=== log_acc_sequencer_flat ===
[config.mk]
export PLATFORM = sky130hd
export DESIGN_NAME = log_acc_sequencer_flat
export DESIGN_NICKNAME = d
export VERILOG_FILES = /design/src/rtl/log_acc_sequencer_pkg.sv /design/src/rtl/log_acc_sequencer_if.sv /design/src/rtl/log_acc_sequencer_logadd.sv /design/src/rtl/log_acc_sequencer.sv /design/src/flat_wrapper.sv
export SDC_FILE = /design/constraint.sdc
export NUM_CORES = 1
export LEC_CHECK = 0
export ABC_AREA = 0
export CAP_MARGIN = 30
export CORE_MARGIN = 3
export CORE_UTILIZATION = 25
export CTS_BUF_LIST = sky130_fd_sc_hd__clkbuf_4 sky130_fd_sc_hd__clkbuf_8
export CTS_CLUSTER_SIZE = 25
export DETAILED_ROUTE_END_ITERATION = 7
export PLACE_DENSITY = 0.52
export RECOVER_POWER = 100
export SYNTH_ARGS = -nofsm -noshare
export SYNTH_HDL_FRONTEND = slang
export SYNTH_SLANG_ARGS = --single-unit
[constraint.sdc]
create_clock -name clock -period 14.3 [get_ports clock]
set_clock_uncertainty 0.1 [all_clocks]
set_input_delay 1.43 -clock clock [delete_from_list [all_inputs] [get_ports clock]]
set_output_delay 1.43 -clock clock [all_outputs]
set_load 0.05 [all_outputs]
[src/rtl/log_acc_sequencer_pkg.sv]
// rtl/log_acc_sequencer_pkg.sv - shared widths, state enum and log-number unpacking
package log_acc_sequencer_pkg;

   localparam int M                  = 3;
   localparam int F                  = 4;
   localparam int LOG_TO_LINEAR_BITS = 8;
   localparam int CNT_W              = 16;

   function automatic int acc_non_frac(input int m);
      return 1 + (2 ** (m - 1) - 1);
   endfunction

   function automatic int acc_frac(input int m, input int l2l);
      return l2l + 2 ** (m - 1);
   endfunction

   // Guard bits above the Kulisch integer part absorb carries of up to 2**CNT_W beats.
   function automatic int kulisch_width(input int non_frac, input int frac, input int guard);
      return non_frac + frac + guard;
   endfunction

   localparam int ACC_NON_FRAC = acc_non_frac(M);
   localparam int ACC_FRAC     = acc_frac(M, LOG_TO_LINEAR_BITS);
   localparam int KW           = kulisch_width(ACC_NON_FRAC, ACC_FRAC, CNT_W);
   localparam int LW           = M + F + 1;

   // Most negative exponent encodes zero, independent of sign.
   localparam logic [M+F-1:0] ZERO_EXP = {1'b1, {(M + F - 1){1'b0}}};

   typedef enum logic [1:0] {IDLE, RUN, FLUSH, HOLD} state_e;

   typedef struct packed {
      logic                sign;
      logic                zero;
      logic signed [M-1:0] int_part;
      logic [F-1:0]        frac;
   } log_unpacked_t;

   function automatic log_unpacked_t unpack_log(input logic [LW-1:0] packed_log);
      log_unpacked_t u;
      u.sign     = packed_log[LW-1];
      u.zero     = (packed_log[M+F-1:0] == ZERO_EXP);
      u.int_part = packed_log[M+F-1:F];
      u.frac     = packed_log[F-1:0];
      return u;
   endfunction

endpackage

[src/rtl/log_acc_sequencer_if.sv]
// rtl/log_acc_sequencer_if.sv - input beat stream, result port and control signals
interface log_acc_sequencer_if;
   import log_acc_sequencer_pkg::*;

   logic             clear;
   logic             in_valid;
   logic             in_ready;
   logic [LW-1:0]    in_data;
   logic             in_last;
   logic             out_valid;
   logic             out_ready;
   logic [KW-1:0]    out_acc;
   logic [CNT_W-1:0] out_count;
   logic             busy;

   modport master (
      output clear, in_valid, in_data, in_last, out_ready,
      input  in_ready, out_valid, out_acc, out_count, busy
   );

   modport slave (
      input  clear, in_valid, in_data, in_last, out_ready,
      output in_ready, out_valid, out_acc, out_count, busy
   );

endinterface

[src/rtl/log_acc_sequencer_logadd.sv]
// rtl/log_acc_sequencer_logadd.sv - converts one unpacked log number to linear and adds it exactly into the Kulisch sum
module log_acc_sequencer_logadd
   import log_acc_sequencer_pkg::*;
(
   input  log_unpacked_t log_i,
   input  logic [KW-1:0] acc_i,
   output logic [KW-1:0] acc_o
);

   localparam logic [M:0] SHIFT_BIAS = (M + 1)'(ACC_FRAC - LOG_TO_LINEAR_BITS);

   logic [LOG_TO_LINEAR_BITS:0] mant;
   logic [M:0]                  shift;
   logic [KW-1:0]               lin;

   // round(2**(frac/16) * 256): mantissa with LOG_TO_LINEAR_BITS fraction bits
   always_comb begin
      mant = 9'd256;
      case (log_i.frac)
         4'd0:  mant = 9'd256;
         4'd1:  mant = 9'd267;
         4'd2:  mant = 9'd279;
         4'd3:  mant = 9'd292;
         4'd4:  mant = 9'd304;
         4'd5:  mant = 9'd318;
         4'd6:  mant = 9'd332;
         4'd7:  mant = 9'd347;
         4'd8:  mant = 9'd362;
         4'd9:  mant = 9'd378;
         4'd10: mant = 9'd395;
         4'd11: mant = 9'd412;
         4'd12: mant = 9'd431;
         4'd13: mant = 9'd450;
         4'd14: mant = 9'd470;
         4'd15: mant = 9'd490;
         default: mant = 9'd256;
      endcase
   end

   // Biased integer part is never negative, so the shift is always left and lossless.
   assign shift = {log_i.int_part[M-1], log_i.int_part} + SHIFT_BIAS;
   assign lin   = KW'(mant) << shift;
   assign acc_o = log_i.zero ? acc_i : (log_i.sign ? acc_i - lin : acc_i + lin);

endmodule

[src/rtl/log_acc_sequencer.sv]
// rtl/log_acc_sequencer.sv - accepts log-number vectors and emits one exact Kulisch sum and beat count per vector
module log_acc_sequencer
   import log_acc_sequencer_pkg::*;
(
   input  logic               clock,
   input  logic               resetN,
   log_acc_sequencer_if.slave bus
);

   state_e           state_q, state_d;
   log_unpacked_t    s1_log_q, s1_log_d;
   logic             s1_valid_q, s1_valid_d;
   logic [KW-1:0]    acc_q, acc_d, acc_sum;
   logic [CNT_W-1:0] count_q, count_d;
   logic             out_valid_q, out_valid_d;
   logic             in_ready, accept, handshake;

   assign in_ready  = !bus.clear && (state_q == IDLE || state_q == RUN);
   assign accept    = bus.in_valid && in_ready;
   assign handshake = out_valid_q && bus.out_ready;

   log_acc_sequencer_logadd u_logadd (
      .log_i (s1_log_q),
      .acc_i (acc_q),
      .acc_o (acc_sum)
   );

   always_comb begin
      state_d     = state_q;
      s1_log_d    = s1_log_q;
      s1_valid_d  = accept;
      acc_d       = acc_q;
      count_d     = count_q;
      out_valid_d = 1'b0;

      if (accept) s1_log_d = unpack_log(bus.in_data);
      if (s1_valid_q) begin
         acc_d   = acc_sum;
         count_d = (count_q == '1) ? count_q : count_q + 1'b1;
      end

      case (state_q)
         IDLE, RUN: if (accept) state_d = bus.in_last ? FLUSH : RUN;
         FLUSH:     state_d = HOLD;
         HOLD: begin
            // First HOLD cycle raises out_valid; the handshake drops it and rearms.
            out_valid_d = !handshake;
            if (handshake) begin
               state_d = IDLE;
               acc_d   = '0;
               count_d = '0;
            end
         end
         default:   state_d = IDLE;
      endcase

      if (bus.clear) begin
         state_d     = IDLE;
         s1_valid_d  = 1'b0;
         acc_d       = '0;
         count_d     = '0;
         out_valid_d = 1'b0;
      end
   end

   always_ff @(posedge clock or negedge resetN) begin
      if (!resetN) begin
         state_q     <= IDLE;
         s1_log_q    <= '0;
         s1_valid_q  <= 1'b0;
         acc_q       <= '0;
         count_q     <= '0;
         out_valid_q <= 1'b0;
      end else begin
         state_q     <= state_d;
         s1_log_q    <= s1_log_d;
         s1_valid_q  <= s1_valid_d;
         acc_q       <= acc_d;
         count_q     <= count_d;
         out_valid_q <= out_valid_d;
      end
   end

   assign bus.in_ready  = in_ready;
   assign bus.out_valid = out_valid_q;
   assign bus.out_acc   = acc_q;
   assign bus.out_count = count_q;
   assign bus.busy      = (state_q != IDLE);

endmodule
[src/flat_wrapper.sv]
// flat-port wrapper written by rule: the top's interface ports become plain ports
module log_acc_sequencer_flat import log_acc_sequencer_pkg::*;
  (clock, resetN, bus_clear, bus_in_valid, bus_in_data, bus_in_last, bus_out_ready, bus_in_ready, bus_out_valid, bus_out_acc, bus_out_count, bus_busy);
  log_acc_sequencer_if bus_i ();
  input  logic clock;
  input  logic resetN;
  input wire logic [$bits(bus_i.clear)-1:0] bus_clear;
  input wire logic [$bits(bus_i.in_valid)-1:0] bus_in_valid;
  input wire logic [$bits(bus_i.in_data)-1:0] bus_in_data;
  input wire logic [$bits(bus_i.in_last)-1:0] bus_in_last;
  input wire logic [$bits(bus_i.out_ready)-1:0] bus_out_ready;
  output wire logic [$bits(bus_i.in_ready)-1:0] bus_in_ready;
  output wire logic [$bits(bus_i.out_valid)-1:0] bus_out_valid;
  output wire logic [$bits(bus_i.out_acc)-1:0] bus_out_acc;
  output wire logic [$bits(bus_i.out_count)-1:0] bus_out_count;
  output wire logic [$bits(bus_i.busy)-1:0] bus_busy;
  assign bus_i.clear = bus_clear;
  assign bus_i.in_valid = bus_in_valid;
  assign bus_i.in_data = bus_in_data;
  assign bus_i.in_last = bus_in_last;
  assign bus_i.out_ready = bus_out_ready;
  assign bus_in_ready = bus_i.in_ready;
  assign bus_out_valid = bus_i.out_valid;
  assign bus_out_acc = bus_i.out_acc;
  assign bus_out_count = bus_i.out_count;
  assign bus_busy = bus_i.busy;
  log_acc_sequencer u_core (.clock(clock), .resetN(resetN), .bus(bus_i));
endmodule
Figure 1. Port wiring (log_acc_sequencer_flat).
Drawn at 2 px/um.
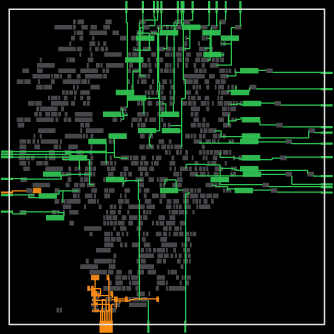
- `bus_in_data`: orange (bits 8; direction input; edge 7 bottom, 1 left; end cells 10; buffers 8; wire 203 um)
- `bus_out_acc`: green (bits 32; direction output; edge 13 top, 11 right, 6 left, 2 bottom; end cells 32; buffers 32; wire 1750 um)

Figure 2. Congestion heat map (log_acc_sequencer_flat).
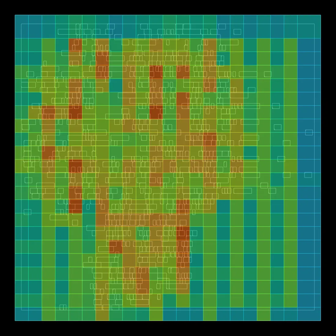
Total Routing Usage GR: 12.7%
met1 GRT Util: 18.3%
post-layout util: 29.8%
Global Route met3 Usage: 1.88%
GR Layer Usage met2: 19.2%

Figure 3. The metal 4 layer (log_acc_sequencer_flat).
Drawn at 2 px/um. Supply wires on this layer in gray.
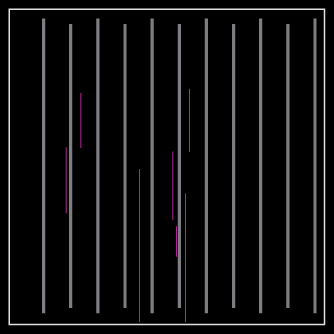
- wire length on this layer: 280 um
- share of all routed wire: 1.8%
- longest straight run: 76.2 um

==> qor.yml <==
pwr:
  p_int_uw: 492
  power.total_uw: 939
  power.share.clock_pct: 17.5
die:
  fp-row-count: 54
  core_sq_um: 22100
critical_path:
  cp_data_arrival_time_ps: 6230
  rrSetupSlack_ps: 8240
  endpoint: "u_core.bus.out_acc[28]$_DFF_PN0_"
finish:
  final_area_sq_um: 6580
run_status:
  violations: "max-capacitance violations, max-slew violations"
  status: "complete, but fails checks"
job:
  max_cap_violations: 1
worst_hold_path:
  hold_start: "u_core.s1_log_q[8]$_DFFE_PN0P_"
routing:
  drc: 0
  dr_wl_met3_um: 481
sta:
  slew_viol_final: 62
clock_network:
  hold_buffers: 0
global_routing:
  grt_max_degree: 62
synth:
  synth.distinct_cells: 87
Yosys cell counts, types with 6 or more instances:
library cell	number
a31oi_1	10
o31ai_1	8
nor2_1	63
a21o_1	12
and3_1	8
nand2_1	86
clkbuf_8	10
o21a_1	6
a21oi_1	64
ha_1	41
and2_1	6
nand4_1	8
inv_1	26
nand2b_1	6
xnor2_1	19
mux2_2	6
nor3_1	18
o21ai_0	49
mux2i_1	6
nand3_1	26
clkbuf_1	35
a211oi_1	12
dfrtp_1	61
or3_1	10
xor2_1	18
flip-flops by register name, summed over array words and instances (netlist names):
register              flops
u_core.bus.out_acc       32
u_core.bus.out_count     16
u_core.bus.out_valid      1
u_core.s1_log_q           9
u_core.s1_valid_q         1
u_core.state_q            2
stage by stage:
step                      worst slack (ps)  std cells  util, %
after floorplan                       9140        711        -
after global placement                8540       1010     29.0
after detailed placement              8450       1010     29.0
after CTS                             8430       1026     29.9
after global routing                  7590       1026     29.8
final                                 8240       1026     29.8
power by group through the flow:
stage,Combinational (uW),Sequential (uW),Clock [uW]
final,552,223,164
after global routing,612,229,179
after CTS,560,224,172
after detailed placement,556,228,0
after global placement,558,228,0
after floorplan,422,253,0

=== encoder_fsm ===
Figure 4. Port wiring (encoder_fsm).
Drawn at 3 px/um.
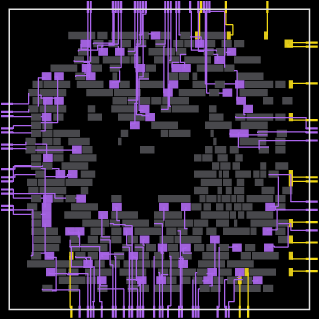
Figure 5. Routed clock nets over the placement (encoder_fsm).
Drawn at 4 px/um.
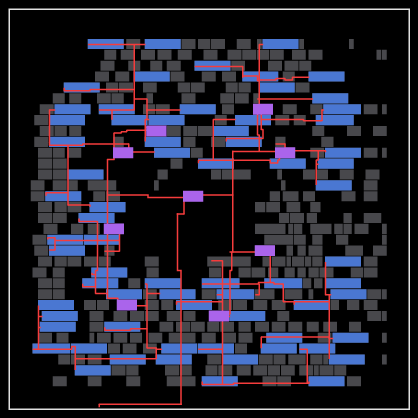
Figure 6. Congestion heat map (encoder_fsm).
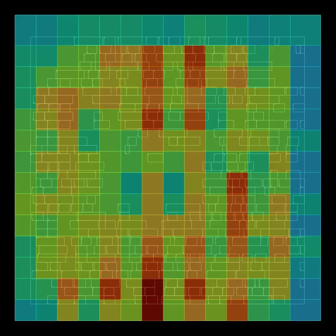
## config.mk

```make
export PLATFORM = sky130hd
export DESIGN_NAME = encoder_fsm
export DESIGN_NICKNAME = d
export VERILOG_FILES = /design/src/rtl/encoder_fsm_pkg.sv /design/src/rtl/encoder_fsm_err_counter.sv /design/src/rtl/encoder_fsm.sv
export SDC_FILE = /design/constraint.sdc
export NUM_CORES = 1
export LEC_CHECK = 0
export ABC_CLOCK_PERIOD_IN_PS = 1950
export CAP_MARGIN = 40
export CORE_MARGIN = 5
export CORE_UTILIZATION = 35
export CTS_CLUSTER_SIZE = 14
export DETAILED_ROUTE_END_ITERATION = 10
export PLACE_DENSITY = 0.79
export SLEW_MARGIN = 20
export SYNTH_ARGS = -nofsm -noshare
export SYNTH_HDL_FRONTEND = slang
export SYNTH_SLANG_ARGS = --single-unit
```

## constraint.sdc

```tcl
create_clock -name i_clock -period 1.95 [get_ports i_clock]
set_input_delay 0.39 -clock i_clock [delete_from_list [all_inputs] [get_ports i_clock]]
set_output_delay 0.39 -clock i_clock [all_outputs]
set_load 0.005 [all_outputs]
```

## src/rtl/encoder_fsm_pkg.sv

```systemverilog
// Shared 64b/66b control constants: state codes, block-type codes and
// the fixed error / local-fault blocks used by encoder and decoder FSMs.
package encoder_fsm_pkg;

   localparam int LEN_TX_TYPE     = 4;
   localparam int LEN_CODED_BLOCK = 66;

   typedef enum logic [2:0] {
      TX_INIT = 3'd0,
      TX_C    = 3'd1,
      TX_D    = 3'd2,
      TX_T    = 3'd3,
      TX_E    = 3'd4
   } tx_state_e;

   // Receive side decodes with these same codes; anything else is TYPE_E.
   localparam logic [3:0] TYPE_C = 4'd1;
   localparam logic [3:0] TYPE_S = 4'd2;
   localparam logic [3:0] TYPE_D = 4'd3;
   localparam logic [3:0] TYPE_T = 4'd4;
   localparam logic [3:0] TYPE_E = 4'd5;

   localparam logic [65:0] EBLOCK_T = 66'h2_1E3C78F1E3C78F1E;
   localparam logic [65:0] LBLOCK_T = 66'h2_4B00000100000000;

endpackage

```

## src/rtl/encoder_fsm_err_counter.sv

```systemverilog
// Saturating 16-bit count of blocks replaced by EBLOCK_T.
import encoder_fsm_pkg::*;

module encoder_err_counter (
   input  logic        i_clock,
   input  logic        i_reset,
   input  logic        i_inc,
   output logic [15:0] o_count
);

   logic [15:0] cnt_q;
   logic [15:0] cnt_d;

   always_comb begin
      cnt_d = cnt_q;
      if (i_inc && (cnt_q != 16'hFFFF)) cnt_d = cnt_q + 16'd1;
   end

   always_ff @(posedge i_clock or posedge i_reset) begin
      if (i_reset) cnt_q <= '0;
      else         cnt_q <= cnt_d;
   end

   assign o_count = cnt_q;

endmodule

```

## src/rtl/encoder_fsm.sv

```systemverilog
// Transmit 64b/66b control FSM; replaces illegal sequences with EBLOCK_T.
// Define ENCODER_FSM_ERR_CNT_EN to build the saturating error counter.
import encoder_fsm_pkg::*;

module encoder_fsm #(
   parameter int LEN_TX_TYPE     = 4,
   parameter int LEN_CODED_BLOCK = 66
) (
   input  logic                       i_clock,
   input  logic                       i_reset,
   input  logic                       i_enable,
   input  logic [LEN_TX_TYPE-1:0]     i_tx_type,
   input  logic [LEN_CODED_BLOCK-1:0] i_tx_coded,
   output logic [LEN_CODED_BLOCK-1:0] o_tx_coded,
   output logic [2:0]                 o_tx_state,
   output logic [15:0]                o_err_count
);

   tx_state_e                  state_q;
   tx_state_e                  state_d;
   logic [LEN_CODED_BLOCK-1:0] coded_q;
   logic [LEN_CODED_BLOCK-1:0] coded_d;
   logic                       is_c;
   logic                       is_s;
   logic                       is_d;
   logic                       is_t;

   assign is_c = (i_tx_type == LEN_TX_TYPE'(TYPE_C));
   assign is_s = (i_tx_type == LEN_TX_TYPE'(TYPE_S));
   assign is_d = (i_tx_type == LEN_TX_TYPE'(TYPE_D));
   assign is_t = (i_tx_type == LEN_TX_TYPE'(TYPE_T));

   always_ff @(posedge i_clock or posedge i_reset) begin
      if (i_reset) begin
         state_q <= TX_INIT;
         coded_q <= LEN_CODED_BLOCK'(LBLOCK_T);
      end else if (i_enable) begin
         state_q <= state_d;
         coded_q <= coded_d;
      end
   end

   // Every unlisted type/state pair falls through to TX_E.
   always_comb begin
      state_d = TX_E;
      unique case (state_q)
         TX_INIT, TX_C, TX_T: begin
            if (is_c)      state_d = TX_C;
            else if (is_s) state_d = TX_D;
         end
         TX_D: begin
            if (is_d)      state_d = TX_D;
            else if (is_t) state_d = TX_T;
         end
         TX_E: begin
            if (is_c)      state_d = TX_C;
            else if (is_d) state_d = TX_D;
            else if (is_t) state_d = TX_T;
         end
         default: state_d = TX_E;
      endcase
   end

   always_comb begin
      coded_d = i_tx_coded;
      if (state_d == TX_E) coded_d = LEN_CODED_BLOCK'(EBLOCK_T);
   end

   assign o_tx_coded = coded_q;
   assign o_tx_state = state_q;

`ifdef ENCODER_FSM_ERR_CNT_EN
   logic err_inc;

   assign err_inc = i_enable && (state_d == TX_E);

   encoder_err_counter u_err_cnt (
      .i_clock (i_clock),
      .i_reset (i_reset),
      .i_inc   (err_inc),
      .o_count (o_err_count)
   );
`else
   assign o_err_count = '0;
`endif

endmodule

```

==> qor.yml <==
run_status:
  status: "finished, final reports clean"
synth:
  top_area_cell: "dfrtp_1"
  syn_inst: 203
routing:
  vias: 2234
finish:
  buffer_area_share_pct: 34.5
  ff_count: 69
  comb_area_sq_um: 887
critical_path:
  r2r-start: "o_tx_state[1]$_DFFE_PP0P_"
  cp_data_required_time_ps: 1560
  cp_data_arrival_time_ps: 1410
  r2r_end: "o_tx_coded[53]$_DFFE_PP0P_"
  critPathLaunchType: "register"
die:
  taps: 102
sta:
  period_needed_ps: 1800
  timing.fmax_mhz: 555
  hold_violations: 0
  timing.final.ws_setup_ps: 150
clock_network:
  htreeDepth: 3
job:
  warnings: 26
placed_design:
  place_inst: 441
Notes on Figure 4 above:
- `o_err_count`: yellow (bits 16; direction output; edge 10 right, 3 bottom, 3 top; end cells 16; buffers 0; wire 124 um)
- `i_tx_coded`: purple (bits 66; direction input; edge 25 bottom, 21 top, 14 left, 6 right; end cells 66; buffers 66; wire 1650 um)

Notes on Figure 5 above:
- clock drivers: purple (count 9)
- flip-flops: blue (count 69)
- clock wires: red (length 906 um)
- flops lie: widely spread

Notes on Figure 6 above:
met1 GRT Util: 19.1%
wire length per cell: 17.2 um
post-layout util: 58.2%
GR Layer Usage met2: 27.3%

-- per-stage QoR --
stage / setup TNS (ps) / hold slack [ps] / util, %
finish: 0 / 497 / 58.2
CTS: 0 / 497 / 58.0
detailed placement: -22360 / 487 / 55.4
floorplan: 0 / 495 / -
global placement: -20230 / 480 / 55.4
global route: 0 / 519 / 58.2
-- report_power, final --
group	total [uW]	internal, uW	switching [uW]
registers	1750	1630	129
clock network	1160	621	544
logic	982	645	337
-- layout by cell type, fill, tap and decap left out, drive strengths merged, types with 2 or more instances in the layout --
cell type,Yosys,routed
clkdlybuf4s50,0,137
dfrtp,63,63
o22a,37,37
a22o,29,29
conb,1,16
buf,24,13
clkbuf,9,10
dfstp,6,6
nor2,4,4
clkinvlp,0,4
dlymetal6s2s,0,4
nor2b,3,3
nand2b,3,3
a31oi,3,3
nor4b,3,3
a311o,2,2
clkinv,0,2
-- cells by family after synthesis --
family / share of synthesized area (%)
mux: 0.757
other cells: 0.133
flops: 61.7
simple gates: 3.96
compound gates: 24.1
xor+xnor: 0.623
buf+inv: 8.73
-- registers in the layout, indices dropped and copies added, names as in the netlist --
register    flops
o_tx_state      3
o_tx_coded     66

=== pcie_arbitro_rr ===
Figure 7. The metal 4 layer (pcie_arbitro_rr).
Drawn at 4 px/um. Supply wires on this layer in gray.
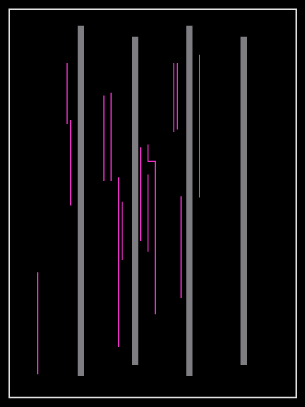
Figure 8. Congestion heat map (pcie_arbitro_rr).
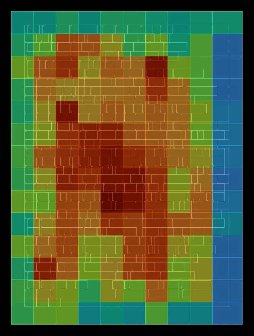
--- config.mk ---
export PLATFORM = sky130hd
export DESIGN_NAME = pcie_arbitro_rr
export DESIGN_NICKNAME = d
export VERILOG_FILES = /design/src/rtl/pcie_pkg.sv /design/src/rtl/pcie_rr_sel.sv /design/src/rtl/pcie_arbitro_rr.sv
export SDC_FILE = /design/constraint.sdc
export NUM_CORES = 1
export LEC_CHECK = 0
export CORE_ASPECT_RATIO = 1.4
export CORE_MARGIN = 4
export CORE_UTILIZATION = 48
export CTS_BUF_LIST = sky130_fd_sc_hd__clkbuf_4 sky130_fd_sc_hd__clkbuf_8
export DETAILED_ROUTE_END_ITERATION = 10
export GPL_ROUTABILITY_DRIVEN = 0
export PLACE_DENSITY = 0.92
export SYNTH_ARGS = -nofsm -noshare
export SYNTH_HDL_FRONTEND = slang
export SYNTH_SLANG_ARGS = --single-unit
--- constraint.sdc ---
create_clock -name clk -period 2.99 [get_ports clk]
set_input_delay 0.598 -clock clk [delete_from_list [all_inputs] [get_ports clk]]
set_output_delay 0.598 -clock clk [all_outputs]
set_load 0.01 [all_outputs]
--- src/rtl/pcie_pkg.sv ---
// Shared constants for the PCIE VC-to-output round-robin arbiter.
// Header field positions, channel counts and FSM state encodings.
package pcie_pkg;

  // Destination field bit positions, counted down from the word width (bit W-DEST_HI .. W-DEST_LO).
  localparam int DEST_HI  = 1;
  localparam int DEST_LO  = 2;

  localparam int N_VC     = 4;
  localparam int N_OUT    = 4;
  localparam int IDX_BASE = 4;

  localparam logic [1:0] IDLE   = 2'd0;
  localparam logic [1:0] ACTIVE = 2'd1;
  localparam logic [1:0] INIT   = 2'd2;

endpackage

--- src/rtl/pcie_rr_sel.sv ---
// Four-way rotating priority select: first set bit of elig starting at ptr wins.
module pcie_rr_sel
  import pcie_pkg::*;
(
  input  logic [N_VC-1:0] elig,
  input  logic [1:0]      ptr,
  output logic [N_VC-1:0] gnt,
  output logic [1:0]      gnt_idx
);

  always_comb begin
    logic [1:0] cand;
    logic       hit;
    gnt_idx = ptr;
    hit     = 1'b0;
    cand    = ptr;
    // Walk from the farthest candidate back to ptr so the nearest eligible one is kept.
    for (int k = N_VC - 1; k >= 0; k--) begin
      cand = ptr + 2'(k);
      if (elig[cand]) begin
        gnt_idx = cand;
        hit     = 1'b1;
      end
    end
    gnt = hit ? (4'(1) << gnt_idx) : '0;
  end

endmodule

--- src/rtl/pcie_arbitro_rr.sv ---
// Round-robin arbiter moving words from VC0..VC3 FIFOs into out4..out7 FIFOs,
// with saturating per-destination push counters readable through req/idx.
module pcie_arbitro_rr
  import pcie_pkg::*;
#(
  parameter int TAMANO_DATOS = 12,
  parameter int CNT_W        = 5
) (
  input  logic                    clk,
  input  logic                    reset,
  input  logic                    init,
  input  logic [N_VC-1:0]         vc_empty,
  input  logic [TAMANO_DATOS-1:0] vc_data0,
  input  logic [TAMANO_DATOS-1:0] vc_data1,
  input  logic [TAMANO_DATOS-1:0] vc_data2,
  input  logic [TAMANO_DATOS-1:0] vc_data3,
  input  logic [N_OUT-1:0]        out_almost_full,
  output logic [N_VC-1:0]         vc_pop,
  output logic [N_OUT-1:0]        push_out,
  output logic [TAMANO_DATOS-1:0] data_arb,
  input  logic                    req,
  input  logic [2:0]              idx,
  output logic [CNT_W-1:0]        contador,
  output logic                    valid_contador
);

  logic [1:0]              state_q, state_d;
  logic [1:0]              ptr_q, ptr_d;
  logic [N_OUT-1:0]        push_out_q, push_out_d;
  logic [TAMANO_DATOS-1:0] data_arb_q, data_arb_d;
  logic [CNT_W-1:0]        cnt_q [N_OUT];
  logic [CNT_W-1:0]        cnt_d [N_OUT];
  logic [CNT_W-1:0]        contador_q, contador_d;
  logic                    valid_contador_q, valid_contador_d;

  logic [TAMANO_DATOS-1:0] vc_data [N_VC];
  logic [1:0]              dest [N_VC];
  logic [N_VC-1:0]         elig, gnt;
  logic [1:0]              gnt_idx;
  logic                    pop_en, clr;

  function automatic logic [CNT_W-1:0] sat_inc(input logic [CNT_W-1:0] v);
    return (&v) ? v : v + 1'b1;
  endfunction

  assign vc_data[0] = vc_data0;
  assign vc_data[1] = vc_data1;
  assign vc_data[2] = vc_data2;
  assign vc_data[3] = vc_data3;

  always_comb begin
    for (int i = 0; i < N_VC; i++) begin
      dest[i] = vc_data[i][TAMANO_DATOS-DEST_HI : TAMANO_DATOS-DEST_LO];
      elig[i] = !vc_empty[i] && !out_almost_full[dest[i]] && (state_q != INIT);
    end
  end

  pcie_rr_sel u_sel (
    .elig    (elig),
    .ptr     (ptr_q),
    .gnt     (gnt),
    .gnt_idx (gnt_idx)
  );

  // init wins over any grant computed in the same cycle.
  assign pop_en = (state_q == ACTIVE) && !init;
  assign clr    = init || (state_q == INIT);
  assign vc_pop = pop_en ? gnt : '0;

  always_comb begin
    state_d          = state_q;
    ptr_d            = ptr_q;
    push_out_d       = '0;
    data_arb_d       = data_arb_q;
    contador_d       = contador_q;
    valid_contador_d = req;

    if (pop_en && (|gnt)) begin
      push_out_d = 4'(1) << dest[gnt_idx];
      data_arb_d = vc_data[gnt_idx];
      ptr_d      = gnt_idx + 2'd1;
    end
    if (clr) ptr_d = '0;

    for (int d = 0; d < N_OUT; d++) begin
      if (clr)                cnt_d[d] = '0;
      else if (push_out_q[d]) cnt_d[d] = sat_inc(cnt_q[d]);
      else                    cnt_d[d] = cnt_q[d];
    end

    // Readout sees the counter before this edge's increment.
    if (req) contador_d = (idx >= 3'(IDX_BASE)) ? cnt_q[idx[1:0]] : '0;

    case (state_q)
      IDLE:    if (|elig) state_d = ACTIVE;
      ACTIVE:  if (!(|elig)) state_d = IDLE;
      INIT:    state_d = IDLE;
      default: state_d = IDLE;
    endcase
    if (init) state_d = INIT;
  end

  always_ff @(posedge clk or posedge reset) begin
    if (reset) begin
      state_q          <= IDLE;
      ptr_q            <= '0;
      push_out_q       <= '0;
      data_arb_q       <= '0;
      contador_q       <= '0;
      valid_contador_q <= 1'b0;
      for (int d = 0; d < N_OUT; d++) cnt_q[d] <= '0;
    end else begin
      state_q          <= state_d;
      ptr_q            <= ptr_d;
      push_out_q       <= push_out_d;
      data_arb_q       <= data_arb_d;
      contador_q       <= contador_d;
      valid_contador_q <= valid_contador_d;
      for (int d = 0; d < N_OUT; d++) cnt_q[d] <= cnt_d[d];
    end
  end

  assign push_out       = push_out_q;
  assign data_arb       = data_arb_q;
  assign contador       = contador_q;
  assign valid_contador = valid_contador_q;

endmodule

==> qor.yml <==
synth:
  avgSynthCellArea_sq_um: 10.9
  synth_flop_count: 46
sta:
  timing.final.ws_setup_ps: -120
  grt_setup_unrepaired: "true"
  setup_viol: 7
routing:
  first_pass_iters: 4
  drc: 0
finish:
  nNonClkBuffers: 125
  clkbuf_count: 7
  clock_area_share_pct: 2.77
  largest_class: "multi-input combinational cells"
global_routing:
  grt_pass1_vias: 2740
run_status:
  violations: "negative setup slack"
  status: "complete, but fails checks"
clock_network:
  insertion_delay_ps: 300
About Figure 7:
- wire length on this layer: 341 um
- nets with wire on the layer: 13
- share of all routed wire: 3.9%
- main direction: vertical

About Figure 8:
met1 GRT Util: 22.6%
GRT busiest layer: met2

[sequential cells by signal (all words and copies together), names as in the netlist]
register,cells
contador,5
state_q,2
cnt_q,20
ptr_q,2
valid_contador,1
data_arb,12
push_out,4
[power by group]
part / switching, uW / internal [uW] / total [uW]
Combinational: 255 / 346 / 601
Clock: 216 / 269 / 485
Sequential: 47.5 / 693 / 741
Total: 518 / 1310 / 1830
[worst max path at each step]
stage	startpoint	slack, ps	to	cells after the start
6_report	out_almost_full[3]	-120	vc_pop[0]	9
4_1_cts	vc_data0[10]	-20	vc_pop[2]	8
3_5_place_dp	vc_data0[10]	-890	vc_pop[2]	8
5_1_grt	out_almost_full[3]	-130	vc_pop[0]	9
3_3_place_gp	vc_data3[10]	-840	vc_pop[3]	8
2_1_floorplan	vc_data0[10]	100	vc_pop[0]	7
[metrics by stage]
| step | std cells | worst slack [ps] |
|---|---|---|
| 4_1_cts | 428 | -23.9 |
| 3_3_place_gp | 406 | -839 |
| 6_report | 432 | -120 |
| 5_1_grt | 432 | -130 |
| 2_1_floorplan | 247 | 104 |
| 3_5_place_dp | 406 | -893 |

=== mem_port_arbiter ===
[config.mk]
export PLATFORM = sky130hd
export DESIGN_NAME = mem_port_arbiter
export DESIGN_NICKNAME = d
export VERILOG_FILES = /design/src/rtl/mem_port_arbiter.sv
export SDC_FILE = /design/constraint.sdc
export NUM_CORES = 1
export LEC_CHECK = 0
export CELL_PAD_IN_SITES_DETAIL_PLACEMENT = 0
export CELL_PAD_IN_SITES_GLOBAL_PLACEMENT = 1
export CORE_MARGIN = 3
export CORE_UTILIZATION = 27
export CTS_CLUSTER_DIAMETER = 60
export DETAILED_ROUTE_END_ITERATION = 10
export PLACE_DENSITY = 0.74
export REMOVE_ABC_BUFFERS = 1
export SKIP_CTS_REPAIR_TIMING = 1
export SYNTH_ARGS = -nofsm -noshare
export SYNTH_HDL_FRONTEND = slang
export SYNTH_SLANG_ARGS = --single-unit
[constraint.sdc]
create_clock -name clk -period 1.7 [get_ports clk]
set_clock_uncertainty 0.05 [all_clocks]
set_input_delay 0.17 -clock clk [delete_from_list [all_inputs] [get_ports clk]]
set_output_delay 0.17 -clock clk [all_outputs]
set_load 0.03 [all_outputs]
[src/rtl/mem_port_arbiter.sv]
// mem_port_arbiter: shares one single-port memory between the processor FSM
// and the host readout port. One access at a time, round-robin on ties,
// fixed read latency absorbed here so requesters only see gnt/ack pulses.
module mem_port_arbiter #(
    parameter int ADDR_W   = 16,
    parameter int DATA_W   = 32,
    parameter int READ_LAT = 3
) (
    input  logic              clk,
    input  logic              rst_n,
    input  logic              cpu_req,
    input  logic              cpu_we,
    input  logic [ADDR_W-1:0] cpu_addr,
    input  logic [DATA_W-1:0] cpu_wdata,
    output logic              cpu_gnt,
    output logic              cpu_ack,
    input  logic              host_req,
    input  logic              host_we,
    input  logic [ADDR_W-1:0] host_addr,
    input  logic [DATA_W-1:0] host_wdata,
    output logic              host_gnt,
    output logic              host_ack,
    output logic [DATA_W-1:0] rd_data,
    output logic              busy,
    output logic              mem_en,
    output logic              mem_ren,
    output logic              mem_wen,
    output logic [ADDR_W-1:0] mem_addr,
    output logic [DATA_W-1:0] mem_din,
    input  logic [DATA_W-1:0] mem_dout
);

    localparam int LAT_W = $clog2(READ_LAT + 1);
    localparam logic [LAT_W-1:0] LAT_LAST = LAT_W'(READ_LAT);
    localparam logic [LAT_W-1:0] LAT_ONE  = LAT_W'(1);

    // Requester identity: CPU = 0, HOST = 1
    localparam logic OWN_CPU  = 1'b0;
    localparam logic OWN_HOST = 1'b1;

    typedef enum logic [1:0] {
        IDLE    = 2'd0,
        RD_WAIT = 2'd1,
        WR      = 2'd2,
        RESP    = 2'd3
    } state_t;

    state_t              state_reg, state_next;
    logic                owner_reg, owner_next;
    logic                last_owner_reg, last_owner_next;
    logic [LAT_W-1:0]    lat_cnt_reg, lat_cnt_next;
    logic                cpu_gnt_reg, cpu_gnt_next;
    logic                host_gnt_reg, host_gnt_next;
    logic                cpu_ack_reg, cpu_ack_next;
    logic                host_ack_reg, host_ack_next;
    logic [DATA_W-1:0]   rd_data_reg, rd_data_next;
    logic                mem_en_reg, mem_en_next;
    logic                mem_ren_reg, mem_ren_next;
    logic                mem_wen_reg, mem_wen_next;
    logic [ADDR_W-1:0]   mem_addr_reg, mem_addr_next;
    logic [DATA_W-1:0]   mem_din_reg, mem_din_next;

    logic                any_req;
    logic                win;
    logic                win_we;
    logic [ADDR_W-1:0]   win_addr;
    logic [DATA_W-1:0]   win_wdata;

    // Winner selection: a lone request wins; on a tie the side that did not
    // own the previous access wins.
    always_comb begin
        any_req = cpu_req | host_req;
        if (cpu_req && host_req) begin
            win = ~last_owner_reg;
        end else if (cpu_req) begin
            win = OWN_CPU;
        end else begin
            win = OWN_HOST;
        end
        if (win == OWN_CPU) begin
            win_we    = cpu_we;
            win_addr  = cpu_addr;
            win_wdata = cpu_wdata;
        end else begin
            win_we    = host_we;
            win_addr  = host_addr;
            win_wdata = host_wdata;
        end
    end

    // Next-state and next-output logic; everything defaults to hold, pulses to 0
    always_comb begin
        state_next      = state_reg;
        owner_next      = owner_reg;
        last_owner_next = last_owner_reg;
        lat_cnt_next    = lat_cnt_reg;
        cpu_gnt_next    = 1'b0;
        host_gnt_next   = 1'b0;
        cpu_ack_next    = 1'b0;
        host_ack_next   = 1'b0;
        rd_data_next    = rd_data_reg;
        mem_en_next     = mem_en_reg;
        mem_ren_next    = mem_ren_reg;
        mem_wen_next    = mem_wen_reg;
        mem_addr_next   = mem_addr_reg;
        mem_din_next    = mem_din_reg;

        case (state_reg)
            IDLE, RESP: begin
                // Arbitration edge; the RESP exit edge allows back-to-back accesses
                if (any_req) begin
                    mem_addr_next   = win_addr;
                    mem_din_next    = win_wdata;
                    mem_en_next     = 1'b1;
                    mem_ren_next    = ~win_we;
                    mem_wen_next    = win_we;
                    cpu_gnt_next    = (win == OWN_CPU);
                    host_gnt_next   = (win == OWN_HOST);
                    owner_next      = win;
                    last_owner_next = win;
                    lat_cnt_next    = LAT_ONE;
                    state_next      = win_we ? WR : RD_WAIT;
                end else begin
                    state_next = IDLE;
                end
            end
            RD_WAIT: begin
                if (lat_cnt_reg == LAT_LAST) begin
                    rd_data_next  = mem_dout;
                    mem_en_next   = 1'b0;
                    mem_ren_next  = 1'b0;
                    cpu_ack_next  = (owner_reg == OWN_CPU);
                    host_ack_next = (owner_reg == OWN_HOST);
                    state_next    = RESP;
                end else begin
                    lat_cnt_next = lat_cnt_reg + LAT_ONE;
                end
            end
            WR: begin
                // Write strobe is a single cycle
                mem_en_next   = 1'b0;
                mem_wen_next  = 1'b0;
                cpu_ack_next  = (owner_reg == OWN_CPU);
                host_ack_next = (owner_reg == OWN_HOST);
                state_next    = RESP;
            end
            default: begin
                state_next = IDLE;
            end
        endcase
    end

    // State and output registers; reset drops any access in flight
    always_ff @(posedge clk or negedge rst_n) begin
        if (!rst_n) begin
            state_reg      <= IDLE;
            owner_reg      <= OWN_CPU;
            last_owner_reg <= OWN_HOST;
            lat_cnt_reg    <= '0;
            cpu_gnt_reg    <= 1'b0;
            host_gnt_reg   <= 1'b0;
            cpu_ack_reg    <= 1'b0;
            host_ack_reg   <= 1'b0;
            rd_data_reg    <= '0;
            mem_en_reg     <= 1'b0;
            mem_ren_reg    <= 1'b0;
            mem_wen_reg    <= 1'b0;
            mem_addr_reg   <= '0;
            mem_din_reg    <= '0;
        end else begin
            state_reg      <= state_next;
            owner_reg      <= owner_next;
            last_owner_reg <= last_owner_next;
            lat_cnt_reg    <= lat_cnt_next;
            cpu_gnt_reg    <= cpu_gnt_next;
            host_gnt_reg   <= host_gnt_next;
            cpu_ack_reg    <= cpu_ack_next;
            host_ack_reg   <= host_ack_next;
            rd_data_reg    <= rd_data_next;
            mem_en_reg     <= mem_en_next;
            mem_ren_reg    <= mem_ren_next;
            mem_wen_reg    <= mem_wen_next;
            mem_addr_reg   <= mem_addr_next;
            mem_din_reg    <= mem_din_next;
        end
    end

    assign cpu_gnt  = cpu_gnt_reg;
    assign host_gnt = host_gnt_reg;
    assign cpu_ack  = cpu_ack_reg;
    assign host_ack = host_ack_reg;
    assign rd_data  = rd_data_reg;
    assign busy     = (state_reg != IDLE);
    assign mem_en   = mem_en_reg;
    assign mem_ren  = mem_ren_reg;
    assign mem_wen  = mem_wen_reg;
    assign mem_addr = mem_addr_reg;
    assign mem_din  = mem_din_reg;

endmodule

Figure 9. The metal 4 layer (mem_port_arbiter).
Drawn at 3 px/um. Supply wires on this layer in gray.
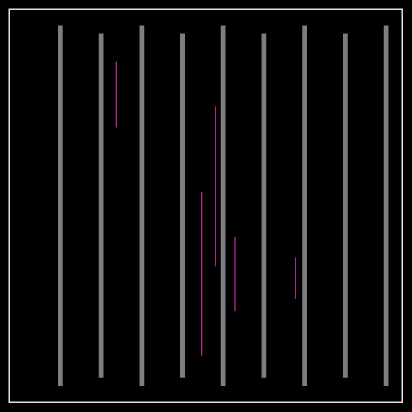
- nets with wire on the layer: 3
- wire length on this layer: 167 um
- share of all routed wire: 1.5%

==> qor.yml <==
sta:
  worst_slew_pin_slew_ps: 428
  relSlewSlack_pct: 71.5
  period_needed_ps: 1630
routing:
  first_iter_violations: 71
  final_antenna_net_count: 0
  totalWireLength_um: 11400
  wl_per_cell_um: 14.9
pwr:
  p_int_uw: 7930
  power_density_nw_per_um2: 1940
  p_seq_share_pct: 28.8
  power.total_uw: 13600
  power.share.clock_pct: 15.1
die:
  fp-utilization_pct: 28.2
finish:
  final_nets: 716
  comb_area_sq_um: 1630
clock_network:
  cts.clk_slew.worst_paths_ps: 70
  cts_tree: "built"
synth:
  xor_share_pct: 0
  top_area_cell: "dfrtp_1"
  adder_share_pct: 1.49
  yosysSeqAreaShare_pct: 55.6
worst_hold_path:
  hp-class: "input port to async pin"
critical_path:
  critPathLaunchType: "register"
  crit_path_max_fanout: 2
run_status:
  status: "finished, final reports clean"
Figure 10. Cell density map (mem_port_arbiter).
Drawn at 3 px/um. The die is cut into 13 by 13 equal tiles; dark blue is low, red is high, 0 to 100% covered.
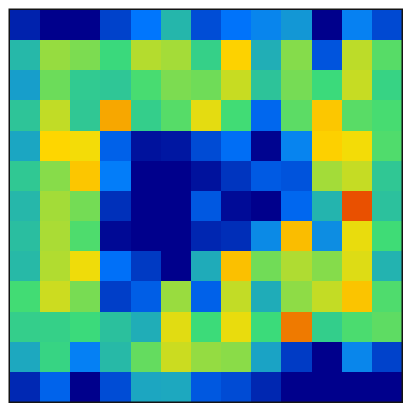
- nearly empty tiles: 11%
- tiles over 75% full: 6.5%
- mean over tiles: 40%
- fullest tile: 91%
- densest ninth of the die: middle right

==> cells in the final DEF (no fill, tap or decap), types with 3 or more instances in the layout <==
cell and n:
clkdlybuf4s50_1 218, dfrtp_1 92, nand2_1 53, mux2i_1 50
o21ai_1 48, mux2_2 32, buf_4 14, clkbuf_16 10
o21ai_0 7, nor2_1 7, inv_1 6, buf_12 6
ha_1 3, clkinv_2 3
==> worst paths after layout <==
path                                       startpoint                       end  slack (ps)  cells past startpoint
min reg2reg                     owner_reg$_DFFE_PN0P_         cpu_ack$_DFF_PN0_         380                      1
max                           rd_data[12]$_DFFE_PN0P_               rd_data[12]          70                      1
max reg2reg                last_owner_reg$_DFFE_PN1P_    mem_din[4]$_DFFE_PN0P_         120                      5
min in group clk                owner_reg$_DFFE_PN0P_         cpu_ack$_DFF_PN0_         380                      1
min                                             rst_n  state_reg[1]$_DFFE_PN0P_         290                      2
max in group asynchronous                       rst_n   mem_din[23]$_DFFE_PN0P_         710                      3
==> routing by layer <==
layer  vias to the layer above  track usage [%]  routed length, um
met3                        13             6.26               1350
met2                       156             21.3               5380
met4                         0             4.30                167
met5                         -                0                  0
li1                       1665                -                  -
met1                      1599             15.3               4500

=== ram_clr ===
File: src/rtl/ram_clr_pkg.sv
// Shared definitions for the clearable word RAM: controller state encoding
// and the default geometry used by the datapath RAM instances.
package ram_clr_pkg;

  typedef enum logic {
    IDLE  = 1'b0,
    SWEEP = 1'b1
  } state_e;

  localparam int DEFAULT_WIDTH = 16;
  localparam int DEFAULT_DEPTH = 8;
  localparam int DEFAULT_AW    = 3;

endpackage

File: src/rtl/ram_clr_ctrl.sv
// Control half of ram_clr: IDLE/SWEEP state machine, sweep pointer, BUSY
// and the write-port select (user write vs. zeroing write).
module ram_clr_ctrl
  import ram_clr_pkg::*;
#(
  parameter int DEPTH = DEFAULT_DEPTH,
  parameter int AW    = DEFAULT_AW
) (
  input  logic          clk,
  input  logic          reset,
  input  logic          load,
  input  logic          clear,
  input  logic [AW-1:0] address,
  output logic          busy,
  output logic          wr_en,
  output logic [AW-1:0] wr_addr,
  output logic          wr_zero
);

  localparam logic [AW-1:0] LAST_PTR  = AW'(DEPTH - 1);
  localparam logic [AW:0]   DEPTH_EXT = (AW + 1)'(DEPTH);

  state_e        state_q, state_d;
  logic [AW-1:0] ptr_q, ptr_d;
  logic          addr_ok;

  assign addr_ok = ({1'b0, address} < DEPTH_EXT);

  // Busy is forced while reset is held, before the state register has settled.
  assign busy = reset | (state_q == SWEEP);

  always_comb begin
    state_d = state_q;
    ptr_d   = ptr_q;
    wr_en   = 1'b0;
    wr_addr = address;
    wr_zero = 1'b0;
    if (!reset) begin
      unique case (state_q)
        SWEEP: begin
          wr_en   = 1'b1;
          wr_addr = ptr_q;
          wr_zero = 1'b1;
          if (ptr_q == LAST_PTR) begin
            state_d = IDLE;
            ptr_d   = '0;
          end else begin
            ptr_d = ptr_q + AW'(1);
          end
        end
        IDLE: begin
          // A clear request wins over a same-cycle load; the sweep zeroes it anyway.
          if (clear) begin
            state_d = SWEEP;
            ptr_d   = '0;
          end else if (load && addr_ok) begin
            wr_en = 1'b1;
          end
        end
        default: begin
          state_d = SWEEP;
          ptr_d   = '0;
        end
      endcase
    end
  end

  always_ff @(posedge clk) begin
    if (reset) begin
      state_q <= SWEEP;
      ptr_q   <= '0;
    end else begin
      state_q <= state_d;
      ptr_q   <= ptr_d;
    end
  end

endmodule

File: src/rtl/ram_clr.sv
// Word-addressable RAM with combinational read, synchronous write and a
// built-in zeroing sweep after reset or on CLEAR.
module ram_clr
  import ram_clr_pkg::*;
#(
  parameter int WIDTH = DEFAULT_WIDTH,
  parameter int DEPTH = DEFAULT_DEPTH,
  parameter int AW    = DEFAULT_AW
) (
  input  logic             CLK,
  input  logic             RESET,
  input  logic [WIDTH-1:0] IN,
  input  logic [AW-1:0]    ADDRESS,
  input  logic             LOAD,
  input  logic             CLEAR,
  output logic [WIDTH-1:0] OUT,
  output logic             BUSY
);

  logic [WIDTH-1:0] mem_q [DEPTH];
  logic [WIDTH-1:0] mem_d [DEPTH];
  logic [WIDTH-1:0] rd_data;
  logic             wr_en;
  logic             wr_zero;
  logic [AW-1:0]    wr_addr;

  ram_clr_ctrl #(
    .DEPTH (DEPTH),
    .AW    (AW)
  ) u_ctrl (
    .clk     (CLK),
    .reset   (RESET),
    .load    (LOAD),
    .clear   (CLEAR),
    .address (ADDRESS),
    .busy    (BUSY),
    .wr_en   (wr_en),
    .wr_addr (wr_addr),
    .wr_zero (wr_zero)
  );

  always_comb begin
    mem_d = mem_q;
    for (int i = 0; i < DEPTH; i++) begin
      if (wr_en && (wr_addr == AW'(i))) begin
        mem_d[i] = wr_zero ? '0 : IN;
      end
    end
  end

  always_ff @(posedge CLK) begin
    mem_q <= mem_d;
  end

  // Addresses at or beyond DEPTH match no word and therefore read as zero.
  always_comb begin
    rd_data = '0;
    for (int i = 0; i < DEPTH; i++) begin
      if (ADDRESS == AW'(i)) begin
        rd_data = mem_q[i];
      end
    end
  end

  assign OUT = BUSY ? '0 : rd_data;

endmodule

File: config.mk
export PLATFORM = sky130hd
export DESIGN_NAME = ram_clr
export DESIGN_NICKNAME = d
export VERILOG_FILES = /design/src/rtl/ram_clr_pkg.sv /design/src/rtl/ram_clr_ctrl.sv /design/src/rtl/ram_clr.sv
export SDC_FILE = /design/constraint.sdc
export NUM_CORES = 1
export LEC_CHECK = 0
export ABC_AREA = 1
export ABC_CLOCK_PERIOD_IN_PS = 2750
export CAP_MARGIN = 25
export CORE_MARGIN = 4
export CORE_UTILIZATION = 60
export CTS_BUF_LIST = sky130_fd_sc_hd__clkbuf_4 sky130_fd_sc_hd__clkbuf_8
export DETAILED_ROUTE_END_ITERATION = 6
export HOLD_SLACK_MARGIN = 0.02
export PLACE_DENSITY = 0.81
export SLEW_MARGIN = 0
export SYNTH_ARGS = -nofsm -noshare
export SYNTH_HDL_FRONTEND = slang
export SYNTH_SLANG_ARGS = --single-unit
File: constraint.sdc
create_clock -name CLK -period 2.75 [get_ports CLK]
set_input_delay 0.55 -clock CLK [delete_from_list [all_inputs] [get_ports CLK]]
set_output_delay 0.55 -clock CLK [all_outputs]
set_load 0.01 [all_outputs]
==> qor.yml <==
run_status:
  status: "finished, final reports clean"
placed_design:
  place_inst: 657
sta:
  timing.final.ws_setup_ps: 191
  hold_violations: 0
  grt_setup_unrepaired: "false"
  worst_slew_pin_slew_ps: 609
routing:
  totalWireLength_um: 12400
  first_pass_iters: 6
worst_hold_path:
  hold_start: "u_ctrl.ptr_q[0]$_SDFFE_PP0P_"
  holdPathStages: 2
synth:
  synth_flop_count: 132
  syn_inst: 479
  top_area_cell: "edfxtp_1"
pwr:
  clk-power_uw: 1710
  p_int_uw: 3300
  power.total_uw: 4290
  pwr-share-comb_pct: 6.9
job:
  max_cap_violations: 0
global_routing:
  overflow: 0
  grt_max_degree: 18
critical_path:
  crit_top_cell: "buf_4"
  rrSetupSlack_ps: 680
die:
  fp-utilization_pct: 61.7
finish:
  final_nets: 594
layer usage:
layer  wire [um]  up-vias  track usage, %  part of all wire, %
met5           0        -               0                    0
met4         340        0            12.8                  2.7
met3         757       30            4.94                  6.1
li1            -     1788               -                    -
met2        6490      140            43.5                   52
met1        4810     1803            31.6                   39
worst max-delay path by stage:
stage,startpoint,to,slack [ps],depth (start not counted)
finish,ADDRESS[0],OUT[5],190,13
global route,ADDRESS[0],OUT[5],50,13
CTS,ADDRESS[0],OUT[15],7,13
detailed placement,ADDRESS[0],OUT[14],-380,11
global placement,ADDRESS[0],OUT[14],-330,11
floorplan,RESET,mem_q[112]$_DFFE_PP_,370,5
final cells by class:
| cell class | instances | area, sq um | area share, % |
|---|---|---|---|
| Multi-Input combinational cell | 270 | 1210 | 18.1 |
| Inverter | 65 | 249 | 3.73 |
| Timing Repair Buffer | 83 | 743 | 11.1 |
| Clock buffer | 18 | 241 | 3.62 |
| Tap cell | 108 | 135 | 2.02 |
| Clock inverter | 14 | 176 | 2.64 |
| Sequential cell | 132 | 3920 | 58.8 |
timing repair:
item	in CTS	in global routing
gates resized	26	8
pin swaps	1	1
setup endpoints to repair	16	12
buffers inserted	1	0
hold endpoints to repair	0	0
Figure 11. Routed clock nets over the placement (ram_clr).
Drawn at 4 px/um.
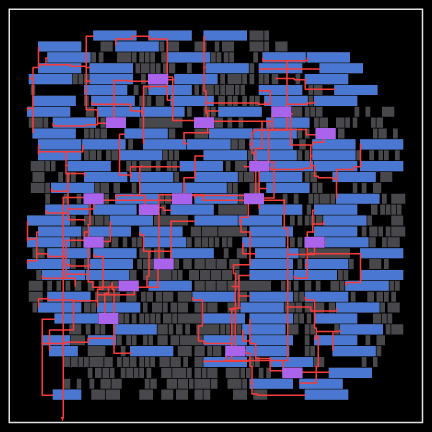
- flip-flops: blue (count 132)
- clock wires: red (length 1500 um)
- clock drivers: purple (count 17)
- routed clock nets: 18

Figure 12. Congestion heat map (ram_clr).
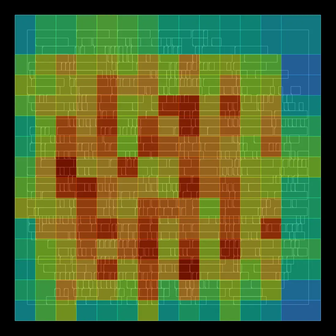
Total Routing Usage GR: 25.7%
wire length per cell: 18.0 um
GRT busiest layer: met2


=== matrix_stream_transpose_2x2 ===
$ cat config.mk
export PLATFORM = sky130hd
export DESIGN_NAME = matrix_stream_transpose_2x2
export DESIGN_NICKNAME = d
export VERILOG_FILES = /design/src/rtl/matrix_loader_2x2_pkg.sv /design/src/rtl/matrix_stream_transpose_2x2.sv /design/src/rtl/matrix_transpose_2x2.sv /design/src/rtl/matrix_loader_2x2.sv
export SDC_FILE = /design/constraint.sdc
export NUM_CORES = 1
export LEC_CHECK = 0
export ABC_AREA = 1
export CAP_MARGIN = 20
export CORE_MARGIN = 10
export CORE_UTILIZATION = 43
export CTS_CLUSTER_SIZE = 20
export DETAILED_ROUTE_END_ITERATION = 10
export PLACE_DENSITY = 0.75
export SYNTH_ARGS = -nofsm -noshare
export SYNTH_HDL_FRONTEND = slang
export SYNTH_SLANG_ARGS = --single-unit
export TNS_END_PERCENT = 10
$ cat constraint.sdc
create_clock -name clk -period 1.5 [get_ports clk]
set_input_delay 0.15 -clock clk [delete_from_list [all_inputs] [get_ports clk]]
set_output_delay 0.15 -clock clk [all_outputs]
set_load 0.01 [all_outputs]
$ cat src/rtl/matrix_loader_2x2_pkg.sv
// Shared definitions for the 2x2 matrix loader and transpose datapath:
// element width, row-major slot indices and the loader state encoding.
package matrix_pkg;

  localparam int ELEM_W = 3;

  // Row-major slot indices; also the values fill_idx steps through.
  localparam logic [1:0] IDX_A11 = 2'd0;
  localparam logic [1:0] IDX_A12 = 2'd1;
  localparam logic [1:0] IDX_A21 = 2'd2;
  localparam logic [1:0] IDX_A22 = 2'd3;

  typedef enum logic {
    ST_FILL = 1'b0,  // collecting elements
    ST_FULL = 1'b1   // holding a complete matrix for downstream
  } state_t;

endpackage

$ cat src/rtl/matrix_stream_transpose_2x2.sv
// System wrapper: stream loader feeding the combinational 2x2 transpose.
module matrix_stream_transpose_2x2
  import matrix_pkg::*;
#(
  parameter int WIDTH     = ELEM_W,
  parameter int CNT_WIDTH = 8
) (
  input  logic                 clk,
  input  logic                 rst_n,
  input  logic                 clear,
  input  logic [WIDTH-1:0]     in_data,
  input  logic                 in_valid,
  output logic                 in_ready,
  output logic [WIDTH-1:0]     t11,
  output logic [WIDTH-1:0]     t12,
  output logic [WIDTH-1:0]     t21,
  output logic [WIDTH-1:0]     t22,
  output logic                 out_valid,
  input  logic                 out_ready,
  output logic [1:0]           fill_idx,
  output logic [CNT_WIDTH-1:0] mat_count
);

  logic [WIDTH-1:0] a11, a12, a21, a22;

  matrix_loader_2x2 #(.WIDTH(WIDTH), .CNT_WIDTH(CNT_WIDTH)) u_loader (
    .clk       (clk),
    .rst_n     (rst_n),
    .clear     (clear),
    .in_data   (in_data),
    .in_valid  (in_valid),
    .in_ready  (in_ready),
    .a11       (a11),
    .a12       (a12),
    .a21       (a21),
    .a22       (a22),
    .out_valid (out_valid),
    .out_ready (out_ready),
    .fill_idx  (fill_idx),
    .mat_count (mat_count)
  );

  matrix_transpose_2x2 #(.WIDTH(WIDTH)) u_transpose (
    .a11 (a11),
    .a12 (a12),
    .a21 (a21),
    .a22 (a22),
    .t11 (t11),
    .t12 (t12),
    .t21 (t21),
    .t22 (t22)
  );

endmodule

$ cat src/rtl/matrix_transpose_2x2.sv
// Combinational 2x2 transpose: swaps the off-diagonal elements.
module matrix_transpose_2x2
  import matrix_pkg::*;
#(
  parameter int WIDTH = ELEM_W
) (
  input  logic [WIDTH-1:0] a11,
  input  logic [WIDTH-1:0] a12,
  input  logic [WIDTH-1:0] a21,
  input  logic [WIDTH-1:0] a22,
  output logic [WIDTH-1:0] t11,
  output logic [WIDTH-1:0] t12,
  output logic [WIDTH-1:0] t21,
  output logic [WIDTH-1:0] t22
);

  assign t11 = a11;
  assign t12 = a21;
  assign t21 = a12;
  assign t22 = a22;

endmodule

$ cat src/rtl/matrix_loader_2x2.sv
// Serial-to-parallel loader: collects four row-major elements from a
// valid/ready stream and holds them as a 2x2 matrix until downstream takes it.
module matrix_loader_2x2
  import matrix_pkg::*;
#(
  parameter int WIDTH     = ELEM_W,
  parameter int CNT_WIDTH = 8
) (
  input  logic                 clk,
  input  logic                 rst_n,
  input  logic                 clear,
  input  logic [WIDTH-1:0]     in_data,
  input  logic                 in_valid,
  output logic                 in_ready,
  output logic [WIDTH-1:0]     a11,
  output logic [WIDTH-1:0]     a12,
  output logic [WIDTH-1:0]     a21,
  output logic [WIDTH-1:0]     a22,
  output logic                 out_valid,
  input  logic                 out_ready,
  output logic [1:0]           fill_idx,
  output logic [CNT_WIDTH-1:0] mat_count
);

  state_t state;
  logic   accept;
  logic   handoff;

  // In FULL the input side only opens when the held matrix leaves this
  // cycle, so the slot freed by the handoff (a11) can be refilled at once.
  assign in_ready  = (state == ST_FILL) ? 1'b1 : out_ready;
  assign out_valid = (state == ST_FULL);
  assign handoff   = out_valid && out_ready;
  // clear aborts a partial fill and beats any element offered alongside it;
  // in FULL it is ignored so a completed matrix is never dropped.
  assign accept    = in_valid && in_ready && !(clear && (state == ST_FILL));

  // Sequencing: slot pointer, FILL/FULL state and handed-off matrix count.
  // NOTE: state registers use non-blocking assignments so every register
  // samples pre-edge values; blocking here would create order-dependent races.
  always_ff @(posedge clk or negedge rst_n) begin
    if (!rst_n) begin
      state     <= ST_FILL;
      fill_idx  <= IDX_A11;
      mat_count <= '0;
    end else begin
      case (state)
        ST_FILL: begin
          if (clear) begin
            fill_idx <= IDX_A11;
          end else if (accept) begin
            fill_idx <= fill_idx + 2'd1;  // wraps 3 -> 0 on the last slot
            if (fill_idx == IDX_A22) state <= ST_FULL;
          end
        end
        ST_FULL: begin
          if (handoff) begin
            mat_count <= mat_count + CNT_WIDTH'(1);
            state     <= ST_FILL;
            fill_idx  <= accept ? IDX_A12 : IDX_A11;
          end
        end
        default: state <= ST_FILL;
      endcase
    end
  end

  // Element capture: write the slot under fill_idx on every accept. In FULL
  // an accept only happens with a handoff and fill_idx is already 0, so the
  // incoming element lands in a11 as the old matrix leaves.
  // NOTE: element registers are reset even though out_valid guards them,
  // because the reset values of a11..a22 are externally visible.
  always_ff @(posedge clk or negedge rst_n) begin
    if (!rst_n) begin
      a11 <= '0;
      a12 <= '0;
      a21 <= '0;
      a22 <= '0;
    end else if (accept) begin
      case (fill_idx)
        IDX_A11: a11 <= in_data;
        IDX_A12: a12 <= in_data;
        IDX_A21: a21 <= in_data;
        IDX_A22: a22 <= in_data;
      endcase
    end
  end

endmodule

Figure 13. Cell density map (matrix_stream_transpose_2x2).
Drawn at 6 px/um. The die is cut into 7 by 7 equal tiles; dark blue is low, red is high, 0 to 100% covered.
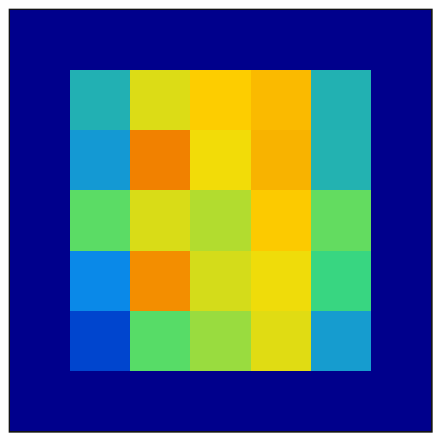
- densest ninth of the die: center
- emptiest ninth of the die: lower left
- mean over tiles: 30%

Figure 14. Port wiring (matrix_stream_transpose_2x2).
Drawn at 4 px/um.
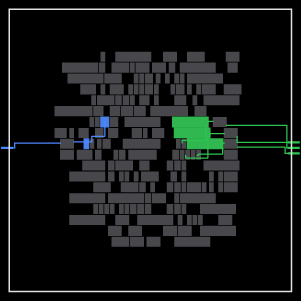
- `clear`: blue (bits 1; direction input; edge left; end cells 2; buffers 1; wire 26.8 um)
- `t11`: green (bits 3; direction output; edge right; end cells 3; buffers 3; wire 87.7 um)

Figure 15. Routed clock nets over the placement (matrix_stream_transpose_2x2).
Drawn at 6 px/um.
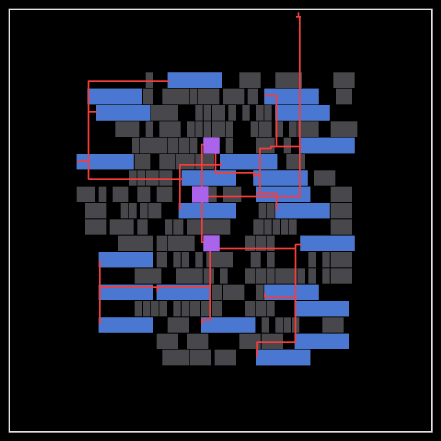
- flip-flops: blue (count 23)
- clock wires: red (length 263 um)
- clock drivers: purple (count 3)
- routed clock nets: 4

==> qor.yml <==
run_status:
  status: "finished, final reports clean"
critical_path:
  worstSetupStartpoint: "u_loader.fill_idx[1]$_DFFE_PN0P_"
  critPathLaunchType: "register"
  cp_data_required_time_ps: 1350
  crit_family: "buffers and inverters"
routing:
  first_pass_iters: 4
  wl_per_cell_um: 12.2
  top_layer_used: "met4"
  vias: 913
sta:
  setup_viol: 0
  period_needed_ps: 1430
  grt_setup_unrepaired: "false"
  hold_violations: 0
synth:
  synthArstFlopShare_pct: 100
  synth_flop_count: 23
  netlist_area_sq_um: 1080
finish:
  most-common-layout-cells: "nand2_1, clkdlybuf4s50_1, dfrtp_1"
  post-route-util_pct: 62.5
  drive_above_1_share_pct: 11.8
  ff_latch_area_sq_um: 579
die:
  fp-utilization_pct: 44.5
  core_sq_um: 2430
global_routing:
  use_met2_pct: 17.1
clock_network:
  root_buffer: "clkbuf_4"
  cts_buffers: 3
-- through the flow --
stage | worst slack [ps] | std cells | area, sq um
3_3_place_gp | 18.1 | 186 | 1470
4_1_cts | 8.77 | 191 | 1500
6_report | 66.5 | 191 | 1520
2_1_floorplan | 308 | 121 | 1080
5_1_grt | 0.651 | 191 | 1520
3_5_place_dp | 28.5 | 186 | 1470
-- cell families (layout without fill, tap and decap cells) --
group / Yosys count / in the layout
AOI/OAI and AO/OA: 7 / 7
muxes: 1 / 1
buffers and inverters: 15 / 55
DFF: 23 / 23
xor gates and xnor gates: 4 / 4
and+or+nand+nor: 66 / 66
adders and majority gates: 5 / 5
-- cell type report --
class	count	share of cell area (%)
tap	30	2.47
multi-input combinational	83	29.3
clock buffer	3	1.48
sequential	23	38.1
inverter	14	3.46
timing repair buffer	37	24.9
clock inverter	1	0.329
-- power breakdown --
group / switching (uW) / internal, uW
clock: 178 / 99.2
sequential: 116 / 797
combinational: 342 / 425
-- state kept, by name, indices dropped and copies added, names as in the netlist --
name / cells
u_loader.a22: 3
u_loader.out_valid: 1
u_loader.a12: 3
u_loader.a21: 3
u_loader.fill_idx: 2
u_loader.a11: 3
u_loader.mat_count: 8

=== serial_add_seq_ctrl ===
Figure 16. Port wiring (serial_add_seq_ctrl).
Drawn at 3 px/um.
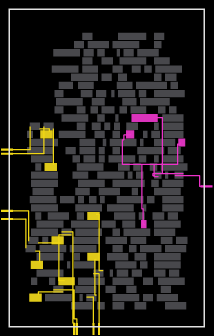
Figure 17. The metal 4 layer (serial_add_seq_ctrl).
Drawn at 4 px/um. Supply wires on this layer in gray.
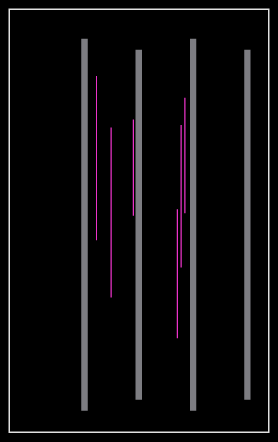
Figure 18. Cell density map (serial_add_seq_ctrl).
Drawn at 4 px/um. The die is cut into 6 by 11 equal tiles; dark blue is low, red is high, 0 to 100% covered.
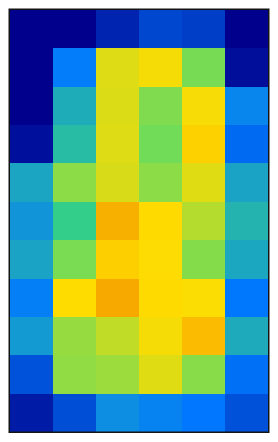
--- src/rtl/serial_add_seq_ctrl.sv ---
// ---------------------------------------------------------------------------
// serial_add_seq_ctrl
//
// Sequencer for an 8-bit bit-serial shift-add datapath.  It takes two
// operands through a Start/Done handshake, then drives the datapath through
// a fixed schedule:
//
//   IDLE -> CLEAR (1 cycle) -> LOAD (1 cycle) -> SHIFT (8 cycles) -> DONE -> IDLE
//
// CLEAR pulses the datapath's active-low clear so no carry survives from a
// previous operation.  LOAD parallel-loads operand A as the coefficient.
// SHIFT streams operand B LSB-first, one bit per cycle.  DONE waits for the
// final shift to settle and captures the sum from the datapath on its exit
// edge.  Every output is a register, so nothing passes combinationally from
// an input to an output.
//
// Ports
//   clk_i                rising-edge clock shared with the datapath
//   rst_i                asynchronous active-high reset
//   start_i              operation request, sampled only in IDLE
//   abort_i              cancels an operation in progress (ignored in IDLE)
//   operand_a_i[7:0]     coefficient operand, captured on accept
//   operand_b_i[7:0]     serial operand, captured on accept
//   parallel_out_i[7:0]  datapath result register
//   datapath_rst_n_o     active-low datapath clear (low in CLEAR and in reset)
//   para_load_o          datapath parallel-load strobe (LOAD only)
//   coeff_data_o[7:0]    datapath parallel-load data (A in LOAD, else 0)
//   serial_in_o          datapath serial bit (B[bit_count] in SHIFT, else 0)
//   enable_shift_add_o   datapath shift/add enable (SHIFT only)
//   busy_o               operation in progress
//   done_o               one-cycle completion pulse
//   result_o[7:0]        captured sum, held until the next completion
//   bit_count_o[2:0]     current shift index (debug)
// ---------------------------------------------------------------------------
module serial_add_seq_ctrl (
  input  logic       clk_i,
  input  logic       rst_i,
  input  logic       start_i,
  input  logic       abort_i,
  input  logic [7:0] operand_a_i,
  input  logic [7:0] operand_b_i,
  input  logic [7:0] parallel_out_i,
  output logic       datapath_rst_n_o,
  output logic       para_load_o,
  output logic [7:0] coeff_data_o,
  output logic       serial_in_o,
  output logic       enable_shift_add_o,
  output logic       busy_o,
  output logic       done_o,
  output logic [7:0] result_o,
  output logic [2:0] bit_count_o
);

  typedef enum logic [2:0] {
    ST_IDLE  = 3'd0,
    ST_CLEAR = 3'd1,
    ST_LOAD  = 3'd2,
    ST_SHIFT = 3'd3,
    ST_DONE  = 3'd4
  } state_e;

  localparam logic [2:0] LAST_BIT = 3'd7;

  // Selects one bit of the serial operand; kept as a function so the
  // indexing rule lives in one place.
  function automatic logic sel_bit(input logic [7:0] word, input logic [2:0] idx);
    return word[idx];
  endfunction

  // State and captured operands
  state_e     state_q,  state_d;
  logic [7:0] op_a_q,   op_a_d;
  logic [7:0] op_b_q,   op_b_d;
  logic [2:0] bit_cnt_q, bit_cnt_d;

  // Registered outputs
  logic       dp_rst_n_q, dp_rst_n_d;
  logic       para_load_q, para_load_d;
  logic [7:0] coeff_q,    coeff_d;
  logic       serial_q,   serial_d;
  logic       en_q,       en_d;
  logic       busy_q,     busy_d;
  logic       done_q,     done_d;
  logic [7:0] result_q,   result_d;

  // Next-state and next-output logic.  Outputs are derived from the state
  // being entered so that each strobe is high exactly while its state is.
  always_comb begin
    state_d   = state_q;
    op_a_d    = op_a_q;
    op_b_d    = op_b_q;
    bit_cnt_d = bit_cnt_q;
    result_d  = result_q;
    done_d    = 1'b0;

    case (state_q)
      ST_IDLE: begin
        if (start_i) begin
          // Start wins over Abort here: Abort has no meaning while idle.
          op_a_d    = operand_a_i;
          op_b_d    = operand_b_i;
          bit_cnt_d = 3'd0;
          state_d   = ST_CLEAR;
        end else begin
          state_d   = ST_IDLE;
        end
      end
      ST_CLEAR: begin
        state_d = ST_LOAD;
      end
      ST_LOAD: begin
        bit_cnt_d = 3'd0;
        state_d   = ST_SHIFT;
      end
      ST_SHIFT: begin
        if (bit_cnt_q == LAST_BIT) begin
          bit_cnt_d = 3'd0;
          state_d   = ST_DONE;
        end else begin
          bit_cnt_d = bit_cnt_q + 3'd1;
          state_d   = ST_SHIFT;
        end
      end
      ST_DONE: begin
        // The last shift landed at the edge entering DONE, so the
        // datapath output is stable for the whole cycle.
        result_d = parallel_out_i;
        done_d   = 1'b1;
        state_d  = ST_IDLE;
      end
      default: begin
        // Unreachable encodings fall back to a safe idle.
        bit_cnt_d = 3'd0;
        state_d   = ST_IDLE;
      end
    endcase

    // Abort cancels any non-idle state, including DONE, so an aborted
    // operation never reports completion or touches the result.
    if ((state_q != ST_IDLE) && abort_i) begin
      state_d   = ST_IDLE;
      bit_cnt_d = 3'd0;
      done_d    = 1'b0;
      result_d  = result_q;
    end else begin
      state_d   = state_d;
    end

    busy_d      = (state_d != ST_IDLE);
    dp_rst_n_d  = (state_d != ST_CLEAR);
    para_load_d = (state_d == ST_LOAD);
    en_d        = (state_d == ST_SHIFT);

    if (state_d == ST_LOAD) begin
      coeff_d = op_a_d;
    end else begin
      coeff_d = 8'h00;
    end

    if (state_d == ST_SHIFT) begin
      serial_d = sel_bit(op_b_d, bit_cnt_d);
    end else begin
      serial_d = 1'b0;
    end
  end

  // Sequencer state and output registers; reset holds the datapath cleared.
  always_ff @(posedge clk_i or posedge rst_i) begin
    if (rst_i) begin
      state_q     <= ST_IDLE;
      op_a_q      <= 8'h00;
      op_b_q      <= 8'h00;
      bit_cnt_q   <= 3'd0;
      dp_rst_n_q  <= 1'b0;
      para_load_q <= 1'b0;
      coeff_q     <= 8'h00;
      serial_q    <= 1'b0;
      en_q        <= 1'b0;
      busy_q      <= 1'b0;
      done_q      <= 1'b0;
      result_q    <= 8'h00;
    end else begin
      state_q     <= state_d;
      op_a_q      <= op_a_d;
      op_b_q      <= op_b_d;
      bit_cnt_q   <= bit_cnt_d;
      dp_rst_n_q  <= dp_rst_n_d;
      para_load_q <= para_load_d;
      coeff_q     <= coeff_d;
      serial_q    <= serial_d;
      en_q        <= en_d;
      busy_q      <= busy_d;
      done_q      <= done_d;
      result_q    <= result_d;
    end
  end

  assign datapath_rst_n_o   = dp_rst_n_q;
  assign para_load_o        = para_load_q;
  assign coeff_data_o       = coeff_q;
  assign serial_in_o        = serial_q;
  assign enable_shift_add_o = en_q;
  assign busy_o             = busy_q;
  assign done_o             = done_q;
  assign result_o           = result_q;
  assign bit_count_o        = bit_cnt_q;

endmodule

--- config.mk ---
export PLATFORM = sky130hd
export DESIGN_NAME = serial_add_seq_ctrl
export DESIGN_NICKNAME = d
export VERILOG_FILES = /design/src/rtl/serial_add_seq_ctrl.sv
export SDC_FILE = /design/constraint.sdc
export NUM_CORES = 1
export LEC_CHECK = 0
export CAP_MARGIN = 20
export CELL_PAD_IN_SITES_DETAIL_PLACEMENT = 1
export CELL_PAD_IN_SITES_GLOBAL_PLACEMENT = 1
export CORE_ASPECT_RATIO = 1.75
export CORE_MARGIN = 5
export CORE_UTILIZATION = 35
export CTS_BUF_LIST = sky130_fd_sc_hd__clkbuf_8
export DETAILED_ROUTE_END_ITERATION = 8
export PLACE_DENSITY = 0.83
export SLEW_MARGIN = 0
export SYNTH_ARGS = -nofsm -noshare
export SYNTH_HDL_FRONTEND = slang
export SYNTH_SLANG_ARGS = --single-unit
--- constraint.sdc ---
create_clock -name clk_i -period 1.9 [get_ports clk_i]
set_input_delay 0.475 -clock clk_i [delete_from_list [all_inputs] [get_ports clk_i]]
set_output_delay 0.475 -clock clk_i [all_outputs]
set_load 0.1 [all_outputs]
==> qor.yml <==
run_status:
  status: "complete, but fails checks"
  violations: "negative setup slack"
finish:
  final_common_cell: "dfrtp_1"
  most-common-layout-cells: "dfrtp_1, clkdlybuf4s50_1, buf_12"
synth:
  top_area_cell: "dfrtp_1"
  ys.flop_type: "dfrtp_1"
  edf_count: 0
sta:
  timing.final.ws_setup_ps: -317
  setup_viol: 1
die:
  fp-utilization_pct: 36.2
critical_path:
  cp_data_required_time_ps: 2070
  crit_top_cell: "ha_4"
  worstSetupStartpoint: "bit_count_o[1]$_DFF_PP0_"
  r2r_end: "serial_in_o$_DFF_PP0_"
global_routing:
  track_usage_pct: 18.2
pwr:
  power_density_nw_per_um2: 960
clock_network:
  hold_buffers: 0
## Picture notes: Figure 16
- `start_i`: magenta (bits 1; direction input; edge right; end cells 4; buffers 2; wire 110 um)
- `operand_a_i`: yellow (bits 8; direction input; edge 4 bottom, 4 left; end cells 8; buffers 8; wire 243 um)

## Picture notes: Figure 17
- wire length on this layer: 203 um
- nets with wire on the layer: 6
- longest straight run: 42.2 um

## Picture notes: Figure 18
- mean over tiles: 45%
- densest ninth of the die: center
- emptiest ninth of the die: upper left
- fullest tile: 81%
- nearly empty tiles: 7.6%

==> cell families (layout without fill, tap and decap cells) <==
group,Yosys count,count (layout),share of synthesized area (%)
buf+inv,9,90,2.89
flops,44,44,60.5
simple gates,34,34,12.9
mux,25,25,15.5
compound gates,18,18,6.81
fa+ha+maj,2,2,1.38
==> layer usage <==
layer | routed length, um | part of all wire [%] | track usage (%) | vias to the layer above
met5 | 0 | 0 | 0 | -
met1 | 1920 | 33 | 17.5 | 709
met2 | 3510 | 60 | 35.9 | 39
met3 | 187 | 3.2 | 3.41 | 14
li1 | - | - | - | 628
met4 | 202 | 3.5 | 8.02 | 0
==> metrics by stage <==
step	total power, uW	instance area (sq um)	instances	utilization, %
2_1_floorplan	1720	1860	132	-
3_3_place_gp	2060	2810	253	55.9
3_5_place_dp	2110	2810	253	55.9
4_1_cts	2950	3050	265	60.7
5_1_grt	3100	3100	267	61.8
6_report	2980	3100	267	61.8
==> sequential cells by signal (all words and copies together), names as in the netlist <==
name and count:
coeff_data_o 8, op_a_q 8, op_b_q 8, result_o 8
bit_count_o 3, state_q 3, busy_o 1, datapath_rst_n_o 1
done_o 1, enable_shift_add_o 1, para_load_o 1, serial_in_o 1

=== deb_edge_detect ===
Figure 19. Cell density map (deb_edge_detect).
Drawn at 4 px/um. The die is cut into 8 by 8 equal tiles; dark blue is low, red is high, 0 to 100% covered.
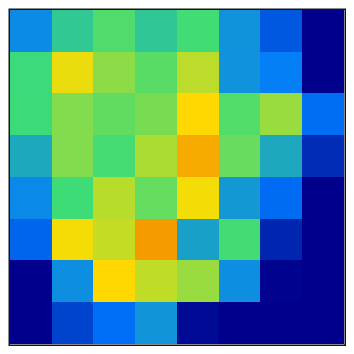
===== config.mk =====
export PLATFORM = sky130hd
export DESIGN_NAME = deb_edge_detect
export DESIGN_NICKNAME = d
export VERILOG_FILES = /design/src/rtl/deb_edge_detect.sv
export SDC_FILE = /design/constraint.sdc
export NUM_CORES = 1
export LEC_CHECK = 0
export CORE_MARGIN = 1.5
export CORE_UTILIZATION = 35
export CTS_BUF_LIST = sky130_fd_sc_hd__clkbuf_8
export CTS_CLUSTER_DIAMETER = 80
export DETAILED_ROUTE_END_ITERATION = 10
export SETUP_SLACK_MARGIN = 0.15
export SYNTH_ARGS = -nofsm -noshare
export SYNTH_HDL_FRONTEND = slang
export SYNTH_SLANG_ARGS = --single-unit

===== constraint.sdc =====
create_clock -name clk -period 3.2 [get_ports clk]
set_clock_uncertainty 0.2 [all_clocks]
set_input_delay 0.48 -clock clk [delete_from_list [all_inputs] [get_ports clk]]
set_output_delay 0.48 -clock clk [all_outputs]
set_load 0.05 [all_outputs]

===== src/rtl/deb_edge_detect.sv =====
// Single-bit input conditioner: two-flop synchroniser, debounce FSM that
// accepts a new level after STABLE_CYCLES consistent samples, registered
// rise/fall/glitch pulses and a saturating rising-edge counter.
module deb_edge_detect #(
  parameter int STABLE_CYCLES = 4,
  parameter int CNT_W         = 16
) (
  input  logic             clk,
  input  logic             reset,
  input  logic             d_i,
  input  logic             clr_i,
  output logic             level_o,
  output logic             rise_o,
  output logic             fall_o,
  output logic             glitch_o,
  output logic [CNT_W-1:0] edge_cnt_o
);

  typedef enum logic [1:0] {
    STABLE_LO = 2'd0,
    PEND_HI   = 2'd1,
    STABLE_HI = 2'd2,
    PEND_LO   = 2'd3
  } state_t;

  // Compare target widened by one bit so cnt+1 never wraps before the test.
  localparam logic [16:0]      STABLE_TGT = 17'(STABLE_CYCLES);
  localparam logic [CNT_W-1:0] CNT_MAX    = '1;

  logic             s1_q, s2_q;
  state_t           state_q, state_d;
  logic [15:0]      cnt_q, cnt_d;
  logic [16:0]      cnt_inc;
  logic             level_q, level_d;
  logic             rise_q, rise_d;
  logic             fall_q, fall_d;
  logic             glitch_q, glitch_d;
  logic [CNT_W-1:0] edge_cnt_q, edge_cnt_d;

  assign cnt_inc = {1'b0, cnt_q} + 17'd1;

  // Debounce FSM: next state, debounce count, level and event pulses.
  always_comb begin
    state_d  = state_q;
    cnt_d    = cnt_q;
    level_d  = level_q;
    rise_d   = 1'b0;
    fall_d   = 1'b0;
    glitch_d = 1'b0;
    case (state_q)
      STABLE_LO: begin
        if (s2_q) begin
          if (STABLE_CYCLES == 1) begin
            state_d = STABLE_HI;
            level_d = 1'b1;
            rise_d  = 1'b1;
          end else begin
            state_d = PEND_HI;
            cnt_d   = 16'd1;
          end
        end
      end
      PEND_HI: begin
        if (s2_q) begin
          cnt_d = cnt_inc[15:0];
          if (cnt_inc == STABLE_TGT) begin
            state_d = STABLE_HI;
            level_d = 1'b1;
            rise_d  = 1'b1;
          end
        end else begin
          // Reversal while pending: abandon the transition, no accumulation.
          state_d  = STABLE_LO;
          glitch_d = 1'b1;
        end
      end
      STABLE_HI: begin
        if (!s2_q) begin
          if (STABLE_CYCLES == 1) begin
            state_d = STABLE_LO;
            level_d = 1'b0;
            fall_d  = 1'b1;
          end else begin
            state_d = PEND_LO;
            cnt_d   = 16'd1;
          end
        end
      end
      PEND_LO: begin
        if (!s2_q) begin
          cnt_d = cnt_inc[15:0];
          if (cnt_inc == STABLE_TGT) begin
            state_d = STABLE_LO;
            level_d = 1'b0;
            fall_d  = 1'b1;
          end
        end else begin
          state_d  = STABLE_HI;
          glitch_d = 1'b1;
        end
      end
      default: state_d = STABLE_LO;
    endcase
  end

  // Rising-edge counter: clear wins over a simultaneous rise; saturates.
  always_comb begin
    edge_cnt_d = edge_cnt_q;
    if (clr_i) begin
      edge_cnt_d = '0;
    end else if (rise_d && (edge_cnt_q != CNT_MAX)) begin
      edge_cnt_d = edge_cnt_q + CNT_W'(1);
    end
  end

  // State registers, all cleared asynchronously by reset.
  always_ff @(posedge clk or posedge reset) begin
    if (reset) begin
      s1_q       <= 1'b0;
      s2_q       <= 1'b0;
      state_q    <= STABLE_LO;
      cnt_q      <= '0;
      level_q    <= 1'b0;
      rise_q     <= 1'b0;
      fall_q     <= 1'b0;
      glitch_q   <= 1'b0;
      edge_cnt_q <= '0;
    end else begin
      s1_q       <= d_i;
      s2_q       <= s1_q;
      state_q    <= state_d;
      cnt_q      <= cnt_d;
      level_q    <= level_d;
      rise_q     <= rise_d;
      fall_q     <= fall_d;
      glitch_q   <= glitch_d;
      edge_cnt_q <= edge_cnt_d;
    end
  end

  assign level_o    = level_q;
  assign rise_o     = rise_q;
  assign fall_o     = fall_q;
  assign glitch_o   = glitch_q;
  assign edge_cnt_o = edge_cnt_q;

endmodule

==> qor.yml <==
finish:
  diodes: 0
  nNonClkBuffers: 39
  drive_above_1_share_pct: 13.8
  largest_class: "multi-input combinational cells"
  final_common_cell: "dfrtp_1"
sta:
  worst_slew_pin_slew_ps: 620
  period_used_pct: 90.3
synth:
  ys_cells: 254
  yosys-top-cells-count: "dfrtp_1, nor2_1, nand2_1, a21oi_1, nand3_1"
  synth.distinct_cells: 46
  adder_share_pct: 1.65
  syn_inst: 254
  yosysWarnings: 0
clock_network:
  clkSinkCount: 40
  post_cts_resize_count: 0
global_routing:
  overflow: 0
  grt_antenna_before_repair: 0
critical_path:
  slowest_delay_ps: 550
placed_design:
  place_ws_ps: 226
  dp_hpwl_um: 3570
run_status:
  status: "finished, final reports clean"
die:
  die.size.x_um: 83.6
About Figure 19:
- densest ninth of the die: center
- emptiest ninth of the die: lower right
- mean over tiles: 39%
- nearly empty tiles: 17%
- fullest tile: 82%
- tiles over 75% full: 6.2%

[metal layers]
metal  part of all wire [%]  vias up
li1                       -      975
met1                     51      943
met2                     44       31
met3                    2.9        6
met4                    1.4        0
met5                      0        -
[registers in the layout, indices dropped and copies added (netlist names), named ones only]
register    flops
s2_q            1
edge_cnt_o     16
glitch_o        1
fall_o          1
level_o         1
cnt_q          16
rise_o          1
s1_q            1
state_q         1
[path summary, 6_finish.rpt]
path                                      start                    endpoint  slack, ps  cells past startpoint
min in group asynchronous                 reset   edge_cnt_o[6]$_DFFE_PP0P_        390                      3
hold / removal                   s1_q$_DFF_PP0_              s2_q$_DFF_PP0_        160                      0
max in group asynchronous                 reset        cnt_q[4]$_DFFE_PP0P_       2000                      3
hold reg to reg                  s1_q$_DFF_PP0_              s2_q$_DFF_PP0_        160                      0
setup / recovery           cnt_q[1]$_DFFE_PP0P_  edge_cnt_o[14]$_DFFE_PP0P_        310                     10
setup reg to reg           cnt_q[1]$_DFFE_PP0P_  edge_cnt_o[14]$_DFFE_PP0P_        310                     10
[report_power, final]
group          switching, uW  internal, uW
registers               59.9           551
logic                    233           154
clock network            196           235

=== updown_counter_flat ===
[config.mk]
export PLATFORM = sky130hd
export DESIGN_NAME = updown_counter_flat
export DESIGN_NICKNAME = d
export VERILOG_FILES = /design/src/rtl/updown_counter_if.sv /design/src/rtl/updown_counter.sv /design/src/flat_wrapper.sv
export SDC_FILE = /design/constraint.sdc
export NUM_CORES = 1
export LEC_CHECK = 0
export ABC_AREA = 1
export CAP_MARGIN = 20
export CORE_AREA = 2 2 39 41
export DETAILED_ROUTE_END_ITERATION = 10
export DIE_AREA = 0 0 41 43
export PLACE_DENSITY_LB_ADDON = 0.1
export SLEW_MARGIN = 10
export SYNTH_ARGS = -nofsm -noshare
export SYNTH_HDL_FRONTEND = slang
export SYNTH_SLANG_ARGS = --single-unit
[constraint.sdc]
create_clock -name clk -period 2.2 [get_ports clk]
set_input_delay 0.33 -clock clk [delete_from_list [all_inputs] [get_ports clk]]
set_output_delay 0.33 -clock clk [all_outputs]
set_load 0.005 [all_outputs]
[src/rtl/updown_counter_if.sv]
`default_nettype none
// ============================================================================
//  Module   : updown_counter_if
//  Brief    : Control/status bundle for updown_counter (enable, direction,
//             load strobe and value in; count and terminal-count out).
//  Revision : 1.0  initial release
// ============================================================================
interface updown_counter_if #(
    parameter int WIDTH = 4
);
    logic             en;
    logic             up;
    logic             load;
    logic [WIDTH-1:0] load_val;
    logic [WIDTH-1:0] q;
    logic             tc;

    modport master (
        output en,
        output up,
        output load,
        output load_val,
        input  q,
        input  tc
    );

    modport slave (
        input  en,
        input  up,
        input  load,
        input  load_val,
        output q,
        output tc
    );
endinterface
`default_nettype wire

[src/rtl/updown_counter.sv]
`default_nettype none
// ============================================================================
//  Module   : updown_counter
//  Brief    : Prescaled up/down counter over 0..MAX_COUNT with load and a
//             registered terminal-count pulse. Define UPDOWN_COUNTER_SAT_EN
//             for saturating bounds instead of wrap-around.
//  Revision : 1.0  initial release
// ============================================================================
module updown_counter #(
    parameter int          WIDTH     = 4,
    parameter int unsigned MAX_COUNT = 32'((64'd1 << WIDTH) - 64'd1),
    parameter int          PRESCALE  = 1
) (
    input  wire logic         clk,
    input  wire logic         reset,
    updown_counter_if.slave   bus
);
    localparam int               c_ps_w    = (PRESCALE > 1) ? $clog2(PRESCALE) : 1;
    localparam logic [WIDTH-1:0] c_max     = WIDTH'(MAX_COUNT);
    localparam logic [c_ps_w-1:0] c_ps_last = c_ps_w'(PRESCALE - 1);

    logic [WIDTH-1:0]  count_q, count_d;
    logic [c_ps_w-1:0] ps_q, ps_d;
    logic              tc_q, tc_d;
    logic              w_step;

    always_comb begin
        w_step  = bus.en && (ps_q == c_ps_last);
        count_d = count_q;
        ps_d    = ps_q;
        tc_d    = 1'b0;

        if (bus.load) begin
            count_d = (bus.load_val > c_max) ? c_max : bus.load_val;
            ps_d    = '0;
        end else if (bus.en) begin
            if (!w_step) begin
                ps_d = ps_q + c_ps_w'(1);
            end else begin
                ps_d = '0;
                if (bus.up) begin
                    if (count_q == c_max) begin
`ifdef UPDOWN_COUNTER_SAT_EN
                        count_d = c_max;
`else
                        count_d = '0;
`endif
                        tc_d = 1'b1;
                    end else begin
                        count_d = count_q + WIDTH'(1);
`ifdef UPDOWN_COUNTER_SAT_EN
                        tc_d = (count_q == c_max - WIDTH'(1));
`endif
                    end
                end else begin
                    if (count_q == '0) begin
`ifdef UPDOWN_COUNTER_SAT_EN
                        count_d = '0;
`else
                        count_d = c_max;
`endif
                        tc_d = 1'b1;
                    end else begin
                        count_d = count_q - WIDTH'(1);
`ifdef UPDOWN_COUNTER_SAT_EN
                        tc_d = (count_q == WIDTH'(1));
`endif
                    end
                end
            end
        end
    end

    always_ff @(posedge clk or posedge reset) begin
        if (reset) begin
            count_q <= '0;
            ps_q    <= '0;
            tc_q    <= 1'b0;
        end else begin
            count_q <= count_d;
            ps_q    <= ps_d;
            tc_q    <= tc_d;
        end
    end

    assign bus.q  = count_q;
    assign bus.tc = tc_q;
endmodule
`default_nettype wire
[src/flat_wrapper.sv]
// flat-port wrapper written by rule: the top's interface ports become plain ports
module updown_counter_flat 
#(
    parameter int          WIDTH     = 4,
    parameter int unsigned MAX_COUNT = 32'((64'd1 << WIDTH) - 64'd1),
    parameter int          PRESCALE  = 1
)
  (clk, reset, bus_en, bus_up, bus_load, bus_load_val, bus_q, bus_tc);
  updown_counter_if #(.WIDTH(WIDTH)) bus_i ();
  input  wire logic clk;
  input  wire logic reset;
  input wire logic [$bits(bus_i.en)-1:0] bus_en;
  input wire logic [$bits(bus_i.up)-1:0] bus_up;
  input wire logic [$bits(bus_i.load)-1:0] bus_load;
  input wire logic [$bits(bus_i.load_val)-1:0] bus_load_val;
  output wire logic [$bits(bus_i.q)-1:0] bus_q;
  output wire logic [$bits(bus_i.tc)-1:0] bus_tc;
  assign bus_i.en = bus_en;
  assign bus_i.up = bus_up;
  assign bus_i.load = bus_load;
  assign bus_i.load_val = bus_load_val;
  assign bus_q = bus_i.q;
  assign bus_tc = bus_i.tc;
  updown_counter #(.WIDTH(WIDTH), .MAX_COUNT(MAX_COUNT), .PRESCALE(PRESCALE)) u_core (.clk(clk), .reset(reset), .bus(bus_i));
endmodule
Figure 20. The metal 3 layer (updown_counter_flat).
Drawn at 12 px/um.
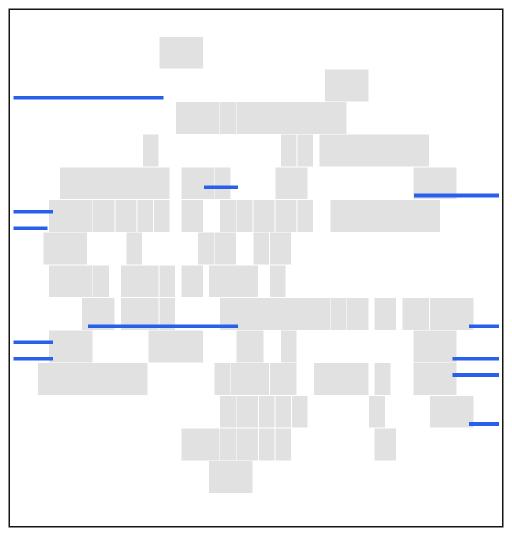
- nets with wire on the layer: 11
- main direction: horizontal

Figure 21. Congestion heat map (updown_counter_flat).
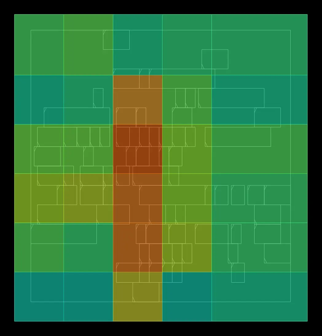
met1 GRT Util: 17.9%
Total Routing Usage GR: 13.4%

Figure 22. Cell density map (updown_counter_flat).
Drawn at 8 px/um. The die is cut into 8 by 9 equal tiles; dark blue is low, red is high, 0 to 100% covered.
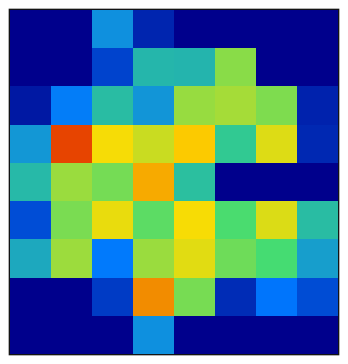
- fullest tile: 92%
- tiles over 75% full: 5.6%
- emptiest ninth of the die: upper left

==> sequential cells by signal, summed over array words and instances (netlist names) <==
| register | flops |
|---|---|
| u_core.bus.q | 4 |
| u_core.bus.tc | 1 |
| u_core.ps_q | 1 |
==> power groups by stage <==
stage / Combinational (uW) / Sequential (uW) / Clock (uW)
floorplan: 65.3 / 141 / 0
global placement: 117 / 145 / 0
detailed placement: 117 / 145 / 0
CTS: 117 / 143 / 106
global route: 130 / 146 / 114
finish: 116 / 143 / 104
==> cell usage in the layout (no fill, tap or decap) <==
cell type         n
a21oi_1           2
clkbuf_4          3
a21oi_2           1
xor2_1            2
o21ai_0           2
inv_1             8
o21ai_1           1
o221ai_1          1
nand3_1           7
clkdlybuf4s50_1  13
dfrtp_1           6
nor2_1            3
inv_2             2
nand4_1           3
nand2_1          16
o21bai_2          1
ha_1              2
nor3_1            1
==> cells by family after synthesis <==
group,count (synthesis)
AOI/OAI and AO/OA,8
xor gates and xnor gates,2
adders and majority gates,2
buffers and inverters,10
DFF,6
and+or+nand+nor,30
==> per-layer routing <==
layer	share of wire, %	up-vias	global-route usage (%)
li1	-	224	-
met1	48	184	17.9
met2	45	12	16.9
met3	6.0	2	7.85
met4	1.2	0	6.00
met5	0	-	0
==> qor.yml <==
die:
  fp.dieH_um: 43
clock_network:
  post_cts_resize_count: 0
synth:
  ys_cells: 58
  synth.most_common_cell: "nand2_1"
  adder_share_pct: 6.04
  netlist_area_sq_um: 414
global_routing:
  overflow: 0
finish:
  comb_share_pct: 38.6
  nNonClkBuffers: 13
  area_growth_pct: 41.7
critical_path:
  slowest_delay_ps: 550
  rrSetupSlack_ps: 840
  worstPathCellList: "clkdlybuf4s50_1"
  critPathKind: "register to output pin"
  endpoint: "bus_q[3]"
  cp_data_arrival_time_ps: 1290
  worstSetupStartpoint: "u_core.bus.q[3]$_DFFE_PP0P_"
pwr:
  power.share.clock_pct: 28.6
sta:
  setup_viol: 0
run_status:
  status: "finished, final reports clean"

=== line_buffer_tile_ctrl_flat ===
### src/rtl/line_buffer_tile_ctrl_if.sv
// Handshake bundle between the tile controller and its neighbours.
// Carries the upstream pixel strobe/ready, the line_buffer write and
// read-advance strobes, and the downstream tile valid/ready with the tile index.
interface line_buffer_tile_ctrl_if #(
    parameter int COL_W = 8
);
    logic             i_pix_valid;
    logic             o_pix_ready;
    logic             o_lb_data_valid;
    logic             o_lb_rd_adv;
    logic             o_tile_valid;
    logic             i_tile_ready;
    logic [COL_W-1:0] o_tile_col;

    // Controller side: consumes the strobes, drives the handshakes.
    modport master (
        input  i_pix_valid,
        input  i_tile_ready,
        output o_pix_ready,
        output o_lb_data_valid,
        output o_lb_rd_adv,
        output o_tile_valid,
        output o_tile_col
    );

    // Environment side: pixel source, line_buffer and transform stage.
    modport slave (
        output i_pix_valid,
        output i_tile_ready,
        input  o_pix_ready,
        input  o_lb_data_valid,
        input  o_lb_rd_adv,
        input  o_tile_valid,
        input  o_tile_col
    );
endinterface

### src/rtl/line_buffer_tile_ctrl.sv
// Band sequencer for one line_buffer instance.
// Each band fills the buffer with M*W pixels, then issues one n-wide
// Winograd input tile per column step of m, then clears the buffer pointers
// before the next band. After NUM_BANDS bands the frame is done.
module line_buffer_tile_ctrl #(
    parameter int M         = 3,
    parameter int W         = 512,
    parameter int n         = 4,
    parameter int m         = 2,
    parameter int NUM_BANDS = 4
) (
    input  logic                             i_clk,
    input  logic                             i_rst,
    input  logic                             i_start,
    line_buffer_tile_ctrl_if.master          bus,
    output logic                             o_lb_rst,
    output logic [$clog2(NUM_BANDS+1)-1:0]   o_band_idx,
    output logic                             o_band_done,
    output logic                             o_frame_done,
    output logic                             o_busy
);

    localparam int TILES  = (W - n) / m + 1;
    localparam int FILL   = M * W;
    localparam int COL_W  = $clog2(TILES + 1);
    localparam int BAND_W = $clog2(NUM_BANDS + 1);
    localparam int FILL_W = $clog2(FILL + 1);

    localparam logic [FILL_W-1:0] FILL_LAST = FILL_W'(FILL - 1);
    localparam logic [COL_W-1:0]  TILE_LAST = COL_W'(TILES - 1);
    localparam logic [BAND_W-1:0] BAND_LAST = BAND_W'(NUM_BANDS - 1);

    typedef enum logic [1:0] {
        ST_IDLE  = 2'd0,
        ST_FILL  = 2'd1,
        ST_ISSUE = 2'd2,
        ST_CLEAR = 2'd3
    } state_t;

    state_t              state_q,    state_d;
    logic [FILL_W-1:0]   fill_cnt_q, fill_cnt_d;
    logic [COL_W-1:0]    tile_col_q, tile_col_d;
    logic [BAND_W-1:0]   band_idx_q, band_idx_d;

    logic run;
    logic pix_fire;
    logic tile_fire;

    // Everything handshake-related is suppressed in the reset cycle so no
    // pixel or tile transfer can complete while the band is being aborted.
    assign run = ~i_rst;

    // Transfers that actually complete this cycle.
    always_comb begin
        pix_fire  = run & (state_q == ST_FILL)  & bus.i_pix_valid;
        tile_fire = run & (state_q == ST_ISSUE) & bus.i_tile_ready;
    end

    // State and counter registers; reset returns to an idle, zeroed controller.
    always_ff @(posedge i_clk) begin
        if (i_rst) begin
            state_q    <= ST_IDLE;
            fill_cnt_q <= '0;
            tile_col_q <= '0;
            band_idx_q <= '0;
        end else begin
            state_q    <= state_d;
            fill_cnt_q <= fill_cnt_d;
            tile_col_q <= tile_col_d;
            band_idx_q <= band_idx_d;
        end
    end

    // Next-state and counter update: fill, issue tiles, clear, next band.
    always_comb begin
        state_d    = state_q;
        fill_cnt_d = fill_cnt_q;
        tile_col_d = tile_col_q;
        band_idx_d = band_idx_q;

        unique case (state_q)
            ST_IDLE: begin
                if (i_start) begin
                    state_d    = ST_FILL;
                    fill_cnt_d = '0;
                    tile_col_d = '0;
                    band_idx_d = '0;
                end
            end

            ST_FILL: begin
                if (pix_fire) begin
                    if (fill_cnt_q == FILL_LAST) begin
                        state_d    = ST_ISSUE;
                        fill_cnt_d = '0;
                    end else begin
                        fill_cnt_d = fill_cnt_q + FILL_W'(1);
                    end
                end
            end

            ST_ISSUE: begin
                if (tile_fire) begin
                    if (tile_col_q == TILE_LAST) begin
                        state_d    = ST_CLEAR;
                        tile_col_d = '0;
                    end else begin
                        tile_col_d = tile_col_q + COL_W'(1);
                    end
                end
            end

            ST_CLEAR: begin
                fill_cnt_d = '0;
                tile_col_d = '0;
                if (band_idx_q == BAND_LAST) begin
                    state_d    = ST_IDLE;
                    band_idx_d = '0;
                end else begin
                    state_d    = ST_FILL;
                    band_idx_d = band_idx_q + BAND_W'(1);
                end
            end

            default: begin
                state_d = ST_IDLE;
            end
        endcase
    end

    // Output decode from the current state; the buffer reset also follows i_rst.
    always_comb begin
        bus.o_pix_ready     = run & (state_q == ST_FILL);
        bus.o_lb_data_valid = pix_fire;
        bus.o_tile_valid    = run & (state_q == ST_ISSUE);
        bus.o_lb_rd_adv     = tile_fire;
        bus.o_tile_col      = tile_col_q & {COL_W{run}};

        o_lb_rst     = i_rst | (state_q == ST_CLEAR);
        o_band_done  = run & (state_q == ST_CLEAR);
        o_frame_done = run & (state_q == ST_CLEAR) & (band_idx_q == BAND_LAST);
        o_busy       = run & (state_q != ST_IDLE);
        o_band_idx   = band_idx_q & {BAND_W{run}};
    end

endmodule

### src/flat_wrapper.sv
// flat-port wrapper written by rule: the top's interface ports become plain ports
module line_buffer_tile_ctrl_flat 
#(
    parameter int M         = 3,
    parameter int W         = 512,
    parameter int n         = 4,
    parameter int m         = 2,
    parameter int NUM_BANDS = 4
)
  (i_clk, i_rst, i_start, o_lb_rst, o_band_idx, o_band_done, o_frame_done, o_busy, bus_i_pix_valid, bus_i_tile_ready, bus_o_pix_ready, bus_o_lb_data_valid, bus_o_lb_rd_adv, bus_o_tile_valid, bus_o_tile_col);
  line_buffer_tile_ctrl_if #(.COL_W(($clog2(((W - (4)) / (2) + 1) + 1)))) bus_i ();
  input  logic i_clk;
  input  logic i_rst;
  input  logic i_start;
  output logic o_lb_rst;
  output logic [$clog2(NUM_BANDS+1)-1:0] o_band_idx;
  output logic o_band_done;
  output logic o_frame_done;
  output logic o_busy;
  input wire logic [$bits(bus_i.i_pix_valid)-1:0] bus_i_pix_valid;
  input wire logic [$bits(bus_i.i_tile_ready)-1:0] bus_i_tile_ready;
  output wire logic [$bits(bus_i.o_pix_ready)-1:0] bus_o_pix_ready;
  output wire logic [$bits(bus_i.o_lb_data_valid)-1:0] bus_o_lb_data_valid;
  output wire logic [$bits(bus_i.o_lb_rd_adv)-1:0] bus_o_lb_rd_adv;
  output wire logic [$bits(bus_i.o_tile_valid)-1:0] bus_o_tile_valid;
  output wire logic [$bits(bus_i.o_tile_col)-1:0] bus_o_tile_col;
  assign bus_i.i_pix_valid = bus_i_pix_valid;
  assign bus_i.i_tile_ready = bus_i_tile_ready;
  assign bus_o_pix_ready = bus_i.o_pix_ready;
  assign bus_o_lb_data_valid = bus_i.o_lb_data_valid;
  assign bus_o_lb_rd_adv = bus_i.o_lb_rd_adv;
  assign bus_o_tile_valid = bus_i.o_tile_valid;
  assign bus_o_tile_col = bus_i.o_tile_col;
  line_buffer_tile_ctrl #(.M(M), .W(W), .n(n), .m(m), .NUM_BANDS(NUM_BANDS)) u_core (.i_clk(i_clk), .i_rst(i_rst), .i_start(i_start), .bus(bus_i), .o_lb_rst(o_lb_rst), .o_band_idx(o_band_idx), .o_band_done(o_band_done), .o_frame_done(o_frame_done), .o_busy(o_busy));
endmodule
### config.mk
export PLATFORM = sky130hd
export DESIGN_NAME = line_buffer_tile_ctrl_flat
export DESIGN_NICKNAME = d
export VERILOG_FILES = /design/src/rtl/line_buffer_tile_ctrl_if.sv /design/src/rtl/line_buffer_tile_ctrl.sv /design/src/flat_wrapper.sv
export SDC_FILE = /design/constraint.sdc
export NUM_CORES = 1
export LEC_CHECK = 0
export CORE_UTILIZATION = 41
export CTS_CLUSTER_DIAMETER = 60
export DETAILED_ROUTE_END_ITERATION = 7
export GPL_TIMING_DRIVEN = 0
export SLEW_MARGIN = 25
export SYNTH_ARGS = -nofsm -noshare
export SYNTH_HDL_FRONTEND = slang
export SYNTH_SLANG_ARGS = --single-unit
### constraint.sdc
create_clock -name i_clk -period 2.7 [get_ports i_clk]
set_input_delay 0.54 -clock i_clk [delete_from_list [all_inputs] [get_ports i_clk]]
set_output_delay 0.54 -clock i_clk [all_outputs]
set_load 0.005 [all_outputs]
Figure 23. Port wiring (line_buffer_tile_ctrl_flat).
Drawn at 4 px/um.
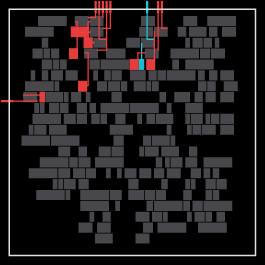
- `bus_o_tile_valid`: cyan (bits 1; direction output; edge top; end cells 1; buffers 1; wire 13.7 um)
- `bus_o_tile_col`: red (bits 8; direction output; edge 7 top, 1 left; end cells 8; buffers 8; wire 95.0 um)

==> qor.yml <==
run_status:
  status: "finished, final reports clean"
synth:
  yosysChipArea_sq_um: 1440
  netlist_area_sq_um: 1440
  yosysSeqAreaShare_pct: 33.4
  synth_flop_count: 24
  avgSynthCellArea_sq_um: 8.56
  top_cell_area_share_pct: 33.4
  ys.flop_type: "dfxtp_1"
clock_network:
  htreeDepth: 1
  root_buffer: "clkbuf_4"
sta:
  hold_ws_ps: 502
  timing.fmax_mhz: 378
  worst_slew_pin_slew_ps: 586
global_routing:
  grt_pass1_wl_um: 5200
  grt_max_degree: 14
  grt_antenna_before_repair: 0
die:
  fp-row-count: 21
finish:
  diodes: 0
critical_path:
  crit_buf_inv: 4
placed_design:
  place.gp.congestion: 0.747
pwr:
  p_seq_share_pct: 35.5
  power_density_nw_per_um2: 666
routing:
  final_antenna_net_count: 0
-- kinds of logic (layout without fill, tap and decap cells) --
group / after synthesis / after routing / synth area share [%]
buffers and inverters: 13 / 40 / 4.87
adders and majority gates: 8 / 8 / 6.96
xor gates and xnor gates: 8 / 8 / 4.87
muxes: 4 / 4 / 2.87
DFF: 24 / 24 / 33.4
and+or+nand+nor: 72 / 72 / 27.9
AOI/OAI and AO/OA: 39 / 39 / 19.1
-- state kept, by name (all words and copies together), names as in the netlist --
signal and count:
u_core.band_idx_q 3, u_core.fill_cnt_q 11, u_core.state_q 2, u_core.tile_col_q 8
-- timing repair --
item,4_1_cts,5_1_grt
hold buffers,0,0
endpoints found under the setup margin,1,8
gates cloned,0,0
resized,1,2
-- cell type report --
cell class,instances,area [sq um],area share (%)
plain buffers,7,50.0,2.84
clock buffers,4,36.3,2.06
inverters,6,22.5,1.28
multi-input cells,131,887,50.3
flip-flops and latches,24,480,27.2
well taps,46,57.6,3.26
repair buffers,23,230,13.0
-- metal layers --
metal	global-route usage, %	up-vias	wire length, um
met3	1.89	2	78
met4	4.87	0	19
met2	29.3	15	1500
li1	-	657	-
met1	26.5	615	1570
met5	0	-	0

=== cmp_serial_mag ===
**config.mk**
```make
export PLATFORM = sky130hd
export DESIGN_NAME = cmp_serial_mag
export DESIGN_NICKNAME = d
export VERILOG_FILES = /design/src/rtl/cmp_pkg.sv /design/src/rtl/cmp_chunk.sv /design/src/rtl/cmp_serial_mag.sv
export SDC_FILE = /design/constraint.sdc
export NUM_CORES = 1
export LEC_CHECK = 0
export ABC_AREA = 1
export CORE_MARGIN = 1
export CORE_UTILIZATION = 50
export CTS_CLUSTER_DIAMETER = 200
export DETAILED_ROUTE_END_ITERATION = 16
export PLACE_DENSITY = 0.79
export SLEW_MARGIN = 5
export SYNTH_ARGS = -nofsm -noshare
export SYNTH_HDL_FRONTEND = slang
export SYNTH_SLANG_ARGS = --single-unit
```
**constraint.sdc**
```tcl
create_clock -name clk -period 2.2 [get_ports clk]
set_clock_uncertainty 0.1 [all_clocks]
set_input_delay 0.33 -clock clk [delete_from_list [all_inputs] [get_ports clk]]
set_output_delay 0.33 -clock clk [all_outputs]
set_load 0.03 [all_outputs]
```
**src/rtl/cmp_pkg.sv**
```systemverilog
// Shared types and helpers for the serial magnitude comparator.
package cmp_pkg;

  typedef enum logic [1:0] {
    IDLE = 2'd0,
    RUN  = 2'd1,
    DONE = 2'd2
  } state_t;

  // One-hot result encoding, bit order {gr, ls, eq}
  localparam logic [2:0] RES_GR = 3'b100;
  localparam logic [2:0] RES_LS = 3'b010;
  localparam logic [2:0] RES_EQ = 3'b001;

  // Ceiling log2, evaluated at elaboration for counter/index widths
  function automatic int clog2(input int v);
    int r;
    r = 0;
    for (int i = 0; i < 31; i++) begin
      if ((1 << i) < v) r = i + 1;
    end
    return r;
  endfunction

endpackage

```
**src/rtl/cmp_chunk.sv**
```systemverilog
// Combinational compare of one operand chunk; flip_msb_i turns the
// two's-complement sign bit into offset binary so an unsigned compare works.
module cmp_chunk #(
  parameter int CHUNK = 2
) (
  input  logic [CHUNK-1:0] a_i,
  input  logic [CHUNK-1:0] b_i,
  input  logic             flip_msb_i,
  output logic             gt_o,
  output logic             lt_o
);

  logic [CHUNK-1:0] a_x;
  logic [CHUNK-1:0] b_x;

  // Optional sign-bit inversion followed by a plain unsigned compare
  always_comb begin
    a_x            = a_i;
    b_x            = b_i;
    a_x[CHUNK-1]   = a_i[CHUNK-1] ^ flip_msb_i;
    b_x[CHUNK-1]   = b_i[CHUNK-1] ^ flip_msb_i;
    gt_o           = (a_x > b_x);
    lt_o           = (a_x < b_x);
  end

endmodule

```
**src/rtl/cmp_serial_mag.sv**
```systemverilog
// Multi-cycle magnitude comparator: one operand pair per handshake, compared
// CHUNK bits per cycle MSB first with early exit, plus saturating counters
// of delivered gr/ls/eq results.
module cmp_serial_mag
  import cmp_pkg::*;
#(
  parameter int WIDTH = 8,
  parameter int CHUNK = 2,
  parameter int CNT_W = 8
) (
  input  logic             clk,
  input  logic             rst_n,
  input  logic             in_valid,
  output logic             in_ready,
  input  logic [WIDTH-1:0] a,
  input  logic [WIDTH-1:0] b,
  input  logic             signed_mode,
  output logic             out_valid,
  input  logic             out_ready,
  output logic             gr,
  output logic             ls,
  output logic             eq,
  input  logic             clr_cnt,
  output logic [CNT_W-1:0] cnt_gr,
  output logic [CNT_W-1:0] cnt_ls,
  output logic [CNT_W-1:0] cnt_eq
);

  localparam int NCH   = WIDTH / CHUNK;
  localparam int IDX_W = (clog2(NCH) < 1) ? 1 : clog2(NCH);
  localparam logic [IDX_W-1:0] IDX_TOP = IDX_W'(NCH - 1);
  localparam logic [CNT_W-1:0] CNT_MAX = '1;

  function automatic logic [CNT_W-1:0] sat_inc(input logic [CNT_W-1:0] v,
                                               input logic en);
    return (en && (v != CNT_MAX)) ? v + 1'b1 : v;
  endfunction

  state_t                      state_q, state_d;
  logic [IDX_W-1:0]            idx_q, idx_d;
  logic [2:0]                  res_q, res_d;
  logic                        vld_q, vld_d;
  logic [NCH-1:0][CHUNK-1:0]   a_q, b_q;
  logic                        sgn_q;
  logic [CNT_W-1:0]            cnt_gr_q, cnt_gr_d;
  logic [CNT_W-1:0]            cnt_ls_q, cnt_ls_d;
  logic [CNT_W-1:0]            cnt_eq_q, cnt_eq_d;
  logic                        accept, deliver;
  logic                        ch_gt, ch_lt, ch_eq;

  assign in_ready  = (state_q == IDLE);
  assign accept    = in_valid && in_ready;
  assign deliver   = vld_q && out_ready;
  assign out_valid = vld_q;
  assign gr        = res_q[2];
  assign ls        = res_q[1];
  assign eq        = res_q[0];
  assign cnt_gr    = cnt_gr_q;
  assign cnt_ls    = cnt_ls_q;
  assign cnt_eq    = cnt_eq_q;
  assign ch_eq     = ~ch_gt & ~ch_lt;

  // Sign flip only applies to the chunk holding the operand MSB
  cmp_chunk #(.CHUNK(CHUNK)) u_chunk (
    .a_i        (a_q[idx_q]),
    .b_i        (b_q[idx_q]),
    .flip_msb_i (sgn_q && (idx_q == IDX_TOP)),
    .gt_o       (ch_gt),
    .lt_o       (ch_lt)
  );

  // Operand capture on accept; data path needs no reset
  always_ff @(posedge clk) begin
    if (accept) begin
      a_q   <= a;
      b_q   <= b;
      sgn_q <= signed_mode;
    end
  end

  // Control state registers
  always_ff @(posedge clk or negedge rst_n) begin
    if (!rst_n) begin
      state_q <= IDLE;
      idx_q   <= '0;
      res_q   <= '0;
      vld_q   <= 1'b0;
    end else begin
      state_q <= state_d;
      idx_q   <= idx_d;
      res_q   <= res_d;
      vld_q   <= vld_d;
    end
  end

  // Next-state: walk chunks MSB first, stop at the first difference
  always_comb begin
    state_d = state_q;
    idx_d   = idx_q;
    res_d   = res_q;
    vld_d   = vld_q;
    unique case (state_q)
      IDLE: begin
        if (in_valid) begin
          state_d = RUN;
          idx_d   = IDX_TOP;
        end
      end
      RUN: begin
        if (ch_gt) begin
          res_d   = RES_GR;
          vld_d   = 1'b1;
          state_d = DONE;
        end else if (ch_lt) begin
          res_d   = RES_LS;
          vld_d   = 1'b1;
          state_d = DONE;
        end else if (ch_eq && (idx_q == '0)) begin
          res_d   = RES_EQ;
          vld_d   = 1'b1;
          state_d = DONE;
        end else begin
          idx_d   = idx_q - 1'b1;
        end
      end
      DONE: begin
        if (out_ready) begin
          res_d   = '0;
          vld_d   = 1'b0;
          state_d = IDLE;
        end
      end
      default: begin
        state_d = IDLE;
      end
    endcase
  end

  // Counter next-state: clear has priority over a same-cycle increment
  always_comb begin
    cnt_gr_d = sat_inc(cnt_gr_q, deliver && (res_q == RES_GR));
    cnt_ls_d = sat_inc(cnt_ls_q, deliver && (res_q == RES_LS));
    cnt_eq_d = sat_inc(cnt_eq_q, deliver && (res_q == RES_EQ));
    if (clr_cnt) begin
      cnt_gr_d = '0;
      cnt_ls_d = '0;
      cnt_eq_d = '0;
    end
  end

  // Event counter registers
  always_ff @(posedge clk or negedge rst_n) begin
    if (!rst_n) begin
      cnt_gr_q <= '0;
      cnt_ls_q <= '0;
      cnt_eq_q <= '0;
    end else begin
      cnt_gr_q <= cnt_gr_d;
      cnt_ls_q <= cnt_ls_d;
      cnt_eq_q <= cnt_eq_d;
    end
  end

endmodule

```
==> qor.yml <==
placed_design:
  place.gp.congestion: 0.814
critical_path:
  cp_data_required_time_ps: 2310
  worstPathCellList: "clkinvlp_4 -> nand2_1 -> nand3_1 -> nand2_1 -> xor2_1 -> ha_1 -> inv_2 -> o21bai_4 -> nand3_4 -> buf_4 -> nand4_1 -> nand2_1"
  cp_data_arrival_time_ps: 2250
sta:
  period_used_pct: 97.4
run_status:
  status: "finished, final reports clean"
die:
  core_sq_um: 5200
  fp-utilization_pct: 52.7
clock_network:
  cts.clk_slew.worst_paths_ps: 90
  cts_tree: "built"
synth:
  avgSynthCellArea_sq_um: 7.95
  synthArstFlopShare_pct: 65.3
  synth_flop_count: 49
  netlist_area_sq_um: 2740
pwr:
  power_density_nw_per_um2: 1040
  p_int_uw: 2240
finish:
  final_nets: 440
  comb_share_pct: 36.0
routing:
  first_pass_iters: 5
## metal layers
metal | part of all wire [%] | global-route usage [%] | up-vias | wire length (um)
met3 | 4.5 | 3.95 | 11 | 275
li1 | - | - | 1243 | -
met5 | 0 | 0 | - | 0
met2 | 50 | 38.7 | 86 | 3060
met1 | 44 | 27.1 | 1163 | 2660
met4 | 1.4 | 7.50 | 0 | 86
## state kept, by name, indices dropped and copies added (netlist names)
signal / count
a_q: 8
b_q: 8
cnt_eq: 8
cnt_gr: 8
cnt_ls: 8
idx_q: 2
out_valid: 1
res_q: 3
sgn_q: 1
state_q: 2
## stage by stage
stage	util (%)	cell area, sq um
2_1_floorplan	-	2740
3_3_place_gp	64.4	3350
3_5_place_dp	64.4	3350
4_1_cts	66.9	3480
5_1_grt	68.3	3560
6_report	68.3	3560
## what timing repair did
item                       4_1_cts  5_1_grt
gates cloned                     0        1
pin swaps                        0        2
hold buffers                     0        0
setup endpoints to repair        2        9
gates resized                    1       11
setup buffers                    0        3
## power groups by stage
stage                     clock (uW)  combinational [uW]  sequential [uW]
after floorplan                    0                 929             1270
after global placement             0                1310             1230
after detailed placement           0                1370             1230
after CTS                        774                1380             1220
after global routing             809                1880             1240
final                            766                1710             1220
Figure 24. Congestion heat map (cmp_serial_mag).
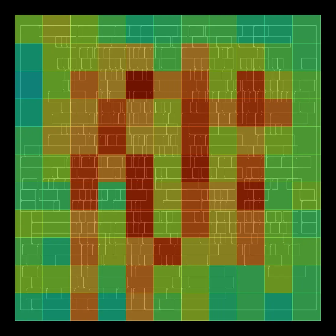
Total Routing Usage GR: 21.9%
wire length per cell: 12.7 um
GRT busiest layer: met2

Figure 25. Port wiring (cmp_serial_mag).
Drawn at 4 px/um.
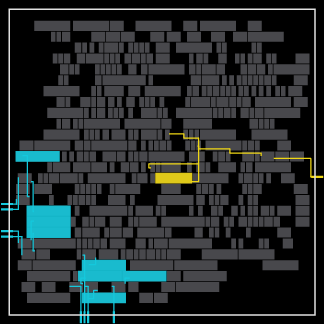
- `b`: cyan (bits 8; direction input; edge 4 bottom, 4 left; end cells 8; buffers 8; wire 106 um)
- `eq`: yellow (bits 1; direction output; edge right; end cells 1; buffers 1; wire 67.5 um)


=== seg_decoder ===
Figure 26. Cell density map (seg_decoder).
Drawn at 6 px/um. The die is cut into 6 by 6 equal tiles; dark blue is low, red is high, 0 to 100% covered.
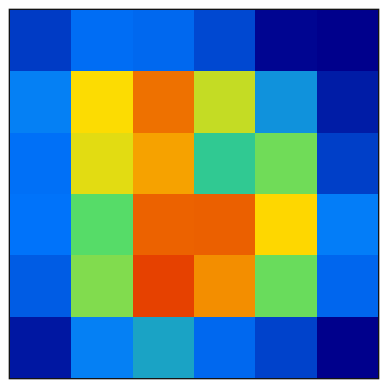
==> src/rtl/seg_pkg.sv <==
// Shared segment encodings for the seven-segment encoder/decoder pair.
// Active-low patterns, bit 6 = g down to bit 0 = a.
package seg_pkg;

  localparam logic [6:0] SEG_0     = 7'b1000000;
  localparam logic [6:0] SEG_1     = 7'b1111001;
  localparam logic [6:0] SEG_2     = 7'b0100100;
  localparam logic [6:0] SEG_3     = 7'b0110000;
  localparam logic [6:0] SEG_4     = 7'b0011001;
  localparam logic [6:0] SEG_5     = 7'b0010010;
  localparam logic [6:0] SEG_6     = 7'b0000010;
  localparam logic [6:0] SEG_7     = 7'b1111000;
  localparam logic [6:0] SEG_BLANK = 7'b1111111;

  typedef enum logic {
    TRACK,
    LOCKED
  } state_t;

endpackage

==> src/rtl/seg_lookup.sv <==
// Pattern to digit lookup; hit marks a legal digit,
// is_blank marks the all-off pattern.
import seg_pkg::*;

module seg_lookup (
  input  logic [6:0] pat,
  output logic [2:0] digit,
  output logic       hit,
  output logic       is_blank
);

  always_comb begin
    digit    = 3'd0;
    hit      = 1'b0;
    is_blank = 1'b0;
    unique case (1'b1)
      (pat == SEG_0): begin
        digit = 3'd0;
        hit   = 1'b1;
      end
      (pat == SEG_1): begin
        digit = 3'd1;
        hit   = 1'b1;
      end
      (pat == SEG_2): begin
        digit = 3'd2;
        hit   = 1'b1;
      end
      (pat == SEG_3): begin
        digit = 3'd3;
        hit   = 1'b1;
      end
      (pat == SEG_4): begin
        digit = 3'd4;
        hit   = 1'b1;
      end
      (pat == SEG_5): begin
        digit = 3'd5;
        hit   = 1'b1;
      end
      (pat == SEG_6): begin
        digit = 3'd6;
        hit   = 1'b1;
      end
      (pat == SEG_7): begin
        digit = 3'd7;
        hit   = 1'b1;
      end
      (pat == SEG_BLANK): begin
        is_blank = 1'b1;
      end
      default: begin
        hit = 1'b0;
      end
    endcase
  end

endmodule

==> src/rtl/seg_decoder.sv <==
// Debounced seven-segment receiver: stability filter, settle FSM,
// valid/ready digit register, error flagging and counting.
import seg_pkg::*;

module seg_decoder #(
  parameter int STABLE_CYCLES = 4,
  parameter int ERR_W         = 8
) (
  input  logic             clk,
  input  logic             reset,
  input  logic [6:0]       seg_in,
  output logic [2:0]       out_value,
  output logic             out_valid,
  input  logic             out_ready,
  output logic             err_pulse,
  output logic [ERR_W-1:0] err_count,
  output logic             blank,
  output logic             overrun
);

  localparam int CNT_W = $clog2(STABLE_CYCLES + 1);
  localparam logic [CNT_W-1:0] CNT_LAST =
    CNT_W'(STABLE_CYCLES - 1);

  logic [6:0]       seg_q;
  logic [CNT_W-1:0] cnt;
  state_t           state;
  state_t           state_n;
  logic             match;
  logic             settle;
  logic [2:0]       digit;
  logic             hit;
  logic             is_blank;
  logic             bad;

  assign match = (seg_in == seg_q);
  assign bad   = settle && !hit && !is_blank;

  seg_lookup u_lookup (
    .pat      (seg_q),
    .digit    (digit),
    .hit      (hit),
    .is_blank (is_blank)
  );

  always_comb begin
    state_n = state;
    settle  = 1'b0;
    case (state)
      TRACK: begin
        if (match && cnt == CNT_LAST) begin
          settle  = 1'b1;
          state_n = LOCKED;
        end
      end
      LOCKED: begin
        if (!match) state_n = TRACK;
      end
      default: state_n = TRACK;
    endcase
  end

  // cnt saturates at CNT_LAST; only its TRACK value matters
  always_ff @(posedge clk) begin
    if (!reset) begin
      seg_q <= SEG_BLANK;
      cnt   <= '0;
      state <= TRACK;
    end else begin
      seg_q <= seg_in;
      state <= state_n;
      if (!match)
        cnt <= '0;
      else if (cnt != CNT_LAST)
        cnt <= cnt + CNT_W'(1);
    end
  end

  always_ff @(posedge clk) begin
    if (!reset) begin
      out_value <= 3'd0;
      out_valid <= 1'b0;
      err_pulse <= 1'b0;
      err_count <= '0;
      blank     <= 1'b0;
      overrun   <= 1'b0;
    end else begin
      err_pulse <= bad;
      if (bad && err_count != '1)
        err_count <= err_count + ERR_W'(1);
      if (settle && is_blank)
        blank <= 1'b1;
      else if (state_n == TRACK)
        blank <= 1'b0;
      if (settle && hit) begin
        out_value <= digit;
        out_valid <= 1'b1;
        if (out_valid && !out_ready)
          overrun <= 1'b1;
      end else if (out_valid && out_ready) begin
        out_valid <= 1'b0;
      end
    end
  end

endmodule

==> config.mk <==
export PLATFORM = sky130hd
export DESIGN_NAME = seg_decoder
export DESIGN_NICKNAME = d
export VERILOG_FILES = /design/src/rtl/seg_pkg.sv /design/src/rtl/seg_lookup.sv /design/src/rtl/seg_decoder.sv
export SDC_FILE = /design/constraint.sdc
export NUM_CORES = 1
export LEC_CHECK = 0
export CORE_MARGIN = 5
export CORE_UTILIZATION = 49
export CTS_BUF_LIST = sky130_fd_sc_hd__clkbuf_2
export DETAILED_ROUTE_END_ITERATION = 10
export PLACE_DENSITY = 0.81
export SLEW_MARGIN = 20
export SYNTH_ARGS = -nofsm -noshare
export SYNTH_HDL_FRONTEND = slang
export SYNTH_SLANG_ARGS = --single-unit
==> constraint.sdc <==
create_clock -name clk -period 3.5 [get_ports clk]
set_input_delay 0.7 -clock clk [delete_from_list [all_inputs] [get_ports clk]]
set_output_delay 0.7 -clock clk [all_outputs]
set_load 0.05 [all_outputs]
==> qor.yml <==
critical_path:
  crit_cells: 8
  crit_slowest_cell: "or4b_1"
  crit_family: "simple AND/OR/NAND/NOR gates"
clock_network:
  insertion_delay_ps: 360
  clkSinkCount: 26
  htreeDepth: 1
  post_cts_resize_count: 0
  hold_buffers: 0
finish:
  final_nets: 179
  most-common-layout-cells: "dfxtp_1, clkdlybuf4s50_1, nand2_1"
  nNonClkBuffers: 26
die:
  fp.dieH_um: 61.3
synth:
  synthArstFlopShare_pct: 0
global_routing:
  overflow: 0
worst_hold_path:
  hp-class: "register to register"
routing:
  vias: 1117
run_status:
  status: "finished, final reports clean"
Notes on Figure 26 above:
- mean over tiles: 40%
- nearly empty tiles: 8.3%
- emptiest ninth of the die: upper right
- tiles over 75% full: 19%

==> state kept, by name, indices dropped and copies added, names as in the netlist <==
signal     cells
err_pulse      1
overrun        1
seg_q          7
err_count      8
out_valid      1
out_value      3
state          1
cnt            3
blank          1
==> per-stage QoR <==
stage | util (%) | instance area (sq um)
floorplan | - | 1290
global placement | 61.3 | 1530
detailed placement | 61.3 | 1530
CTS | 62.0 | 1550
global route | 62.0 | 1550
finish | 62.0 | 1550
==> cell families (layout without fill, tap and decap cells) <==
family	after synthesis	in the layout	synth area share [%]
flops	26	26	40.3
fa+ha+maj	3	3	2.91
compound gates	28	28	14.2
xor+xnor	10	10	7.95
simple gates	63	63	28.7
mux	1	1	0.776
buf+inv	13	34	5.14
==> where the power goes <==
part | switching (uW) | internal, uW | leakage, uW
Sequential | 9.31 | 301 | 0.000211
Clock | 88.9 | 24.8 | 0.0000140
Combinational | 18.8 | 24.1 | 0.000317
Total | 117 | 350 | 0.000542
==> Yosys cell counts (all sizes together), types with 4 or more instances <==
cell,n
a21oi,8
buf,4
clkbuf,5
dfxtp,26
inv,4
nand2,13
nand2b,9
nand3,5
nor2,11
o21ai,6
o31ai,6
or4,5
xnor2,7


==> layout pictures side by side <==
Routed clock nets over the placement.
panel A
Drawn at 4 px/um.
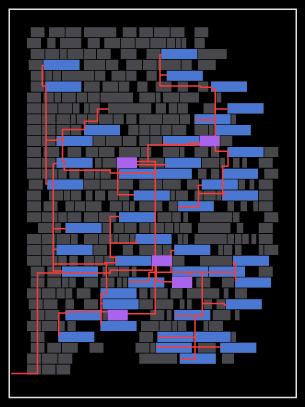
panel B
Drawn at 3 px/um.
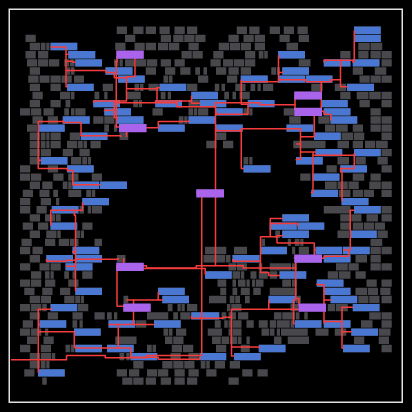
panel C
Drawn at 6 px/um.
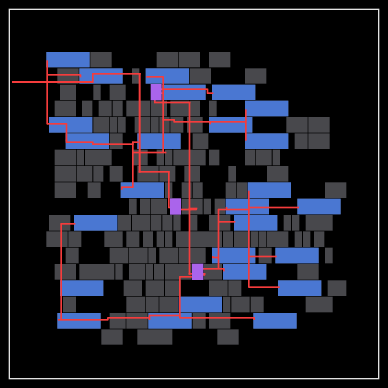
panel D
Drawn at 2 px/um.
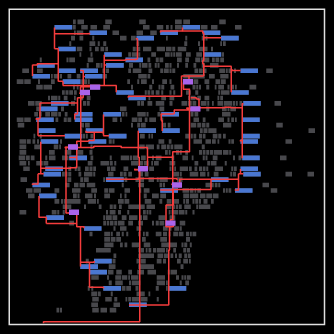
panel E
Drawn at 4 px/um.
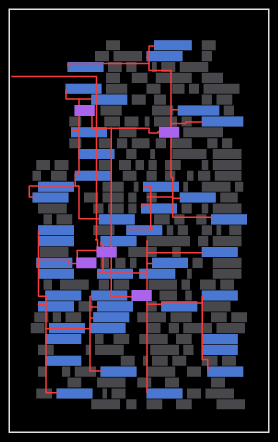
panel F
Drawn at 6 px/um.
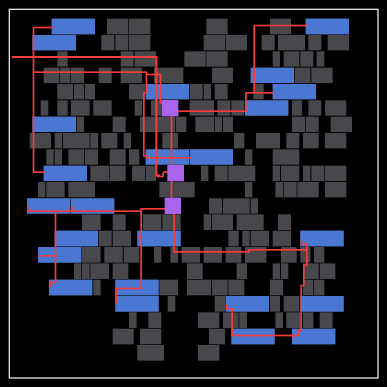
| picture | from |
|---|---|
| panel A | pcie_arbitro_rr |
| panel E | serial_add_seq_ctrl |
| panel B | mem_port_arbiter |
| panel C | seg_decoder |
| panel D | log_acc_sequencer_flat |
| panel F | line_buffer_tile_ctrl_flat |

Key to panel B:
- clock drivers: purple (count 9)
- clock wires: red (length 1300 um)
- flip-flops: blue (count 93)
- flops lie: widely spread
- routed clock nets: 10


==> gallery <==
Routed clock nets over the placement.
image #1
Drawn at 4 px/um.
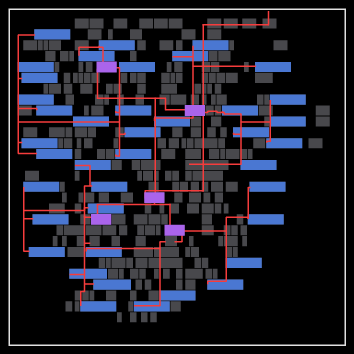
image #2
Drawn at 4 px/um.
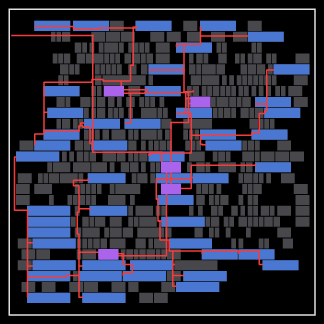
image #3
Drawn at 8 px/um.
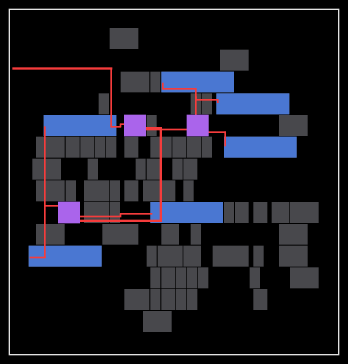
deb_edge_detect: image #1
cmp_serial_mag: image #2
updown_counter_flat: image #3
- most sequential cells: image #2
- smallest die: image #3

Key to image #3:
- flip-flops: blue (count 6)
- clock drivers: purple (count 3)
- clock wires: red (length 107 um)
- routed clock nets: 4

Power and IR drop assume default switching activity.
